==================== muldiv_unit
**src/rtl/muldiv_unit.sv**
```systemverilog
// muldiv_unit: iterative unsigned multiply / divide, one bit per clock.
//   clk, reset (sync, active-high)
//   start, op[1:0] (00 MUL, 01 MULHU, 10 DIVU, 11 REMU)
//   rs1_data / rs2_data : operand A (dividend) / operand B (divisor)
//   rd_addr             : destination register index
//   busy                : high while CALC or DONE; control stalls on it
//   done                : one-cycle completion pulse
//   result, wb_reg      : final value and destination, held after done
//   wb_en               : register-file write pulse, suppressed for rd==0
module muldiv_unit #(
  parameter int XLEN       = 32,
  parameter int REG_ADDR_W = 5
) (
  input  logic                  clk,
  input  logic                  reset,
  input  logic                  start,
  input  logic [1:0]            op,
  input  logic [XLEN-1:0]       rs1_data,
  input  logic [XLEN-1:0]       rs2_data,
  input  logic [REG_ADDR_W-1:0] rd_addr,
  output logic                  busy,
  output logic                  done,
  output logic [XLEN-1:0]       result,
  output logic [REG_ADDR_W-1:0] wb_reg,
  output logic                  wb_en
);
  localparam int CNT_W = $clog2(XLEN);
  localparam logic [CNT_W-1:0] LAST = CNT_W'(XLEN - 1);

  typedef enum logic [1:0] {IDLE, CALC, DONE} state_t;
  state_t state, state_n;

  logic [1:0]            op_q;
  logic [XLEN-1:0]       b_q;
  logic [XLEN:0]         acc, acc_n;    // MUL: product high half; DIV: remainder
  logic [XLEN-1:0]       lo, lo_n;      // MUL: multiplier/product low; DIV: dividend/quotient
  logic [CNT_W-1:0]      count;
  logic [REG_ADDR_W-1:0] rd_q;
  logic                  div0;
  logic [XLEN-1:0]       result_q, fin;

  // One iteration of the datapath.
  logic [XLEN:0]   sum, sh;
  logic [XLEN-1:0] addend;
  always_comb begin
    addend = lo[0] ? b_q : '0;
    sum    = {1'b0, acc[XLEN-1:0]} + {1'b0, addend};
    sh     = {acc[XLEN-1:0], lo[XLEN-1]};
    acc_n  = acc;
    lo_n   = lo;
    if (op_q[1]) begin
      // Restoring divide: shift in next dividend bit, subtract if it fits.
      if (sh >= {1'b0, b_q}) begin
        acc_n = sh - {1'b0, b_q};
        lo_n  = {lo[XLEN-2:0], 1'b1};
      end else begin
        acc_n = sh;
        lo_n  = {lo[XLEN-2:0], 1'b0};
      end
    end else begin
      // Shift-add: product bits leave acc and fill lo from the top.
      acc_n = {1'b0, sum[XLEN:1]};
      lo_n  = {sum[0], lo[XLEN-1:1]};
    end
  end

  // Final value selected on the edge entering DONE. For divide-by-zero the
  // datapath has not run yet, so lo still holds the latched dividend.
  always_comb begin
    if (div0)              fin = op_q[0] ? lo : '1;
    else if (op_q == 2'b00 || op_q == 2'b10) fin = lo_n;
    else                   fin = acc_n[XLEN-1:0];
  end

  always_comb begin
    state_n = state;
    case (state)
      IDLE: if (start) state_n = CALC;
      CALC: if (div0 || count == LAST) state_n = DONE;
      DONE: state_n = IDLE;
      default: state_n = IDLE;
    endcase
  end

  always_ff @(posedge clk) begin
    if (reset) begin
      state    <= IDLE;
      op_q     <= '0;
      b_q      <= '0;
      acc      <= '0;
      lo       <= '0;
      count    <= '0;
      rd_q     <= '0;
      div0     <= 1'b0;
      result_q <= '0;
    end else begin
      state <= state_n;
      case (state)
        IDLE: if (start) begin
          op_q  <= op;
          b_q   <= rs2_data;
          lo    <= rs1_data;
          acc   <= '0;
          count <= '0;
          rd_q  <= rd_addr;
          div0  <= op[1] && (rs2_data == '0);
        end
        CALC: begin
          acc   <= acc_n;
          lo    <= lo_n;
          count <= count + 1'b1;
          if (state_n == DONE) result_q <= fin;
        end
        default: ;
      endcase
    end
  end

  assign busy   = (state != IDLE);
  assign done   = (state == DONE);
  assign wb_en  = done && (rd_q != '0);
  assign wb_reg = rd_q;
  assign result = result_q;
endmodule

```
**config.mk**
```make
export PLATFORM = sky130hd
export DESIGN_NAME = muldiv_unit
export DESIGN_NICKNAME = d
export VERILOG_FILES = /design/src/rtl/muldiv_unit.sv
export SDC_FILE = /design/constraint.sdc
export NUM_CORES = 1
export LEC_CHECK = 0
export CAP_MARGIN = 5
export CORE_MARGIN = 3
export CORE_UTILIZATION = 50
export DETAILED_ROUTE_END_ITERATION = 6
export PLACE_DENSITY_LB_ADDON = 0.08
export SLEW_MARGIN = 10
export SYNTH_ARGS = -nofsm -noshare
export SYNTH_HDL_FRONTEND = slang
export SYNTH_SLANG_ARGS = --single-unit
```
**constraint.sdc**
```tcl
create_clock -name clk -period 4.5 [get_ports clk]
set_clock_uncertainty 0.15 [all_clocks]
set_input_delay 0.9 -clock clk [delete_from_list [all_inputs] [get_ports clk]]
set_output_delay 0.9 -clock clk [all_outputs]
set_load 0.05 [all_outputs]
```
==================== rgb_pattern_gen
`src/rtl/rgb_pattern_gen.sv`:
```
// rgb_pattern_gen: panel bring-up test-pattern source placed behind the display
// timing generator. Tracks the active x/y position from the {vsync,hsync,den}
// bundle and emits a 24-bit RGB pixel aligned with a 2-cycle delayed sync copy.
// Optional feature macro: PATTERN_AUTOCYCLE_EN (adds auto_en; the active pattern
// then steps every AUTO_FRAMES frames instead of following pat_sel).
module rgb_pattern_gen #(
    parameter int BAR_COUNT  = 8,
    parameter int CHECK_LOG2 = 5
`ifdef PATTERN_AUTOCYCLE_EN
    ,
    parameter int AUTO_FRAMES = 64
`endif
) (
    input  logic        clk,
    input  logic        rst_n,
    input  logic [2:0]  sync_in,
    input  logic [11:0] h_size,
    input  logic [10:0] v_size,
    input  logic [2:0]  pat_sel,
    input  logic [23:0] solid_rgb,
`ifdef PATTERN_AUTOCYCLE_EN
    input  logic        auto_en,
`endif
    output logic [23:0] rgb_out,
    output logic [2:0]  sync_out,
    output logic [7:0]  frame_cnt
);

    // Palette has exactly eight entries; the last bar index absorbs remainder pixels.
    localparam logic [2:0] BAR_LAST = 3'(BAR_COUNT - 1);

    logic [2:0]  r_s1;
    logic        r_vs_prev;
    logic        r_den_prev;
    logic [11:0] r_x;
    logic [10:0] r_y;
    logic        r_y_arm;
    logic [8:0]  r_bar_cnt;
    logic [2:0]  r_bar_idx;
    logic [2:0]  r_pat;
    logic [23:0] r_solid;
    logic [7:0]  r_frame_cnt;
    logic [23:0] r_rgb;
    logic [2:0]  r_sync;

    logic        w_den;
    logic        w_vs_rise;
    logic        w_den_fall;
    logic [8:0]  w_bar_w;
    logic [11:0] w_h_last;
    logic [10:0] w_v_last;
    logic [23:0] w_bar_rgb;
    logic [23:0] w_color;
    logic        w_check;
    logic        w_grid;

    assign w_den      = r_s1[0];
    assign w_vs_rise  = r_s1[2] & ~r_vs_prev;
    assign w_den_fall = ~r_s1[0] & r_den_prev;
    assign w_bar_w    = (h_size[11:3] == 9'd0) ? 9'd1 : h_size[11:3];
    assign w_h_last   = h_size - 12'd1;
    assign w_v_last   = v_size - 11'd1;

    // Stage 1: register the sync bundle and keep the previous sample for edge detection.
    always_ff @(posedge clk or negedge rst_n) begin
        if (!rst_n) begin
            r_s1       <= 3'd0;
            r_vs_prev  <= 1'b0;
            r_den_prev <= 1'b0;
        end else begin
            r_s1       <= sync_in;
            r_vs_prev  <= r_s1[2];
            r_den_prev <= r_s1[0];
        end
    end

    // Position counters; y is held at 0 after reset until a vsync rise re-arms it.
    always_ff @(posedge clk or negedge rst_n) begin
        if (!rst_n) begin
            r_x     <= 12'd0;
            r_y     <= 11'd0;
            r_y_arm <= 1'b0;
        end else begin
            if (w_den) begin
                r_x <= (r_x == 12'hFFF) ? r_x : r_x + 12'd1;
            end else begin
                r_x <= 12'd0;
            end
            if (w_vs_rise) begin
                r_y     <= 11'd0;
                r_y_arm <= 1'b1;
            end else if (w_den_fall && r_y_arm && (r_y != 11'h7FF)) begin
                r_y <= r_y + 11'd1;
            end
        end
    end

    // Colour-bar position: counter wraps every bar_w pixels and steps the saturating index.
    always_ff @(posedge clk or negedge rst_n) begin
        if (!rst_n) begin
            r_bar_cnt <= 9'd0;
            r_bar_idx <= 3'd0;
        end else if (!w_den) begin
            r_bar_cnt <= 9'd0;
            r_bar_idx <= 3'd0;
        end else if (r_bar_cnt == (w_bar_w - 9'd1)) begin
            r_bar_cnt <= 9'd0;
            r_bar_idx <= (r_bar_idx == BAR_LAST) ? r_bar_idx : r_bar_idx + 3'd1;
        end else begin
            r_bar_cnt <= r_bar_cnt + 9'd1;
        end
    end

`ifdef PATTERN_AUTOCYCLE_EN
    localparam int AW = (AUTO_FRAMES > 1) ? $clog2(AUTO_FRAMES) : 1;
    localparam logic [AW-1:0] AUTO_LAST = AW'(AUTO_FRAMES - 1);

    logic [AW-1:0] r_auto_cnt;
    logic          w_auto_step;

    assign w_auto_step = (r_auto_cnt == AUTO_LAST);

    // Auto-cycle frame counter; idle and cleared while auto_en is low.
    always_ff @(posedge clk or negedge rst_n) begin
        if (!rst_n) begin
            r_auto_cnt <= '0;
        end else if (!auto_en) begin
            r_auto_cnt <= '0;
        end else if (w_vs_rise) begin
            r_auto_cnt <= w_auto_step ? '0 : r_auto_cnt + 1'b1;
        end
    end
`endif

    // Frame boundary: count frames and shadow the pattern controls so a frame never tears.
    always_ff @(posedge clk or negedge rst_n) begin
        if (!rst_n) begin
            r_frame_cnt <= 8'd0;
            r_solid     <= 24'd0;
            r_pat       <= 3'd0;
        end else if (w_vs_rise) begin
            r_frame_cnt <= r_frame_cnt + 8'd1;
            r_solid     <= solid_rgb;
`ifdef PATTERN_AUTOCYCLE_EN
            if (auto_en) begin
                if (w_auto_step) begin
                    r_pat <= r_pat + 3'd1;
                end
            end else begin
                r_pat <= pat_sel;
            end
`else
            r_pat <= pat_sel;
`endif
        end
    end

    // Bar palette lookup.
    always_comb begin
        w_bar_rgb = 24'h000000;
        case (r_bar_idx)
            3'd0:    w_bar_rgb = 24'hFFFFFF;
            3'd1:    w_bar_rgb = 24'hFFFF00;
            3'd2:    w_bar_rgb = 24'h00FFFF;
            3'd3:    w_bar_rgb = 24'h00FF00;
            3'd4:    w_bar_rgb = 24'hFF00FF;
            3'd5:    w_bar_rgb = 24'hFF0000;
            3'd6:    w_bar_rgb = 24'h0000FF;
            default: w_bar_rgb = 24'h000000;
        endcase
    end

    // Pattern colour for the pixel currently in stage 1.
    always_comb begin
        w_check = r_x[CHECK_LOG2] ^ r_y[CHECK_LOG2];
        w_grid  = (r_x == 12'd0) || (r_x == w_h_last) ||
                  (r_y == 11'd0) || (r_y == w_v_last) ||
                  (r_x[CHECK_LOG2-1:0] == '0) || (r_y[CHECK_LOG2-1:0] == '0);
        w_color = 24'h000000;
        case (r_pat)
            3'd0:    w_color = r_solid;
            3'd1:    w_color = w_bar_rgb;
            3'd2:    w_color = {3{r_x[7:0]}};
            3'd3:    w_color = {3{r_y[7:0]}};
            3'd4:    w_color = w_check ? 24'hFFFFFF : 24'h000000;
            3'd5:    w_color = w_grid ? 24'hFFFFFF : 24'h000000;
            3'd6:    w_color = {r_x[7:0], r_y[7:0], r_frame_cnt};
            default: w_color = 24'h000000;
        endcase
    end

    // Stage 2: output pixel and delayed sync; pixel data is blanked outside den.
    always_ff @(posedge clk or negedge rst_n) begin
        if (!rst_n) begin
            r_rgb  <= 24'd0;
            r_sync <= 3'd0;
        end else begin
            r_sync <= r_s1;
            r_rgb  <= w_den ? w_color : 24'd0;
        end
    end

    assign rgb_out   = r_rgb;
    assign sync_out  = r_sync;
    assign frame_cnt = r_frame_cnt;

endmodule

```
`config.mk`:
```
export PLATFORM = sky130hd
export DESIGN_NAME = rgb_pattern_gen
export DESIGN_NICKNAME = d
export VERILOG_FILES = /design/src/rtl/rgb_pattern_gen.sv
export SDC_FILE = /design/constraint.sdc
export NUM_CORES = 1
export LEC_CHECK = 0
export ABC_AREA = 1
export CORE_MARGIN = 2
export CORE_UTILIZATION = 55
export CTS_BUF_LIST = sky130_fd_sc_hd__clkbuf_16
export DETAILED_ROUTE_END_ITERATION = 12
export PLACE_DENSITY = 0.82
export SETUP_SLACK_MARGIN = 0.02
export SYNTH_ARGS = -nofsm -noshare
export SYNTH_HDL_FRONTEND = slang
export SYNTH_SLANG_ARGS = --single-unit
```
`constraint.sdc`:
```
create_clock -name clk -period 2.4 [get_ports clk]
set_input_delay 0.48 -clock clk [delete_from_list [all_inputs] [get_ports clk]]
set_output_delay 0.48 -clock clk [all_outputs]
set_load 0.02 [all_outputs]
```
**muldiv_unit: where the registers sit**

(2 px per um)
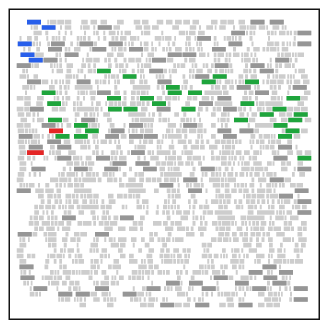
legend:
  blue:
    signal: `count`
    sequential_cells: 5
    where: top left
  green:
    signal: `result`
    sequential_cells: 32
  red:
    signal: `op_q`
    sequential_cells: 2
not colored: 104

**muldiv_unit: cell classes on the final placement**

(2 px per um)
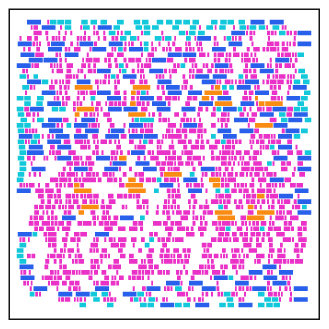
legend:
  blue:
    class: flops
    cells: 143
  cyan:
    class: other buffers and delay cells
    cells: 153
  orange:
    class: clock drivers and dummy loads
    cells: 32
  magenta:
    class: combinational and other logic
    cells: 1,286

==> ci_impl_report.md, muldiv_unit <==
### Metrics collected by this job

| Metric | Value |
|---|---|
| Gr busiest metal | met2 |
| Chip Area, Yosys | 11,000 um^2 |
| RD Place Congestion | 0.984 |
| Die area | 23,800 um^2 |
| Synth logic family | AND-OR/OR-AND gates |
| Max-Cap Viols | 0 |
| Most numerous cell in the Yosys netlist | nand2_1 |
| GRT overflow | 0 |
| Status | completed |
| Vias | 11,900 |
| Uppermost layer routed | met4 |
| Ys cells | 1,532 |
| Log Warnings | 26 |
| Biggest area cells | dfxtp_1 26%, a21oi_1 8.6%, ha_1 7.5% |
| RSZ-0062 raised after global routing | false |
| Leak Pwr | 0.00535 uW |
| Multi-input comb cells | 1,226 |
| Largest cell class by area | multi-input combinational cells |
| Port Buf Inserts | 113 |
| Hold path start | result[14] |
| Chip Height | 154 um |
| Clk buf depth | 2 |
| Initial antenna violation count | 0 |
| Logic area | 7500 um^2 |
| WL met1 | 16.7 mm |
| Worst setup EP type | register |
| Worst path buffer plus inverter count | 1 |
| Nonclk inv count | 60 |
| WL final | 39.5 mm |
| Die width | 154 um |
| DR pass1 iterations | 5 |
| Top power group | clock |
| FF-to-FF setup slack | 320 ps |
| Fin cells | 1,889 |
| Syn_area_per_cell | 7.18 um^2 |
| Dpl cell area | 12,400 um^2 |
| # Taps | 275 |
| Routed Antenna Nets | 0 |
| Most frequent cells in the layout | 193 x nand2_1, 188 x a21oi_1, 179 x nor2_1 |
| CP Max Fanout | 23 |
| Sw Pwr | 1340 uW |
| Worst-path cell chain | inv_1 > ha_1 > nand4_2 > or4_1 > a211o_1 > a211o_1 > nand2_2 > mux2_2 > a21oi_1 > o21ai_0 |
| Unique cell types | 75 |
| Reg2reg start | b_q[21] |
| Seq share, synth | 26.0% |
| Final TNS setup | 0 ps |
| Syn Inst Count | 1,532 |
| Fp_density | 51.6% |
| CTS tree | built |
| Fillers | 2,031 |
| EDFF count, synth | 0 |
| CTS sink count | 143 |
| Clock share of power | 37.8% |
| Pin count of the biggest net entering global routing | 51 |
| Clock-pin slew on the worst setup and hold paths | 80 ps |
| Htree depth | 4 |
| Seq/total area | 22.1% |
| Site Rows | 53 |
| Family with the most delay on the worst path | simple AND/OR/NAND/NOR gates |
| Slowest cell on crit path | or4_1 |
**rgb_pattern_gen: placed standard cells**

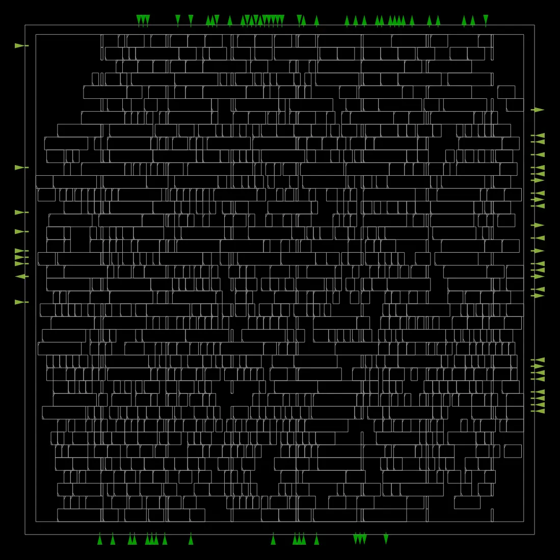
Core Region: 10,700 um^2
fin cells: 1,072
Fillers: 849
# Taps: 140
Seq/total area: 32.4%

==> ci_impl_report.md, rgb_pattern_gen <==
### Metrics collected by this job

| Metric | Value |
|---|---|
| Status | completed |
| Sequential logic power | 2020 uW |
| Clk buf depth | 2 |
| Crit path capture | rgb_out[2] |
| Worst R2R Path Depth | 8 |
| Switching share of power | 31.4% |
| Combinational share of power | 25.5% |
| Synth cell count leaders | 217 x nand2_1, 101 x dfrtp_1, 82 x inv_1, 82 x nor2_1, 47 x nand3_1 |
| GRT overflow | 0 |
| Endpoints failing hold | 0 |
| Hold_buf cts | 0 |
| Total clock network power | 1490 uW |
| Crit. path cell count | 13 |
| Met3 global-route usage | 3.98% |
| First-pass GRT wire length | 26.4 mm |
| Htree depth | 3 |
| Syn_area_per_cell | 7.55 um^2 |
| Num CTS Buffers | 9 |
| CLK BUF | 9 |
| Vias | 5,844 |
| Pin count of the biggest net entering global routing | 65 |
| Adder share | 3.15% |
| FF/Latch Area | 2530 um^2 |
| Post-DP HPWL | 12.5 mm |
| Tot Pwr | 4710 uW |
| Yosys xor share | 4.70% |
| Post-synth ARST share | 100% |
| Worst R2R End | rgb_out[2] |
| Crit-path most repeated cell | nor2_1 |
| Fin crit share | 94.2% |
| Seq share, synth | 42.4% |
| Worst-path cell chain | clkdlybuf4s50_1 > inv_1 > ha_2 > xor2_1 > o21ai_0 > nor2_1 > nand2_1 > nor2_1 > nand3_1 > nand3_2 > nand2_4 > buf_12 > a21oi_1 |
| Simple-Gate Area Share | 30.2% |
| FMAX | 442 MHz |
| Diode count | 0 |
| Multi-input comb cells | 575 |
| Layout cell share with drive strength beyond 1 | 14.5% |

==================== time_date_editor
**time_date_editor: clock network drawn from the DEF**

(1.5 px per um)
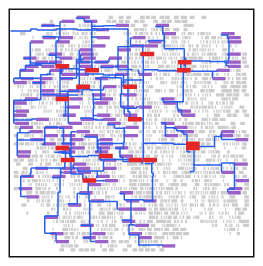

$ cat src/rtl/time_date_editor.sv
// Button-driven set controller for the BCD clock/calendar: debounced buttons
// walk hour..year, edits live in shadow registers and are committed by load strobes.
module tde_debounce #(
  parameter int            DBW = 20,
  parameter logic [DBW-1:0] DEBOUNCE_CYCLES = 20'd999_999
) (
  input  logic clk,
  input  logic rst_n,
  input  logic btn_n_i,
  output logic press_o
);
  logic [1:0]     sync_q;
  logic           stable_q;
  logic [DBW-1:0] cnt_q;
  logic           press_q;

  // cnt_q counts consecutive cycles the synced level differs from the accepted one
  always_ff @(posedge clk or negedge rst_n) begin
    if (!rst_n) begin
      sync_q   <= 2'b11;
      stable_q <= 1'b1;
      cnt_q    <= '0;
      press_q  <= 1'b0;
    end else begin
      sync_q  <= {sync_q[0], btn_n_i};
      press_q <= 1'b0;
      if (sync_q[1] == stable_q) begin
        cnt_q <= '0;
      end else if (cnt_q == DEBOUNCE_CYCLES) begin
        stable_q <= sync_q[1];
        cnt_q    <= '0;
        press_q  <= ~sync_q[1];
      end else begin
        cnt_q <= cnt_q + 1'b1;
      end
    end
  end

  assign press_o = press_q;
endmodule

module time_date_editor #(
  parameter int             DBW = 20,
  parameter logic [DBW-1:0] DEBOUNCE_CYCLES = 20'd999_999,
  parameter int             BLW = 24,
  parameter logic [BLW-1:0] BLINK_COUNT = 24'd12_499_999
) (
  input  logic        clk,
  input  logic        rst_n,
  input  logic        butt_increase,
  input  logic        butt_decrease,
  input  logic        butt_change,
  input  logic [23:0] cur_time,
  input  logic [31:0] cur_date,
  output logic [23:0] set_time,
  output logic [31:0] set_date,
  output logic        load_time,
  output logic        load_date,
  output logic        edit_active,
  output logic [2:0]  field_sel,
  output logic        show_date,
  output logic [7:0]  blink_mask
);
  typedef enum logic [2:0] {IDLE, HOUR, MIN, SEC, DAY, MONTH, YEAR, COMMIT} state_e;

  state_e         state_q, state_d;
  logic [23:0]    time_q, time_d;
  logic [31:0]    date_q, date_d;
  logic [BLW-1:0] bcnt_q, bcnt_d;
  logic           phase_q, phase_d;
  logic [2:0]     btn_n, press;
  logic           chg_p, inc_p, dec_p, step;

  assign btn_n = {butt_change, butt_increase, butt_decrease};
  for (genvar g = 0; g < 3; g++) begin : g_db
    tde_debounce #(.DBW(DBW), .DEBOUNCE_CYCLES(DEBOUNCE_CYCLES)) u_db (
      .clk(clk), .rst_n(rst_n), .btn_n_i(btn_n[g]), .press_o(press[g]));
  end

  assign chg_p = press[2];
  assign inc_p = press[1] & ~press[0] & ~chg_p;
  assign dec_p = press[0] & ~press[1] & ~chg_p;
  assign step  = inc_p | dec_p;

  function automatic logic [6:0] bcd2bin(input logic [7:0] b);
    return 7'({3'b0, b[7:4]} * 7'd10 + {3'b0, b[3:0]});
  endfunction

  function automatic logic [7:0] bin2bcd(input logic [6:0] v);
    logic [6:0] t, o;
    t = v / 7'd10;
    o = v % 7'd10;
    return {t[3:0], o[3:0]};
  endfunction

  // Out-of-range inputs (odd snapshots) wrap like the top of the range
  function automatic logic [7:0] step2(input logic [7:0] b, input logic up,
                                       input logic [6:0] lo, input logic [6:0] hi);
    logic [6:0] v;
    v = bcd2bin(b);
    if (up) v = (v >= hi) ? lo : v + 7'd1;
    else    v = (v <= lo || v > hi) ? hi : v - 7'd1;
    return bin2bcd(v);
  endfunction

  function automatic logic [15:0] step_year(input logic [15:0] y, input logic up);
    logic [15:0] r;
    logic [3:0]  d;
    logic        c;
    r = y;
    c = 1'b1;
    for (int i = 0; i < 4; i++) begin
      d = r[4*i +: 4];
      if (c) begin
        if (up) begin
          c = (d >= 4'd9);
          d = c ? 4'd0 : d + 4'd1;
        end else begin
          c = (d == 4'd0);
          d = c ? 4'd9 : d - 4'd1;
        end
      end
      r[4*i +: 4] = d;
    end
    return r;
  endfunction

  function automatic logic div4(input logic [3:0] t, input logic [3:0] o);
    return t[0] ? (o == 4'd2 || o == 4'd6) : (o == 4'd0 || o == 4'd4 || o == 4'd8);
  endfunction

  function automatic logic leap(input logic [15:0] y);
    return (y[7:0] == 8'h00) ? div4(y[15:12], y[11:8]) : div4(y[7:4], y[3:0]);
  endfunction

  function automatic logic [6:0] maxday(input logic [7:0] mon, input logic lp);
    case (bcd2bin(mon))
      7'd2:                      return lp ? 7'd29 : 7'd28;
      7'd4, 7'd6, 7'd9, 7'd11:  return 7'd30;
      default:                   return 7'd31;
    endcase
  endfunction

  always_comb begin
    logic [7:0]  new_mon;
    logic [15:0] new_yr;
    logic [6:0]  md;
    state_d = state_q;
    time_d  = time_q;
    date_d  = date_q;
    new_mon = date_q[23:16];
    new_yr  = date_q[15:0];
    md      = 7'd31;
    case (state_q)
      IDLE: if (chg_p) begin
        time_d  = cur_time;
        date_d  = cur_date;
        state_d = HOUR;
      end
      HOUR: if (chg_p) state_d = MIN;
            else if (step) time_d[23:16] = step2(time_q[23:16], inc_p, 7'd0, 7'd23);
      MIN:  if (chg_p) state_d = SEC;
            else if (step) time_d[15:8] = step2(time_q[15:8], inc_p, 7'd0, 7'd59);
      SEC:  if (chg_p) state_d = DAY;
            else if (step) time_d[7:0] = step2(time_q[7:0], inc_p, 7'd0, 7'd59);
      DAY:  if (chg_p) state_d = MONTH;
            else if (step) date_d[31:24] = step2(date_q[31:24], inc_p, 7'd1,
                                               maxday(date_q[23:16], leap(date_q[15:0])));
      MONTH, YEAR: begin
        if (chg_p) begin
          state_d = (state_q == MONTH) ? YEAR : COMMIT;
        end else if (step) begin
          if (state_q == MONTH) new_mon = step2(date_q[23:16], inc_p, 7'd1, 7'd12);
          else                  new_yr  = step_year(date_q[15:0], inc_p);
          md = maxday(new_mon, leap(new_yr));
          date_d[23:0] = {new_mon, new_yr};
          if (bcd2bin(date_q[31:24]) > md) date_d[31:24] = bin2bcd(md);
        end
      end
      COMMIT: state_d = IDLE;
      default: state_d = IDLE;
    endcase
  end

  // Blink counter idles at zero, so entering HOUR always starts a fresh phase
  always_comb begin
    bcnt_d  = '0;
    phase_d = 1'b0;
    if (state_q != IDLE) begin
      if (bcnt_q == BLINK_COUNT) begin
        phase_d = ~phase_q;
      end else begin
        bcnt_d  = bcnt_q + 1'b1;
        phase_d = phase_q;
      end
    end
  end

  always_ff @(posedge clk or negedge rst_n) begin
    if (!rst_n) begin
      state_q <= IDLE;
      time_q  <= '0;
      date_q  <= '0;
      bcnt_q  <= '0;
      phase_q <= 1'b0;
    end else begin
      state_q <= state_d;
      time_q  <= time_d;
      date_q  <= date_d;
      bcnt_q  <= bcnt_d;
      phase_q <= phase_d;
    end
  end

  always_comb begin
    blink_mask = 8'h00;
    if (phase_q) begin
      case (state_q)
        HOUR, DAY:  blink_mask = 8'hC0;
        MIN, MONTH: blink_mask = 8'h30;
        SEC:        blink_mask = 8'h0C;
        YEAR:       blink_mask = 8'h0F;
        default:    blink_mask = 8'h00;
      endcase
    end
  end

  assign set_time    = time_q;
  assign set_date    = date_q;
  assign load_time   = (state_q == COMMIT);
  assign load_date   = (state_q == COMMIT);
  assign edit_active = (state_q != IDLE);
  assign field_sel   = (state_q == COMMIT) ? 3'd0 : state_q;
  assign show_date   = (state_q == DAY) || (state_q == MONTH) || (state_q == YEAR);
endmodule

$ cat config.mk
export PLATFORM = sky130hd
export DESIGN_NAME = time_date_editor
export DESIGN_NICKNAME = d
export VERILOG_FILES = /design/src/rtl/time_date_editor.sv
export SDC_FILE = /design/constraint.sdc
export NUM_CORES = 1
export LEC_CHECK = 0
export ABC_AREA = 1
export ABC_CLOCK_PERIOD_IN_PS = 6600
export CAP_MARGIN = 20
export CORE_AREA = 2 2 160 162
export DETAILED_ROUTE_END_ITERATION = 6
export DIE_AREA = 0 0 162 164
export GPL_ROUTABILITY_DRIVEN = 0
export PLACE_DENSITY = 0.73
export SYNTH_ARGS = -nofsm -noshare
export SYNTH_HDL_FRONTEND = slang
export SYNTH_SLANG_ARGS = --single-unit
$ cat constraint.sdc
create_clock -name clk -period 6.6 [get_ports clk]
set_clock_uncertainty 0.15 [all_clocks]
set_input_delay 1.32 -clock clk [delete_from_list [all_inputs] [get_ports clk]]
set_output_delay 1.32 -clock clk [all_outputs]
set_load 0.1 [all_outputs]
==================== tick_timer
## src/rtl/tick_timer_pkg.sv

```systemverilog
// Shared definitions for the tick_timer block: state encoding and default counter width.
package tick_timer_pkg;

  localparam int unsigned DefaultWidth = 16;

  localparam logic [1:0] ST_IDLE = 2'd0;
  localparam logic [1:0] ST_RUN  = 2'd1;
  localparam logic [1:0] ST_FIRE = 2'd2;

  typedef enum logic [1:0] {
    StIdle = ST_IDLE,
    StRun  = ST_RUN,
    StFire = ST_FIRE
  } state_e;

endpackage

```

## src/rtl/rise_detect.sv

```systemverilog
// Rising-edge detector for a slow square wave already synchronous to clk_in.
module rise_detect (
  input  logic clk_in,
  input  logic reset,
  input  logic sig_i,
  output logic rise_o
);

  logic sig_q;

  always_ff @(posedge clk_in) begin
    if (reset) begin
      sig_q <= 1'b0;
    end else begin
      sig_q <= sig_i;
    end
  end

  assign rise_o = sig_i & ~sig_q;

endmodule

```

## src/rtl/tick_timer.sv

```systemverilog
// One-shot countdown timer decremented on each rising edge of tick_in; pulses irq on expiry.
// Define TICK_TIMER_AUTORELOAD_EN to make expiry reload the count for periodic interrupts.
module tick_timer
  import tick_timer_pkg::*;
#(
  parameter int unsigned WIDTH = DefaultWidth
) (
  input  logic             clk_in,
  input  logic             reset,
  input  logic             tick_in,
  input  logic             load_we,
  input  logic [WIDTH-1:0] load_val,
  input  logic             start,
  input  logic             stop,
  output logic             irq,
  output logic             busy,
  output logic [WIDTH-1:0] count
);

  state_e           state_q, state_d;
  logic [WIDTH-1:0] count_q, count_d;
  logic [WIDTH-1:0] reload_q, reload_d;
  logic [WIDTH-1:0] eff_reload;
  logic             tick_rise;

  rise_detect u_rise_detect (
    .clk_in (clk_in),
    .reset  (reset),
    .sig_i  (tick_in),
    .rise_o (tick_rise)
  );

  // A same-cycle write is visible to start immediately.
  assign eff_reload = load_we ? load_val : reload_q;
  assign reload_d   = load_we ? load_val : reload_q;

  always_comb begin
    state_d = state_q;
    count_d = count_q;

    unique case (state_q)
      StIdle: begin
      end
      StRun: begin
        if (stop) begin
          state_d = StIdle;
        end else if (tick_rise && (count_q != '0)) begin
          count_d = count_q - WIDTH'(1);
          if (count_q == WIDTH'(1)) begin
            state_d = StFire;
          end
        end
      end
      StFire: begin
`ifdef TICK_TIMER_AUTORELOAD_EN
        if (reload_q != '0) begin
          count_d = reload_q;
          state_d = StRun;
        end else begin
          state_d = StIdle;
        end
`else
        state_d = StIdle;
`endif
      end
      default: state_d = StIdle;
    endcase

    // start overrides everything, including stop and a pending expiry.
    if (start) begin
      if (eff_reload != '0) begin
        count_d = eff_reload;
        state_d = StRun;
      end else begin
        state_d = StFire;
      end
    end
  end

  always_ff @(posedge clk_in) begin
    if (reset) begin
      state_q  <= StIdle;
      count_q  <= '0;
      reload_q <= '0;
    end else begin
      state_q  <= state_d;
      count_q  <= count_d;
      reload_q <= reload_d;
    end
  end

  assign irq   = (state_q == StFire);
  assign busy  = (state_q == StRun);
  assign count = count_q;

endmodule

```

## config.mk

```make
export PLATFORM = sky130hd
export DESIGN_NAME = tick_timer
export DESIGN_NICKNAME = d
export VERILOG_FILES = /design/src/rtl/tick_timer_pkg.sv /design/src/rtl/rise_detect.sv /design/src/rtl/tick_timer.sv
export SDC_FILE = /design/constraint.sdc
export NUM_CORES = 1
export LEC_CHECK = 0
export CAP_MARGIN = 0
export CORE_MARGIN = 2
export CORE_UTILIZATION = 45
export DETAILED_ROUTE_END_ITERATION = 8
export HOLD_SLACK_MARGIN = 0.08
export PLACE_DENSITY = 0.72
export SETUP_SLACK_MARGIN = 0.4
export SYNTH_ARGS = -nofsm -noshare
export SYNTH_HDL_FRONTEND = slang
export SYNTH_HIERARCHICAL = 1
export SYNTH_SLANG_ARGS = --single-unit
```

## constraint.sdc

```tcl
create_clock -name clk_in -period 2.8 [get_ports clk_in]
set_input_delay 0.56 -clock clk_in [delete_from_list [all_inputs] [get_ports clk_in]]
set_output_delay 0.56 -clock clk_in [all_outputs]
set_load 0.02 [all_outputs]
```

==================== conv2d_seq
<file path="src/rtl/conv2d_pkg.sv">
// conv2d_pkg: shared types and default widths for the conv2d address sequencer.
//   state_t         : sequencer FSM states
//   ADDR_WIDTH_DEF  : default byte-address width of image memory
//   DIM_WIDTH_DEF   : default width of dimension fields and counters
package conv2d_pkg;

   localparam int ADDR_WIDTH_DEF = 32;
   localparam int DIM_WIDTH_DEF  = 16;

   typedef enum logic [2:0] {
      ST_IDLE,
      ST_CHECK,
      ST_READ,
      ST_WRITE,
      ST_FIN
   } state_t;

endpackage

</file>
<file path="src/rtl/conv2d_win_counter.sv">
// conv2d_win_counter: 2-D position counter, x innermost.
//   clk, resetn   : clock, async active-low reset
//   clr           : synchronous return to (0,0)
//   inc           : advance one position; wraps to (0,0) after (lim_x,lim_y)
//   lim_x, lim_y  : last valid index in each dimension (inclusive)
//   x, y          : current position
//   x_wrap        : x is at lim_x
//   last          : position is (lim_x,lim_y)
module conv2d_win_counter
   import conv2d_pkg::*;
#(
   parameter int W = DIM_WIDTH_DEF
) (
   input  logic         clk,
   input  logic         resetn,
   input  logic         clr,
   input  logic         inc,
   input  logic [W-1:0] lim_x,
   input  logic [W-1:0] lim_y,
   output logic [W-1:0] x,
   output logic [W-1:0] y,
   output logic         x_wrap,
   output logic         last
);

   assign x_wrap = (x == lim_x);
   assign last   = x_wrap && (y == lim_y);

   always_ff @(posedge clk or negedge resetn) begin
      if (!resetn) begin
         x <= '0;
         y <= '0;
      end else if (clr) begin
         x <= '0;
         y <= '0;
      end else if (inc) begin
         if (x_wrap) begin
            x <= '0;
            y <= last ? '0 : y + W'(1);
         end else begin
            x <= x + W'(1);
         end
      end
   end

endmodule

</file>
<file path="src/rtl/conv2d_seq.sv">
// conv2d_seq: address sequencer for the conv2d accelerator. Latches a job
// configuration on start, then for every valid output position issues one
// read per kernel tap followed by one result write.
//   clk, resetn              : clock, async active-low reset
//   start, abort             : job launch (IDLE only) / synchronous cancel
//   img_w, img_h, k_w, k_h   : image and kernel dimensions
//   in_base, out_base        : image and result base byte addresses
//   rd_addr/first/last/valid, rd_ready : tap read request channel
//   wr_addr/valid, wr_ready  : result write request channel
//   busy, done, err          : job status
//
// state    | meaning
// ---------+-----------------------------------------------------
// ST_IDLE  | waiting for start
// ST_CHECK | validate latched config, prime address pointers
// ST_READ  | issuing tap reads for the current window
// ST_WRITE | issuing the result write for the current window
// ST_FIN   | one-cycle done pulse
module conv2d_seq
   import conv2d_pkg::*;
#(
   parameter int ADDR_WIDTH = ADDR_WIDTH_DEF,
   parameter int DIM_WIDTH  = DIM_WIDTH_DEF
) (
   input  logic                  clk,
   input  logic                  resetn,
   input  logic                  start,
   input  logic                  abort,
   input  logic [DIM_WIDTH-1:0]  img_w,
   input  logic [DIM_WIDTH-1:0]  img_h,
   input  logic [DIM_WIDTH-1:0]  k_w,
   input  logic [DIM_WIDTH-1:0]  k_h,
   input  logic [ADDR_WIDTH-1:0] in_base,
   input  logic [ADDR_WIDTH-1:0] out_base,
   output logic [ADDR_WIDTH-1:0] rd_addr,
   output logic                  rd_first,
   output logic                  rd_last,
   output logic                  rd_valid,
   input  logic                  rd_ready,
   output logic [ADDR_WIDTH-1:0] wr_addr,
   output logic                  wr_valid,
   input  logic                  wr_ready,
   output logic                  busy,
   output logic                  done,
   output logic                  err
);

   state_t state;

   logic [DIM_WIDTH-1:0]  img_w_q, img_h_q, k_w_q, k_h_q;
   logic [ADDR_WIDTH-1:0] in_base_q, out_base_q;

   // line_base: first pixel of the current output row's top image row
   // win_base : top-left pixel of the current window
   // row_ptr  : first pixel of the current kernel row in the window
   logic [ADDR_WIDTH-1:0] line_base, win_base, row_ptr;
   logic [ADDR_WIDTH-1:0] img_w_a, next_row, next_line, next_win;

   logic [DIM_WIDTH-1:0]  kx, ky, ox, oy;
   logic [DIM_WIDTH-1:0]  k_lim_x, k_lim_y, o_lim_x, o_lim_y;
   logic                  kx_wrap, k_last, ox_wrap, o_last;
   logic                  cfg_bad, rd_fire, wr_fire, cnt_clr;
   logic                  unused_pos;

   assign img_w_a   = ADDR_WIDTH'(img_w_q);
   assign next_row  = row_ptr + img_w_a;
   assign next_line = line_base + img_w_a;
   assign next_win  = win_base + ADDR_WIDTH'(1);

   // Zero-sized kernels and kernels larger than the image also cover the
   // empty-image case, so no separate img_w/img_h test is needed.
   assign cfg_bad = (k_w_q == '0) || (k_h_q == '0) ||
                    (k_w_q > img_w_q) || (k_h_q > img_h_q);

   assign k_lim_x = k_w_q - DIM_WIDTH'(1);
   assign k_lim_y = k_h_q - DIM_WIDTH'(1);
   assign o_lim_x = img_w_q - k_w_q;
   assign o_lim_y = img_h_q - k_h_q;

   assign rd_fire = (state == ST_READ)  && rd_ready && !abort;
   assign wr_fire = (state == ST_WRITE) && wr_ready && !abort;
   assign cnt_clr = (state == ST_CHECK);

   assign rd_first = rd_valid && (kx == '0) && (ky == '0);
   assign rd_last  = rd_valid && k_last;

   // Output position is tracked for window termination only; the write
   // address comes from a running pointer instead.
   assign unused_pos = ^{ox, oy};

   conv2d_win_counter #(.W(DIM_WIDTH)) u_kern_cnt (
      .clk    (clk),
      .resetn (resetn),
      .clr    (cnt_clr),
      .inc    (rd_fire),
      .lim_x  (k_lim_x),
      .lim_y  (k_lim_y),
      .x      (kx),
      .y      (ky),
      .x_wrap (kx_wrap),
      .last   (k_last)
   );

   conv2d_win_counter #(.W(DIM_WIDTH)) u_out_cnt (
      .clk    (clk),
      .resetn (resetn),
      .clr    (cnt_clr),
      .inc    (wr_fire),
      .lim_x  (o_lim_x),
      .lim_y  (o_lim_y),
      .x      (ox),
      .y      (oy),
      .x_wrap (ox_wrap),
      .last   (o_last)
   );

   always_ff @(posedge clk or negedge resetn) begin
      if (!resetn) begin
         state      <= ST_IDLE;
         img_w_q    <= '0;
         img_h_q    <= '0;
         k_w_q      <= '0;
         k_h_q      <= '0;
         in_base_q  <= '0;
         out_base_q <= '0;
         line_base  <= '0;
         win_base   <= '0;
         row_ptr    <= '0;
         rd_addr    <= '0;
         rd_valid   <= 1'b0;
         wr_addr    <= '0;
         wr_valid   <= 1'b0;
         busy       <= 1'b0;
         done       <= 1'b0;
         err        <= 1'b0;
      end else begin
         case (state)
            ST_IDLE: begin
               if (start) begin
                  img_w_q    <= img_w;
                  img_h_q    <= img_h;
                  k_w_q      <= k_w;
                  k_h_q      <= k_h;
                  in_base_q  <= in_base;
                  out_base_q <= out_base;
                  err        <= 1'b0;
                  busy       <= 1'b1;
                  state      <= ST_CHECK;
               end
            end

            ST_CHECK: begin
               if (abort) begin
                  busy  <= 1'b0;
                  state <= ST_IDLE;
               end else if (cfg_bad) begin
                  err   <= 1'b1;
                  done  <= 1'b1;
                  state <= ST_FIN;
               end else begin
                  line_base <= in_base_q;
                  win_base  <= in_base_q;
                  row_ptr   <= in_base_q;
                  rd_addr   <= in_base_q;
                  wr_addr   <= out_base_q;
                  rd_valid  <= 1'b1;
                  state     <= ST_READ;
               end
            end

            ST_READ: begin
               if (abort) begin
                  rd_valid <= 1'b0;
                  busy     <= 1'b0;
                  state    <= ST_IDLE;
               end else if (rd_ready) begin
                  if (k_last) begin
                     rd_valid <= 1'b0;
                     wr_valid <= 1'b1;
                     state    <= ST_WRITE;
                  end else if (kx_wrap) begin
                     row_ptr <= next_row;
                     rd_addr <= next_row;
                  end else begin
                     rd_addr <= rd_addr + ADDR_WIDTH'(1);
                  end
               end
            end

            ST_WRITE: begin
               if (abort) begin
                  wr_valid <= 1'b0;
                  busy     <= 1'b0;
                  state    <= ST_IDLE;
               end else if (wr_ready) begin
                  wr_valid <= 1'b0;
                  wr_addr  <= wr_addr + ADDR_WIDTH'(1);
                  if (o_last) begin
                     done  <= 1'b1;
                     state <= ST_FIN;
                  end else begin
                     rd_valid <= 1'b1;
                     state    <= ST_READ;
                     if (ox_wrap) begin
                        line_base <= next_line;
                        win_base  <= next_line;
                        row_ptr   <= next_line;
                        rd_addr   <= next_line;
                     end else begin
                        win_base <= next_win;
                        row_ptr  <= next_win;
                        rd_addr  <= next_win;
                     end
                  end
               end
            end

            ST_FIN: begin
               done  <= 1'b0;
               busy  <= 1'b0;
               state <= ST_IDLE;
            end

            default: begin
               rd_valid <= 1'b0;
               wr_valid <= 1'b0;
               busy     <= 1'b0;
               done     <= 1'b0;
               state    <= ST_IDLE;
            end
         endcase
      end
   end

endmodule

</file>
<file path="config.mk">
export PLATFORM = sky130hd
export DESIGN_NAME = conv2d_seq
export DESIGN_NICKNAME = d
export VERILOG_FILES = /design/src/rtl/conv2d_pkg.sv /design/src/rtl/conv2d_win_counter.sv /design/src/rtl/conv2d_seq.sv
export SDC_FILE = /design/constraint.sdc
export NUM_CORES = 1
export LEC_CHECK = 0
export ABC_AREA = 1
export CAP_MARGIN = 40
export CORE_ASPECT_RATIO = 0.75
export CORE_MARGIN = 2
export CORE_UTILIZATION = 50
export CTS_CLUSTER_SIZE = 30
export DETAILED_ROUTE_END_ITERATION = 16
export GPL_TIMING_DRIVEN = 0
export PLACE_DENSITY = 0.78
export SETUP_SLACK_MARGIN = 0.4
export SYNTH_ARGS = -nofsm -noshare
export SYNTH_HDL_FRONTEND = slang
export SYNTH_SLANG_ARGS = --single-unit
</file>
<file path="constraint.sdc">
create_clock -name clk -period 7 [get_ports clk]
set_input_delay 1.4 -clock clk [delete_from_list [all_inputs] [get_ports clk]]
set_output_delay 1.4 -clock clk [all_outputs]
set_load 0.05 [all_outputs]
</file>
**conv2d_seq: placed standard cells**

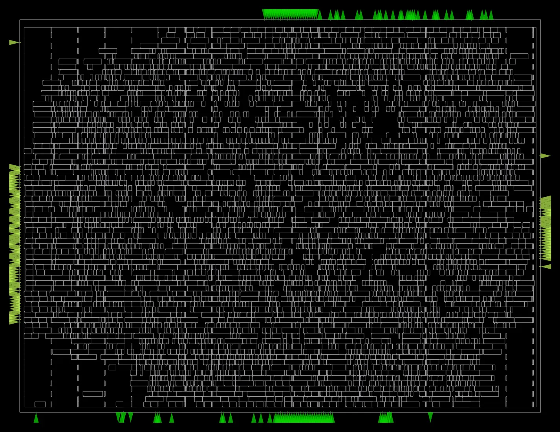
Fillers: 4,999
Seq/total area: 29.3%
Core Region: 51,700 um^2
registers: 360

**conv2d_seq: metal 2**

(2 px per um)
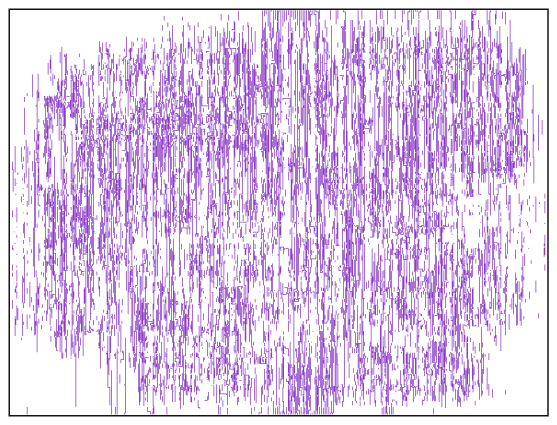
nets with wire on the layer: 3,550
share of all routed wire: 39%
main direction: vertical
wire length on this layer: 37.7 mm
longest straight run: 82.1 um

==> ci_impl_report.md, conv2d_seq <==
### Metrics collected by this job

| Metric | Value |
|---|---|
| RD Place Congestion | 1.05 |
| Vias/cell | 5.70 |
| Uppermost layer routed | met5 |
| Routed Antenna Nets | 0 |
| Chip Height | 203 um |
| M2 GR Usage | 48.5% |
| WL met1 | 44.3 mm |
| Pint | 7780 uW |
| Hold Slack | 481 ps |
| Worst Skew | 28.4 ps |
| GRT overflow | 0 |
| Endpoints failing hold | 0 |
| Post-DP HPWL | 77.5 mm |
| Synth cell count leaders | 1,197 x nand2_1, 411 x inv_1, 360 x dfrtp_1, 319 x nor2_1, 295 x nand3_1 |
| Metal2 WL | 37.7 mm |
| Status | completed |
| Commonest flop | dfrtp_1 |
| Clock-cell share | 4.55% |
| Crit path arrival time | 4080 ps |
| Slowest cell on crit path | clkdlybuf4s50_1 |
| Hold path start | line_base[9] |
| Die area | 54,400 um^2 |
| Leak Pwr | 0.0148 uW |
| Dpl cell area | 29,300 um^2 |
| WL final | 97.1 mm |
| PwrDens | 556 nW/um^2 |
| IO Pins | 205 |
| Reg2reg start | img_w_q[1] |
| Pin count of the biggest net entering global routing | 108 |
| Largest cell class by area | multi-input combinational cells |
| Tot Pwr | 17,100 uW |
| Startpoint types | register |
| Biggest area cells | dfrtp_1 34%, nand2_1 17%, inv_1 5.9% |
| Worst R2R Path Depth | 19 |
| Fin crit share | 78.3% |
| Sequential logic power | 4120 uW |
| Adder share | 3.92% |
| P&R area growth vs syn | 16.9% |
| FF/Latch Area | 9010 um^2 |
| Compound-Gate Fraction of Synth Area | 8.87% |
| Clock share of power | 13.4% |
| Seq share, synth | 34.3% |
| Ys cells | 3,840 |
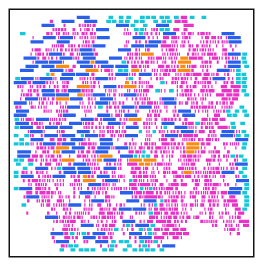
**Above:** time_date_editor (cell classes on the final placement).
(1.5 px per um)
legend:
  cyan:
    class: other buffers and delay cells
    cells: 144
  magenta:
    class: combinational and other logic
    cells: 1,644
  orange:
    class: clock drivers and dummy loads
    cells: 32
  blue:
    class: flops
    cells: 156

## Picture notes: 'clock network drawn from the DEF' of time_date_editor
legend:
  red:
    item: clock drivers
    count: 17
  purple:
    item: flip-flops
    count: 156
  blue:
    item: clock wires
    length: 2,250 um
flops lie: spread over the die
routed clock nets: 18

==> ci_impl_report.md, time_date_editor <==
### Metrics collected by this job

| Metric | Value |
|---|---|
| Status | completed |
| Grt met1 use | 32.0% |
| Diode count | 1 |
| Seq/total area | 25.9% |
| Worst hold path type | register to register |
| Synth Register Bits | 156 |
| Clock share of power | 48.8% |
| Pint | 1510 uW |
| Largest register by flop count | g_db.u_db.cnt_q |
| Dpl cell area | 14,400 um^2 |
| DR pass1 iterations | 5 |
| Vias | 12,300 |
| GRT overflow | 0 |
| # Taps | 330 |
| Family with the most delay on the worst path | adder cells |
| Kind of critical path | register to register |
| Top power group | clock |
| Seq share, synth | 30.7% |
| Worst R2R Path Depth | 36 |
| Port Buf Inserts | 131 |
| Critical Path Source | set_date[21] |
| Syn Inst Count | 1,834 |
| Post-route minimum period | 6310 ps |
| Initial DRC count | 813 |
**tick_timer: where the registers sit**

(4 px per um)
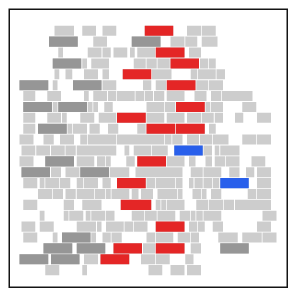
legend:
  red:
    signal: `count`
    sequential_cells: 16
  blue:
    signal: `state_q`
    sequential_cells: 2

==> ci_impl_report.md, tick_timer <==
### Metrics collected by this job

| Metric | Value |
|---|---|
| Clk buf depth | 2 |
| GRT overflow | 0 |
| Hold_buf cts | 0 |
| Log Warnings | 28 |
| Kind of critical path | input port to register |
| YS warnings | 6 |
| Uppermost layer routed | met4 |
| Post-route minimum period | 2340 ps |
| Met3 global-route usage | 5.26% |
| Vias/cell | 5.40 |
| Post-CTS Resized | 6 |
| Worst-path cell chain | clkdlybuf4s50_1 > nor4_2 > a22oi_2 > o41ai_4 > buf_4 > buf_4 > buf_12 > nor2b_1 > a211oi_1 |
| First-pass GRT wire length | 7.67 mm |
| Slowest cell on crit path | clkdlybuf4s50_1 |
| Metal2 WL | 2.26 mm |
| Multi-input comb cells | 142 |
| Top cell excl fill/tap | clkdlybuf4s50_1 |
| Post-CTS Setup Bufs | 4 |
| Seq share, synth | 36.7% |
| Num CTS Buffers | 5 |
| Worst R2R Path Depth | 7 |
| Chip Height | 69.1 um |
| Status | completed |
| # DRC | 0 |
| IO Pins | 40 |
| CTS sink count | 35 |
| Worst setup EP type | register |
| Fin cells | 296 |
| Unique cell types | 38 |
| Initial antenna violation count | 0 |
| Max_slew headroom | 63.7% |
| CTS tree | built |
| Final Util | 64.9% |
| Diode count | 0 |
| Reg2reg start | count[0] |
| Switching share of power | 28.8% |
| Pin count of the biggest net entering global routing | 15 |
| Most frequent cells in the layout | 35 x clkdlybuf4s50_1, 34 x dfxtp_1, 24 x nor2_1 |
| Chip Area, Yosys | 1910 um^2 |
| Post-DP HPWL | 3.26 mm |
| Worst R2R End | count[1] |
| Fin crit share | 83.5% |
| Critical Path Source | load_val[10] |
| EDFF count, synth | 0 |
| Family with the most delay on the worst path | buffers and inverters |
| Commonest flop | dfxtp_1 |

==> notes/layouts.md <==
Pictures saved along the way, in no particular order.

Port wiring.
panel A
(6 px per um)
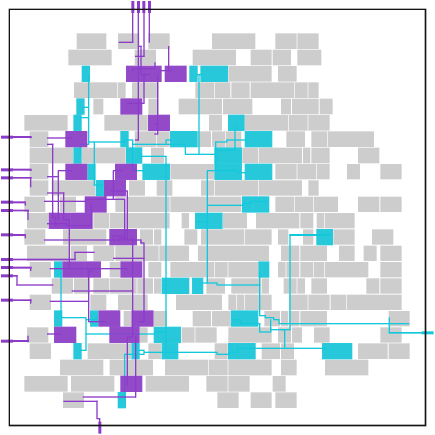
panel B
(3 px per um)
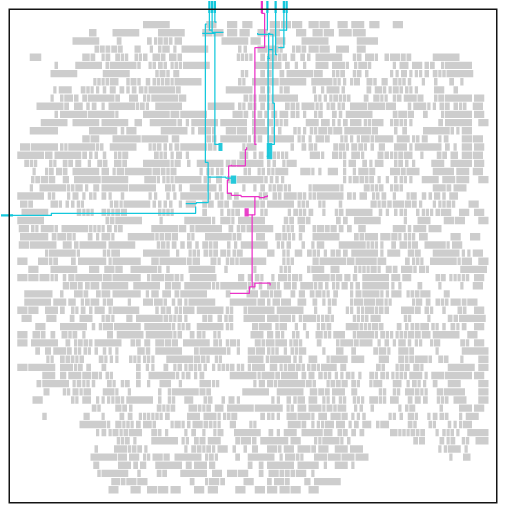
panel C
(2 px per um)
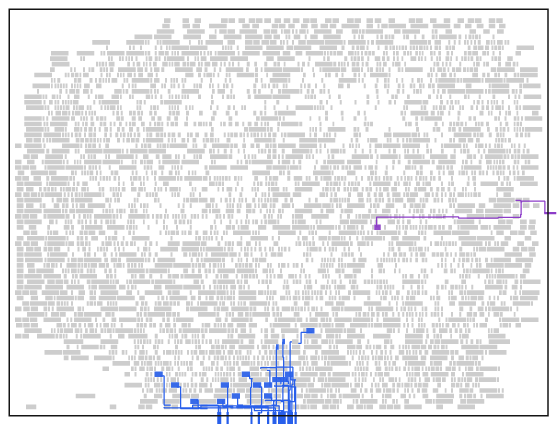
Panel B is time_date_editor.
Panel A is tick_timer.
Panel C is conv2d_seq.
Of these, smallest die: panel A
Of these, largest die: panel C

Key to panel B:
legend:
  cyan:
    port: `blink_mask`
    bits: 8
    direction: output
    edge: 7 top, 1 left
    end_cells: 4
    buffers: 8
    wire: 338 um
  magenta:
    port: `edit_active`
    bits: 1
    direction: output
    edge: top
    end_cells: 1
    buffers: 1
    wire: 137 um


==================== turn_signal_unit
**turn_signal_unit: clock network drawn from the DEF**

(3 px per um)
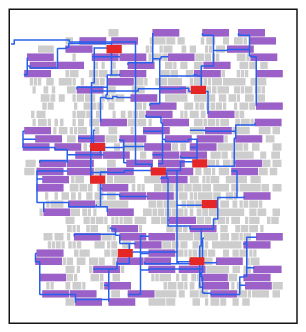

--- config.mk ---
export PLATFORM = sky130hd
export DESIGN_NAME = turn_signal_unit
export DESIGN_NICKNAME = d
export VERILOG_FILES = /design/src/rtl/turn_signal_unit.sv
export SDC_FILE = /design/constraint.sdc
export NUM_CORES = 1
export LEC_CHECK = 0
export CORE_ASPECT_RATIO = 1.1
export CORE_MARGIN = 4
export CORE_UTILIZATION = 55
export DETAILED_ROUTE_END_ITERATION = 8
export HOLD_SLACK_MARGIN = 0.1
export PLACE_DENSITY = 0.72
export SLEW_MARGIN = 20
export SYNTH_ARGS = -nofsm -noshare
export SYNTH_HDL_FRONTEND = slang
export SYNTH_SLANG_ARGS = --single-unit
--- constraint.sdc ---
create_clock -name clk -period 1.7 [get_ports clk]
set_input_delay 0.34 -clock clk [delete_from_list [all_inputs] [get_ports clk]]
set_output_delay 0.34 -clock clk [all_outputs]
set_load 0.03 [all_outputs]
--- src/rtl/turn_signal_unit.sv ---
// Turn-signal controller: debounced lever/hazard buttons drive a four-state
// mode machine and a blink generator that feeds the lamps and the click generator.
module turn_signal_unit #(
   parameter int BLINK_HALF = 20_000_000,
   parameter int DEBOUNCE   = 500_000
) (
   input  logic       clk,
   input  logic       rst,
   input  logic       engine_on,
   input  logic       btn_left,
   input  logic       btn_right,
   input  logic       btn_hazard,
   output logic       turn_signal_on,
   output logic       led_left,
   output logic       led_right,
   output logic [1:0] mode
);

   localparam int DW = (DEBOUNCE > 1) ? $clog2(DEBOUNCE) : 1;
   localparam int BW = (BLINK_HALF > 1) ? $clog2(BLINK_HALF) : 1;
   localparam logic [DW-1:0] DB_MAX = DW'(DEBOUNCE - 1);
   localparam logic [BW-1:0] BL_MAX = BW'(BLINK_HALF - 1);

   localparam int B_L = 0;
   localparam int B_R = 1;
   localparam int B_H = 2;

   typedef enum logic [1:0] {
      S_OFF    = 2'b00,
      S_LEFT   = 2'b01,
      S_RIGHT  = 2'b10,
      S_HAZARD = 2'b11
   } state_t;

   logic [2:0]    btn_raw;
   logic [2:0]    sync1;
   logic [2:0]    sync2;
   logic [2:0]    level;
   logic [2:0]    level_d;
   logic [2:0]    press;
   logic [DW-1:0] db_cnt [3];

   state_t        state;
   state_t        state_nxt;
   logic [BW-1:0] blink_cnt;
   logic          phase;

   assign btn_raw = {btn_hazard, btn_right, btn_left};

   // Synchronize, debounce, then register a one-cycle pulse on each accepted rise.
   always_ff @(posedge clk or negedge rst) begin
      if (!rst) begin
         sync1   <= '0;
         sync2   <= '0;
         level   <= '0;
         level_d <= '0;
         press   <= '0;
         for (int i = 0; i < 3; i++) begin
            db_cnt[i] <= '0;
         end
      end else begin
         sync1   <= btn_raw;
         sync2   <= sync1;
         level_d <= level;
         press   <= level & ~level_d;
         for (int i = 0; i < 3; i++) begin
            if (sync2[i] == level[i]) begin
               db_cnt[i] <= '0;
            end else if (db_cnt[i] == DB_MAX) begin
               level[i]  <= sync2[i];
               db_cnt[i] <= '0;
            end else begin
               db_cnt[i] <= db_cnt[i] + 1'b1;
            end
         end
      end
   end

   // Hazard outranks everything; engine-off only releases the lever states.
   function automatic state_t next_state(input state_t cur, input logic eng,
                                         input logic [2:0] p);
      state_t nxt;
      nxt = cur;
      if (p[B_H]) begin
         nxt = (cur == S_HAZARD) ? S_OFF : S_HAZARD;
      end else if (cur == S_HAZARD) begin
         nxt = S_HAZARD;
      end else if (!eng) begin
         nxt = S_OFF;
      end else if (p[B_L] && !p[B_R]) begin
         nxt = (cur == S_LEFT) ? S_OFF : S_LEFT;
      end else if (p[B_R] && !p[B_L]) begin
         nxt = (cur == S_RIGHT) ? S_OFF : S_RIGHT;
      end
      return nxt;
   endfunction

   assign state_nxt = next_state(state, engine_on, press);

   // Entering from OFF restarts the blink lit; active-to-active keeps the rhythm.
   always_ff @(posedge clk or negedge rst) begin
      if (!rst) begin
         state     <= S_OFF;
         blink_cnt <= '0;
         phase     <= 1'b0;
      end else begin
         state <= state_nxt;
         if (state_nxt == S_OFF) begin
            blink_cnt <= '0;
            phase     <= 1'b0;
         end else if (state == S_OFF) begin
            blink_cnt <= '0;
            phase     <= 1'b1;
         end else if (blink_cnt == BL_MAX) begin
            blink_cnt <= '0;
            phase     <= ~phase;
         end else begin
            blink_cnt <= blink_cnt + 1'b1;
         end
      end
   end

   assign mode           = state;
   assign turn_signal_on = phase & (state != S_OFF);
   assign led_left       = phase & ((state == S_LEFT)  || (state == S_HAZARD));
   assign led_right      = phase & ((state == S_RIGHT) || (state == S_HAZARD));

endmodule

==================== alu_cmd_pipe_flat
### config.mk
export PLATFORM = sky130hd
export DESIGN_NAME = alu_cmd_pipe_flat
export DESIGN_NICKNAME = d
export VERILOG_FILES = /design/src/rtl/alu_cmd_pipe_if.sv /design/src/rtl/alu_cmd_pipe.sv /design/src/flat_wrapper.sv
export SDC_FILE = /design/constraint.sdc
export NUM_CORES = 1
export LEC_CHECK = 0
export CAP_MARGIN = 20
export CORE_MARGIN = 4
export CORE_UTILIZATION = 30
export DETAILED_ROUTE_END_ITERATION = 10
export GPL_ROUTABILITY_DRIVEN = 0
export PLACE_DENSITY = 0.59
export SLEW_MARGIN = 0
export SYNTH_ARGS = -nofsm -noshare
export SYNTH_HDL_FRONTEND = slang
export SYNTH_SLANG_ARGS = --single-unit
### constraint.sdc
create_clock -name clk -period 4.8 [get_ports clk]
set_input_delay 1.44 -clock clk [delete_from_list [all_inputs] [get_ports clk]]
set_output_delay 1.44 -clock clk [all_outputs]
set_load 0.01 [all_outputs]
### src/rtl/alu_cmd_pipe_if.sv
// rtl/alu_cmd_pipe_if.sv - command/result bundle between a host, alu_cmd_pipe and the ALU
interface alu_cmd_pipe_if #(
  parameter int DEPTH = 4,
  parameter int WIDTH = 32
);
  localparam int CNT_W = $clog2(DEPTH + 1);

  // command side
  logic             in_valid;
  logic             in_ready;
  logic [WIDTH-1:0] in_a;
  logic [WIDTH-1:0] in_b;
  logic [3:0]       in_opcode;

  // ALU operand/result side
  logic [WIDTH-1:0] alu_a;
  logic [WIDTH-1:0] alu_b;
  logic [3:0]       alu_opcode;
  logic [WIDTH-1:0] alu_result;
  logic             alu_zero;
  logic             alu_negative;
  logic             alu_carryout;
  logic             alu_overflow;

  // result slot
  logic             out_valid;
  logic             out_ready;
  logic [WIDTH-1:0] out_result;
  logic             out_zero;
  logic             out_negative;
  logic             out_carryout;
  logic             out_overflow;
  logic             out_illegal;

  // status
  logic [CNT_W-1:0] count;
  logic             sticky_carry;
  logic             sticky_overflow;
  logic             sticky_clear;

  // pipe side
  modport slave (
    input  in_valid, in_a, in_b, in_opcode,
    output in_ready,
    output alu_a, alu_b, alu_opcode,
    input  alu_result, alu_zero, alu_negative, alu_carryout, alu_overflow,
    output out_valid, out_result, out_zero, out_negative, out_carryout, out_overflow, out_illegal,
    input  out_ready,
    output count, sticky_carry, sticky_overflow,
    input  sticky_clear
  );

  // host plus ALU side
  modport master (
    output in_valid, in_a, in_b, in_opcode,
    input  in_ready,
    input  alu_a, alu_b, alu_opcode,
    output alu_result, alu_zero, alu_negative, alu_carryout, alu_overflow,
    input  out_valid, out_result, out_zero, out_negative, out_carryout, out_overflow, out_illegal,
    output out_ready,
    input  count, sticky_carry, sticky_overflow,
    output sticky_clear
  );
endinterface

### src/rtl/alu_cmd_pipe.sv
// rtl/alu_cmd_pipe.sv - command FIFO feeding a combinational ALU with a registered result slot
module alu_cmd_pipe #(
  parameter int DEPTH = 4,
  parameter int WIDTH = 32
) (
  input logic           clk,
  input logic           reset,
  alu_cmd_pipe_if.slave bus
);
  localparam int         PTR_W    = (DEPTH > 1) ? $clog2(DEPTH) : 1;
  localparam int         CNT_W    = $clog2(DEPTH + 1);
  localparam logic [3:0] OP_IDLE  = 4'b1111;
  localparam logic [3:0] OP_FIRST_ILLEGAL = 4'b1110;

  // command storage
  logic [WIDTH-1:0] r_mem_a  [DEPTH];
  logic [WIDTH-1:0] r_mem_b  [DEPTH];
  logic [3:0]       r_mem_op [DEPTH];
  logic [PTR_W-1:0] r_wr_ptr;
  logic [PTR_W-1:0] r_rd_ptr;
  logic [CNT_W-1:0] r_count;

  // result slot
  logic             r_out_valid;
  logic [WIDTH-1:0] r_out_result;
  logic             r_out_zero;
  logic             r_out_negative;
  logic             r_out_carryout;
  logic             r_out_overflow;
  logic             r_out_illegal;

  // sticky status
  logic             r_sticky_carry;
  logic             r_sticky_overflow;

  logic             w_empty;
  logic             w_can_push;
  logic             w_push;
  logic             w_issue;
  logic [3:0]       w_head_op;
  logic             w_sticky_carry_kept;
  logic             w_sticky_overflow_kept;

  assign w_empty    = (r_count == '0);
  // Acceptance looks only at occupancy, never at a same-cycle pop, so
  // in_ready carries no combinational path from out_ready.
  assign w_can_push = !reset && (r_count < CNT_W'(DEPTH));
  assign w_push     = bus.in_valid && w_can_push;
  assign w_issue    = !w_empty && (!r_out_valid || bus.out_ready);
  assign w_head_op  = r_mem_op[r_rd_ptr];

  // A clear in the issuing cycle is applied before the OR, so the new status survives.
  assign w_sticky_carry_kept    = r_sticky_carry    && !bus.sticky_clear;
  assign w_sticky_overflow_kept = r_sticky_overflow && !bus.sticky_clear;

  // Head entry drives the ALU; an empty FIFO presents zeros with an idle opcode.
  assign bus.alu_a      = w_empty ? '0 : r_mem_a[r_rd_ptr];
  assign bus.alu_b      = w_empty ? '0 : r_mem_b[r_rd_ptr];
  assign bus.alu_opcode = w_empty ? OP_IDLE : w_head_op;

  assign bus.in_ready        = w_can_push;
  assign bus.count           = r_count;
  assign bus.out_valid       = r_out_valid;
  assign bus.out_result      = r_out_result;
  assign bus.out_zero        = r_out_zero;
  assign bus.out_negative    = r_out_negative;
  assign bus.out_carryout    = r_out_carryout;
  assign bus.out_overflow    = r_out_overflow;
  assign bus.out_illegal     = r_out_illegal;
  assign bus.sticky_carry    = r_sticky_carry;
  assign bus.sticky_overflow = r_sticky_overflow;

  // Write accepted commands into the circular buffer (storage needs no reset).
  always_ff @(posedge clk) begin
    if (w_push) begin
      r_mem_a[r_wr_ptr]  <= bus.in_a;
      r_mem_b[r_wr_ptr]  <= bus.in_b;
      r_mem_op[r_wr_ptr] <= bus.in_opcode;
    end
  end

  // Pointers wrap naturally because DEPTH is a power of two; count follows push/pop.
  always_ff @(posedge clk) begin
    if (reset) begin
      r_wr_ptr <= '0;
      r_rd_ptr <= '0;
      r_count  <= '0;
    end else begin
      if (w_push) begin
        r_wr_ptr <= r_wr_ptr + PTR_W'(1);
      end
      if (w_issue) begin
        r_rd_ptr <= r_rd_ptr + PTR_W'(1);
      end
      case ({w_push, w_issue})
        2'b10:   r_count <= r_count + CNT_W'(1);
        2'b01:   r_count <= r_count - CNT_W'(1);
        default: r_count <= r_count;
      endcase
    end
  end

  // Capture the ALU outcome on issue; a drain without issue only drops valid.
  always_ff @(posedge clk) begin
    if (reset) begin
      r_out_valid    <= 1'b0;
      r_out_result   <= '0;
      r_out_zero     <= 1'b0;
      r_out_negative <= 1'b0;
      r_out_carryout <= 1'b0;
      r_out_overflow <= 1'b0;
      r_out_illegal  <= 1'b0;
    end else if (w_issue) begin
      r_out_valid    <= 1'b1;
      r_out_result   <= bus.alu_result;
      r_out_zero     <= bus.alu_zero;
      r_out_negative <= bus.alu_negative;
      r_out_carryout <= bus.alu_carryout;
      r_out_overflow <= bus.alu_overflow;
      r_out_illegal  <= (w_head_op >= OP_FIRST_ILLEGAL);
    end else if (r_out_valid && bus.out_ready) begin
      r_out_valid    <= 1'b0;
    end
  end

  // Accumulate carry/overflow of every issued command until software clears them.
  always_ff @(posedge clk) begin
    if (reset) begin
      r_sticky_carry    <= 1'b0;
      r_sticky_overflow <= 1'b0;
    end else begin
      r_sticky_carry    <= w_sticky_carry_kept    || (w_issue && bus.alu_carryout);
      r_sticky_overflow <= w_sticky_overflow_kept || (w_issue && bus.alu_overflow);
    end
  end
endmodule

### src/flat_wrapper.sv
// flat-port wrapper written by rule: the top's interface ports become plain ports
module alu_cmd_pipe_flat 
#(
  parameter int DEPTH = 4,
  parameter int WIDTH = 32
)
  (clk, reset, bus_in_valid, bus_in_a, bus_in_b, bus_in_opcode, bus_in_ready, bus_alu_a, bus_alu_b, bus_alu_opcode, bus_alu_result, bus_alu_zero, bus_alu_negative, bus_alu_carryout, bus_alu_overflow, bus_out_valid, bus_out_result, bus_out_zero, bus_out_negative, bus_out_carryout, bus_out_overflow, bus_out_illegal, bus_out_ready, bus_count, bus_sticky_carry, bus_sticky_overflow, bus_sticky_clear);
  alu_cmd_pipe_if #(.DEPTH(DEPTH), .WIDTH(WIDTH)) bus_i ();
  input logic clk;
  input logic reset;
  input wire logic [$bits(bus_i.in_valid)-1:0] bus_in_valid;
  input wire logic [$bits(bus_i.in_a)-1:0] bus_in_a;
  input wire logic [$bits(bus_i.in_b)-1:0] bus_in_b;
  input wire logic [$bits(bus_i.in_opcode)-1:0] bus_in_opcode;
  output wire logic [$bits(bus_i.in_ready)-1:0] bus_in_ready;
  output wire logic [$bits(bus_i.alu_a)-1:0] bus_alu_a;
  output wire logic [$bits(bus_i.alu_b)-1:0] bus_alu_b;
  output wire logic [$bits(bus_i.alu_opcode)-1:0] bus_alu_opcode;
  input wire logic [$bits(bus_i.alu_result)-1:0] bus_alu_result;
  input wire logic [$bits(bus_i.alu_zero)-1:0] bus_alu_zero;
  input wire logic [$bits(bus_i.alu_negative)-1:0] bus_alu_negative;
  input wire logic [$bits(bus_i.alu_carryout)-1:0] bus_alu_carryout;
  input wire logic [$bits(bus_i.alu_overflow)-1:0] bus_alu_overflow;
  output wire logic [$bits(bus_i.out_valid)-1:0] bus_out_valid;
  output wire logic [$bits(bus_i.out_result)-1:0] bus_out_result;
  output wire logic [$bits(bus_i.out_zero)-1:0] bus_out_zero;
  output wire logic [$bits(bus_i.out_negative)-1:0] bus_out_negative;
  output wire logic [$bits(bus_i.out_carryout)-1:0] bus_out_carryout;
  output wire logic [$bits(bus_i.out_overflow)-1:0] bus_out_overflow;
  output wire logic [$bits(bus_i.out_illegal)-1:0] bus_out_illegal;
  input wire logic [$bits(bus_i.out_ready)-1:0] bus_out_ready;
  output wire logic [$bits(bus_i.count)-1:0] bus_count;
  output wire logic [$bits(bus_i.sticky_carry)-1:0] bus_sticky_carry;
  output wire logic [$bits(bus_i.sticky_overflow)-1:0] bus_sticky_overflow;
  input wire logic [$bits(bus_i.sticky_clear)-1:0] bus_sticky_clear;
  assign bus_i.in_valid = bus_in_valid;
  assign bus_i.in_a = bus_in_a;
  assign bus_i.in_b = bus_in_b;
  assign bus_i.in_opcode = bus_in_opcode;
  assign bus_in_ready = bus_i.in_ready;
  assign bus_alu_a = bus_i.alu_a;
  assign bus_alu_b = bus_i.alu_b;
  assign bus_alu_opcode = bus_i.alu_opcode;
  assign bus_i.alu_result = bus_alu_result;
  assign bus_i.alu_zero = bus_alu_zero;
  assign bus_i.alu_negative = bus_alu_negative;
  assign bus_i.alu_carryout = bus_alu_carryout;
  assign bus_i.alu_overflow = bus_alu_overflow;
  assign bus_out_valid = bus_i.out_valid;
  assign bus_out_result = bus_i.out_result;
  assign bus_out_zero = bus_i.out_zero;
  assign bus_out_negative = bus_i.out_negative;
  assign bus_out_carryout = bus_i.out_carryout;
  assign bus_out_overflow = bus_i.out_overflow;
  assign bus_out_illegal = bus_i.out_illegal;
  assign bus_i.out_ready = bus_out_ready;
  assign bus_count = bus_i.count;
  assign bus_sticky_carry = bus_i.sticky_carry;
  assign bus_sticky_overflow = bus_i.sticky_overflow;
  assign bus_i.sticky_clear = bus_sticky_clear;
  alu_cmd_pipe #(.DEPTH(DEPTH), .WIDTH(WIDTH)) u_core (.clk(clk), .reset(reset), .bus(bus_i));
endmodule
**turn_signal_unit: where the registers sit**

(3 px per um)
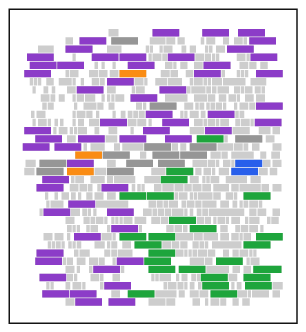
legend:
  purple:
    signal: `db_cnt`
    sequential_cells: 57
    where: spread over the die
  orange:
    signal: `sync2`
    sequential_cells: 3
  blue:
    signal: `mode`
    sequential_cells: 2
  green:
    signal: `blink_cnt`
    sequential_cells: 25
not colored: 13

**turn_signal_unit: port wiring**

(4 px per um)
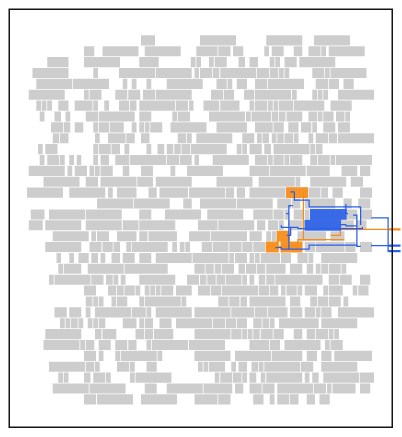
legend:
  orange:
    port: `engine_on`
    bits: 1
    direction: input
    edge: right
    end_cells: 4
    buffers: 1
    wire: 53.1 um
  blue:
    port: `mode`
    bits: 2
    direction: output
    edge: right
    end_cells: 2
    buffers: 4
    wire: 120 um

## Picture notes: 'clock network drawn from the DEF' of turn_signal_unit
legend:
  red:
    item: clock drivers
    count: 9
  purple:
    item: flip-flops
    count: 100
  blue:
    item: clock wires
    length: 1,150 um
flops lie: spread over the die
routed clock nets: 10

==> ci_impl_report.md, turn_signal_unit <==
### Metrics collected by this job

| Metric | Value |
|---|---|
| Status | complete, but fails checks |
| Failing checks | negative setup slack |
| Family with the most delay on the worst path | simple AND/OR/NAND/NOR gates |
| Clock-pin slew on the worst setup and hold paths | 90 ps |
| Worst path buffer plus inverter count | 1 |
| Hold Slack | 354 ps |
| Fillers | 566 |
| # setup viols final | 24 |
| Chip Height | 104 um |
| Nets | 545 |
| Post-CTS Setup Bufs | 7 |
| CTS root buffer | clkbuf_8 |
| Hold_buf cts | 1 |
| Worst Hold Path EP | sync2[1] |
| Clk buf depth | 2 |
| Metal2 WL | 4.74 mm |
| Area fraction in mux cells | 0.731% |
| FF/Latch Area | 2500 um^2 |
| FMAX | 555 MHz |
| Buffers excl. clock | 74 |
| Seq share, synth | 54.1% |
| Post-CTS Resized | 27 |
| Syn_area_per_cell | 10.1 um^2 |
| RD Place Congestion | 0.848 |
| Post-route setup slack | -102 ps |
| Fin crit share | 106% |
| Uppermost layer routed | met4 |
| RSZ-0062 raised after global routing | true |
| Comb area share | 38.1% |
| Layout cell share with drive strength beyond 1 | 23.1% |
| Adder share | 1.08% |
| Top cell type's share of synthesized area | 54.1% |
| Post-DP HPWL | 5.72 mm |
| Nonclk inv count | 16 |
| Endpoints failing hold | 0 |
| EDFF count, synth | 0 |
| Num CTS Buffers | 9 |
| Biggest area cells | dfrtp_1 54%, xor2_1 8.5%, nor2_1 8.2% |
| Non-clk buf share | 11.8% |
| CP max stage delay | 460 ps |
| Worst hold path type | register to register |
| Actual slew at the worst max-slew pin | 341 ps |
| CTS tree | built |
**alu_cmd_pipe_flat: port wiring**

(2 px per um)
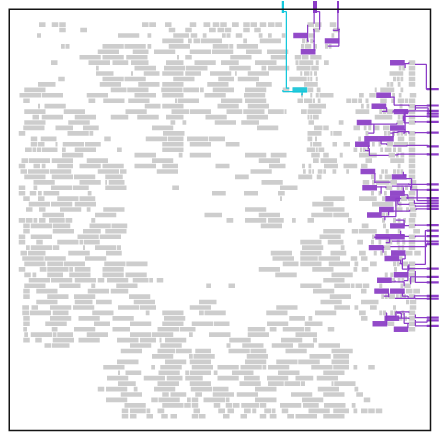
legend:
  cyan:
    port: `bus_out_illegal`
    bits: 1
    direction: output
    edge: top
    end_cells: 1
    buffers: 1
    wire: 56.6 um
  purple:
    port: `bus_out_result`
    bits: 32
    direction: output
    edge: 29 right, 3 top
    end_cells: 32
    buffers: 32
    wire: 733 um

==> ci_impl_report.md, alu_cmd_pipe_flat <==
### Metrics collected by this job

| Metric | Value |
|---|---|
| Crit path arrival time | 2820 ps |
| Worst hold stages | 2 |
| Gr usage total | 12.7% |
| Die width | 210 um |
| Port Buf Inserts | 220 |
| Num CTS Buffers | 37 |
| Metal2 WL | 13.2 mm |
| Largest cell class by area | registers |
| WL/cell | 19.7 um |
| Endpoints failing hold | 0 |
| Met3 Wirelength | 2.00 mm |
| Status | completed |
| Registers | 321 |
| Pin count of the biggest net entering global routing | 69 |
| Tot Pwr | 9650 uW |
| Clock share of power | 29.4% |
| Post-route setup slack | 537 ps |
| Leak Pwr | 0.00518 uW |
| Seq/total area | 56.3% |
| Combinational power | 3310 uW |
| Compound-Gate Fraction of Synth Area | 3.55% |
| Fin crit share | 88.8% |
| Worst Skew | 13.9 ps |
| EDFF count, synth | 272 |
| Worst R2R End | u_core.bus.count[2] |
| Fillers | 3,687 |
| Combinational share of power | 34.3% |
| GRT overflow | 0 |
| M2 GR Usage | 20.1% |
| Family with the most delay on the worst path | buffers and inverters |
| Die area | 44,100 um^2 |
| Simple-Gate Area Share | 6.07% |
| Site Rows | 73 |
| RSZ-0062 raised after global routing | false |
| Startpoint types | register |
| CP Data Required Time | 3360 ps |

==> gallery <==
Cell classes on the final placement.
picture 1
(3 px per um)
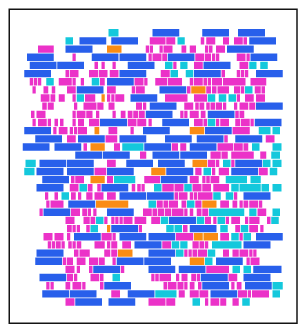
picture 2
(1.5 px per um)
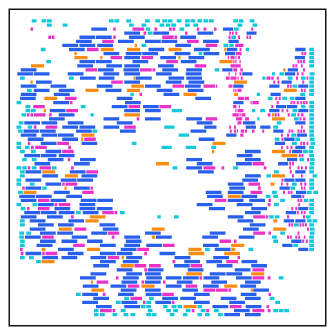
Of these, most sequential cells: picture 2
Of these, most cells: picture 2
alu_cmd_pipe_flat -> picture 2
turn_signal_unit -> picture 1



==> screenshots <==
Cell classes on the final placement.
shot_01.png
(4 px per um)
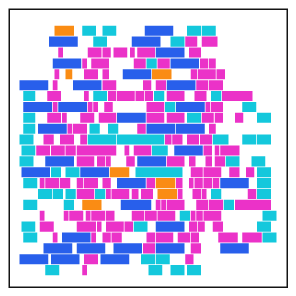
shot_02.png
(2 px per um)
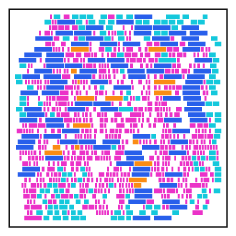
shot_03.png
(1 px per um)
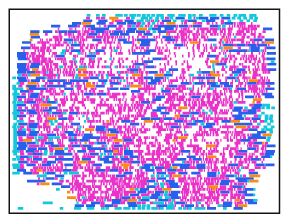
- smallest die: shot_01.png
- most cells: shot_03.png
shot_02.png is rgb_pattern_gen.
shot_01.png is tick_timer.
shot_03.png is conv2d_seq.


==> layout pictures side by side <==
Clock network drawn from the DEF.
image #1
(1.5 px per um)
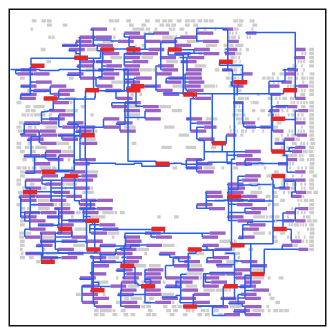
image #2
(2 px per um)
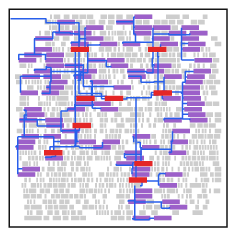
image #3
(2 px per um)
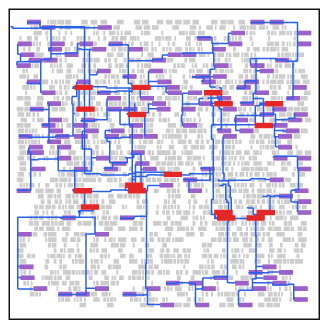
image #4
(1 px per um)
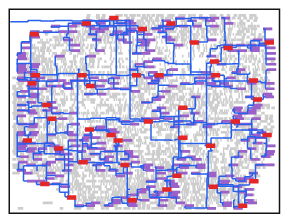
image #5
(4 px per um)
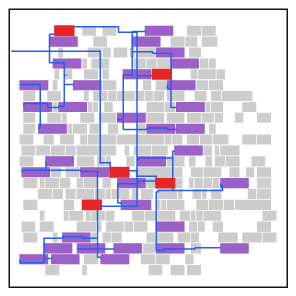
Image #2 is rgb_pattern_gen.
Image #1 is alu_cmd_pipe_flat.
Image #3 is muldiv_unit.
Image #5 is tick_timer.
Image #4 is conv2d_seq.
- fewest sequential cells: image #5
- smallest die: image #5

Power is estimated from default activity; no workload was simulated.
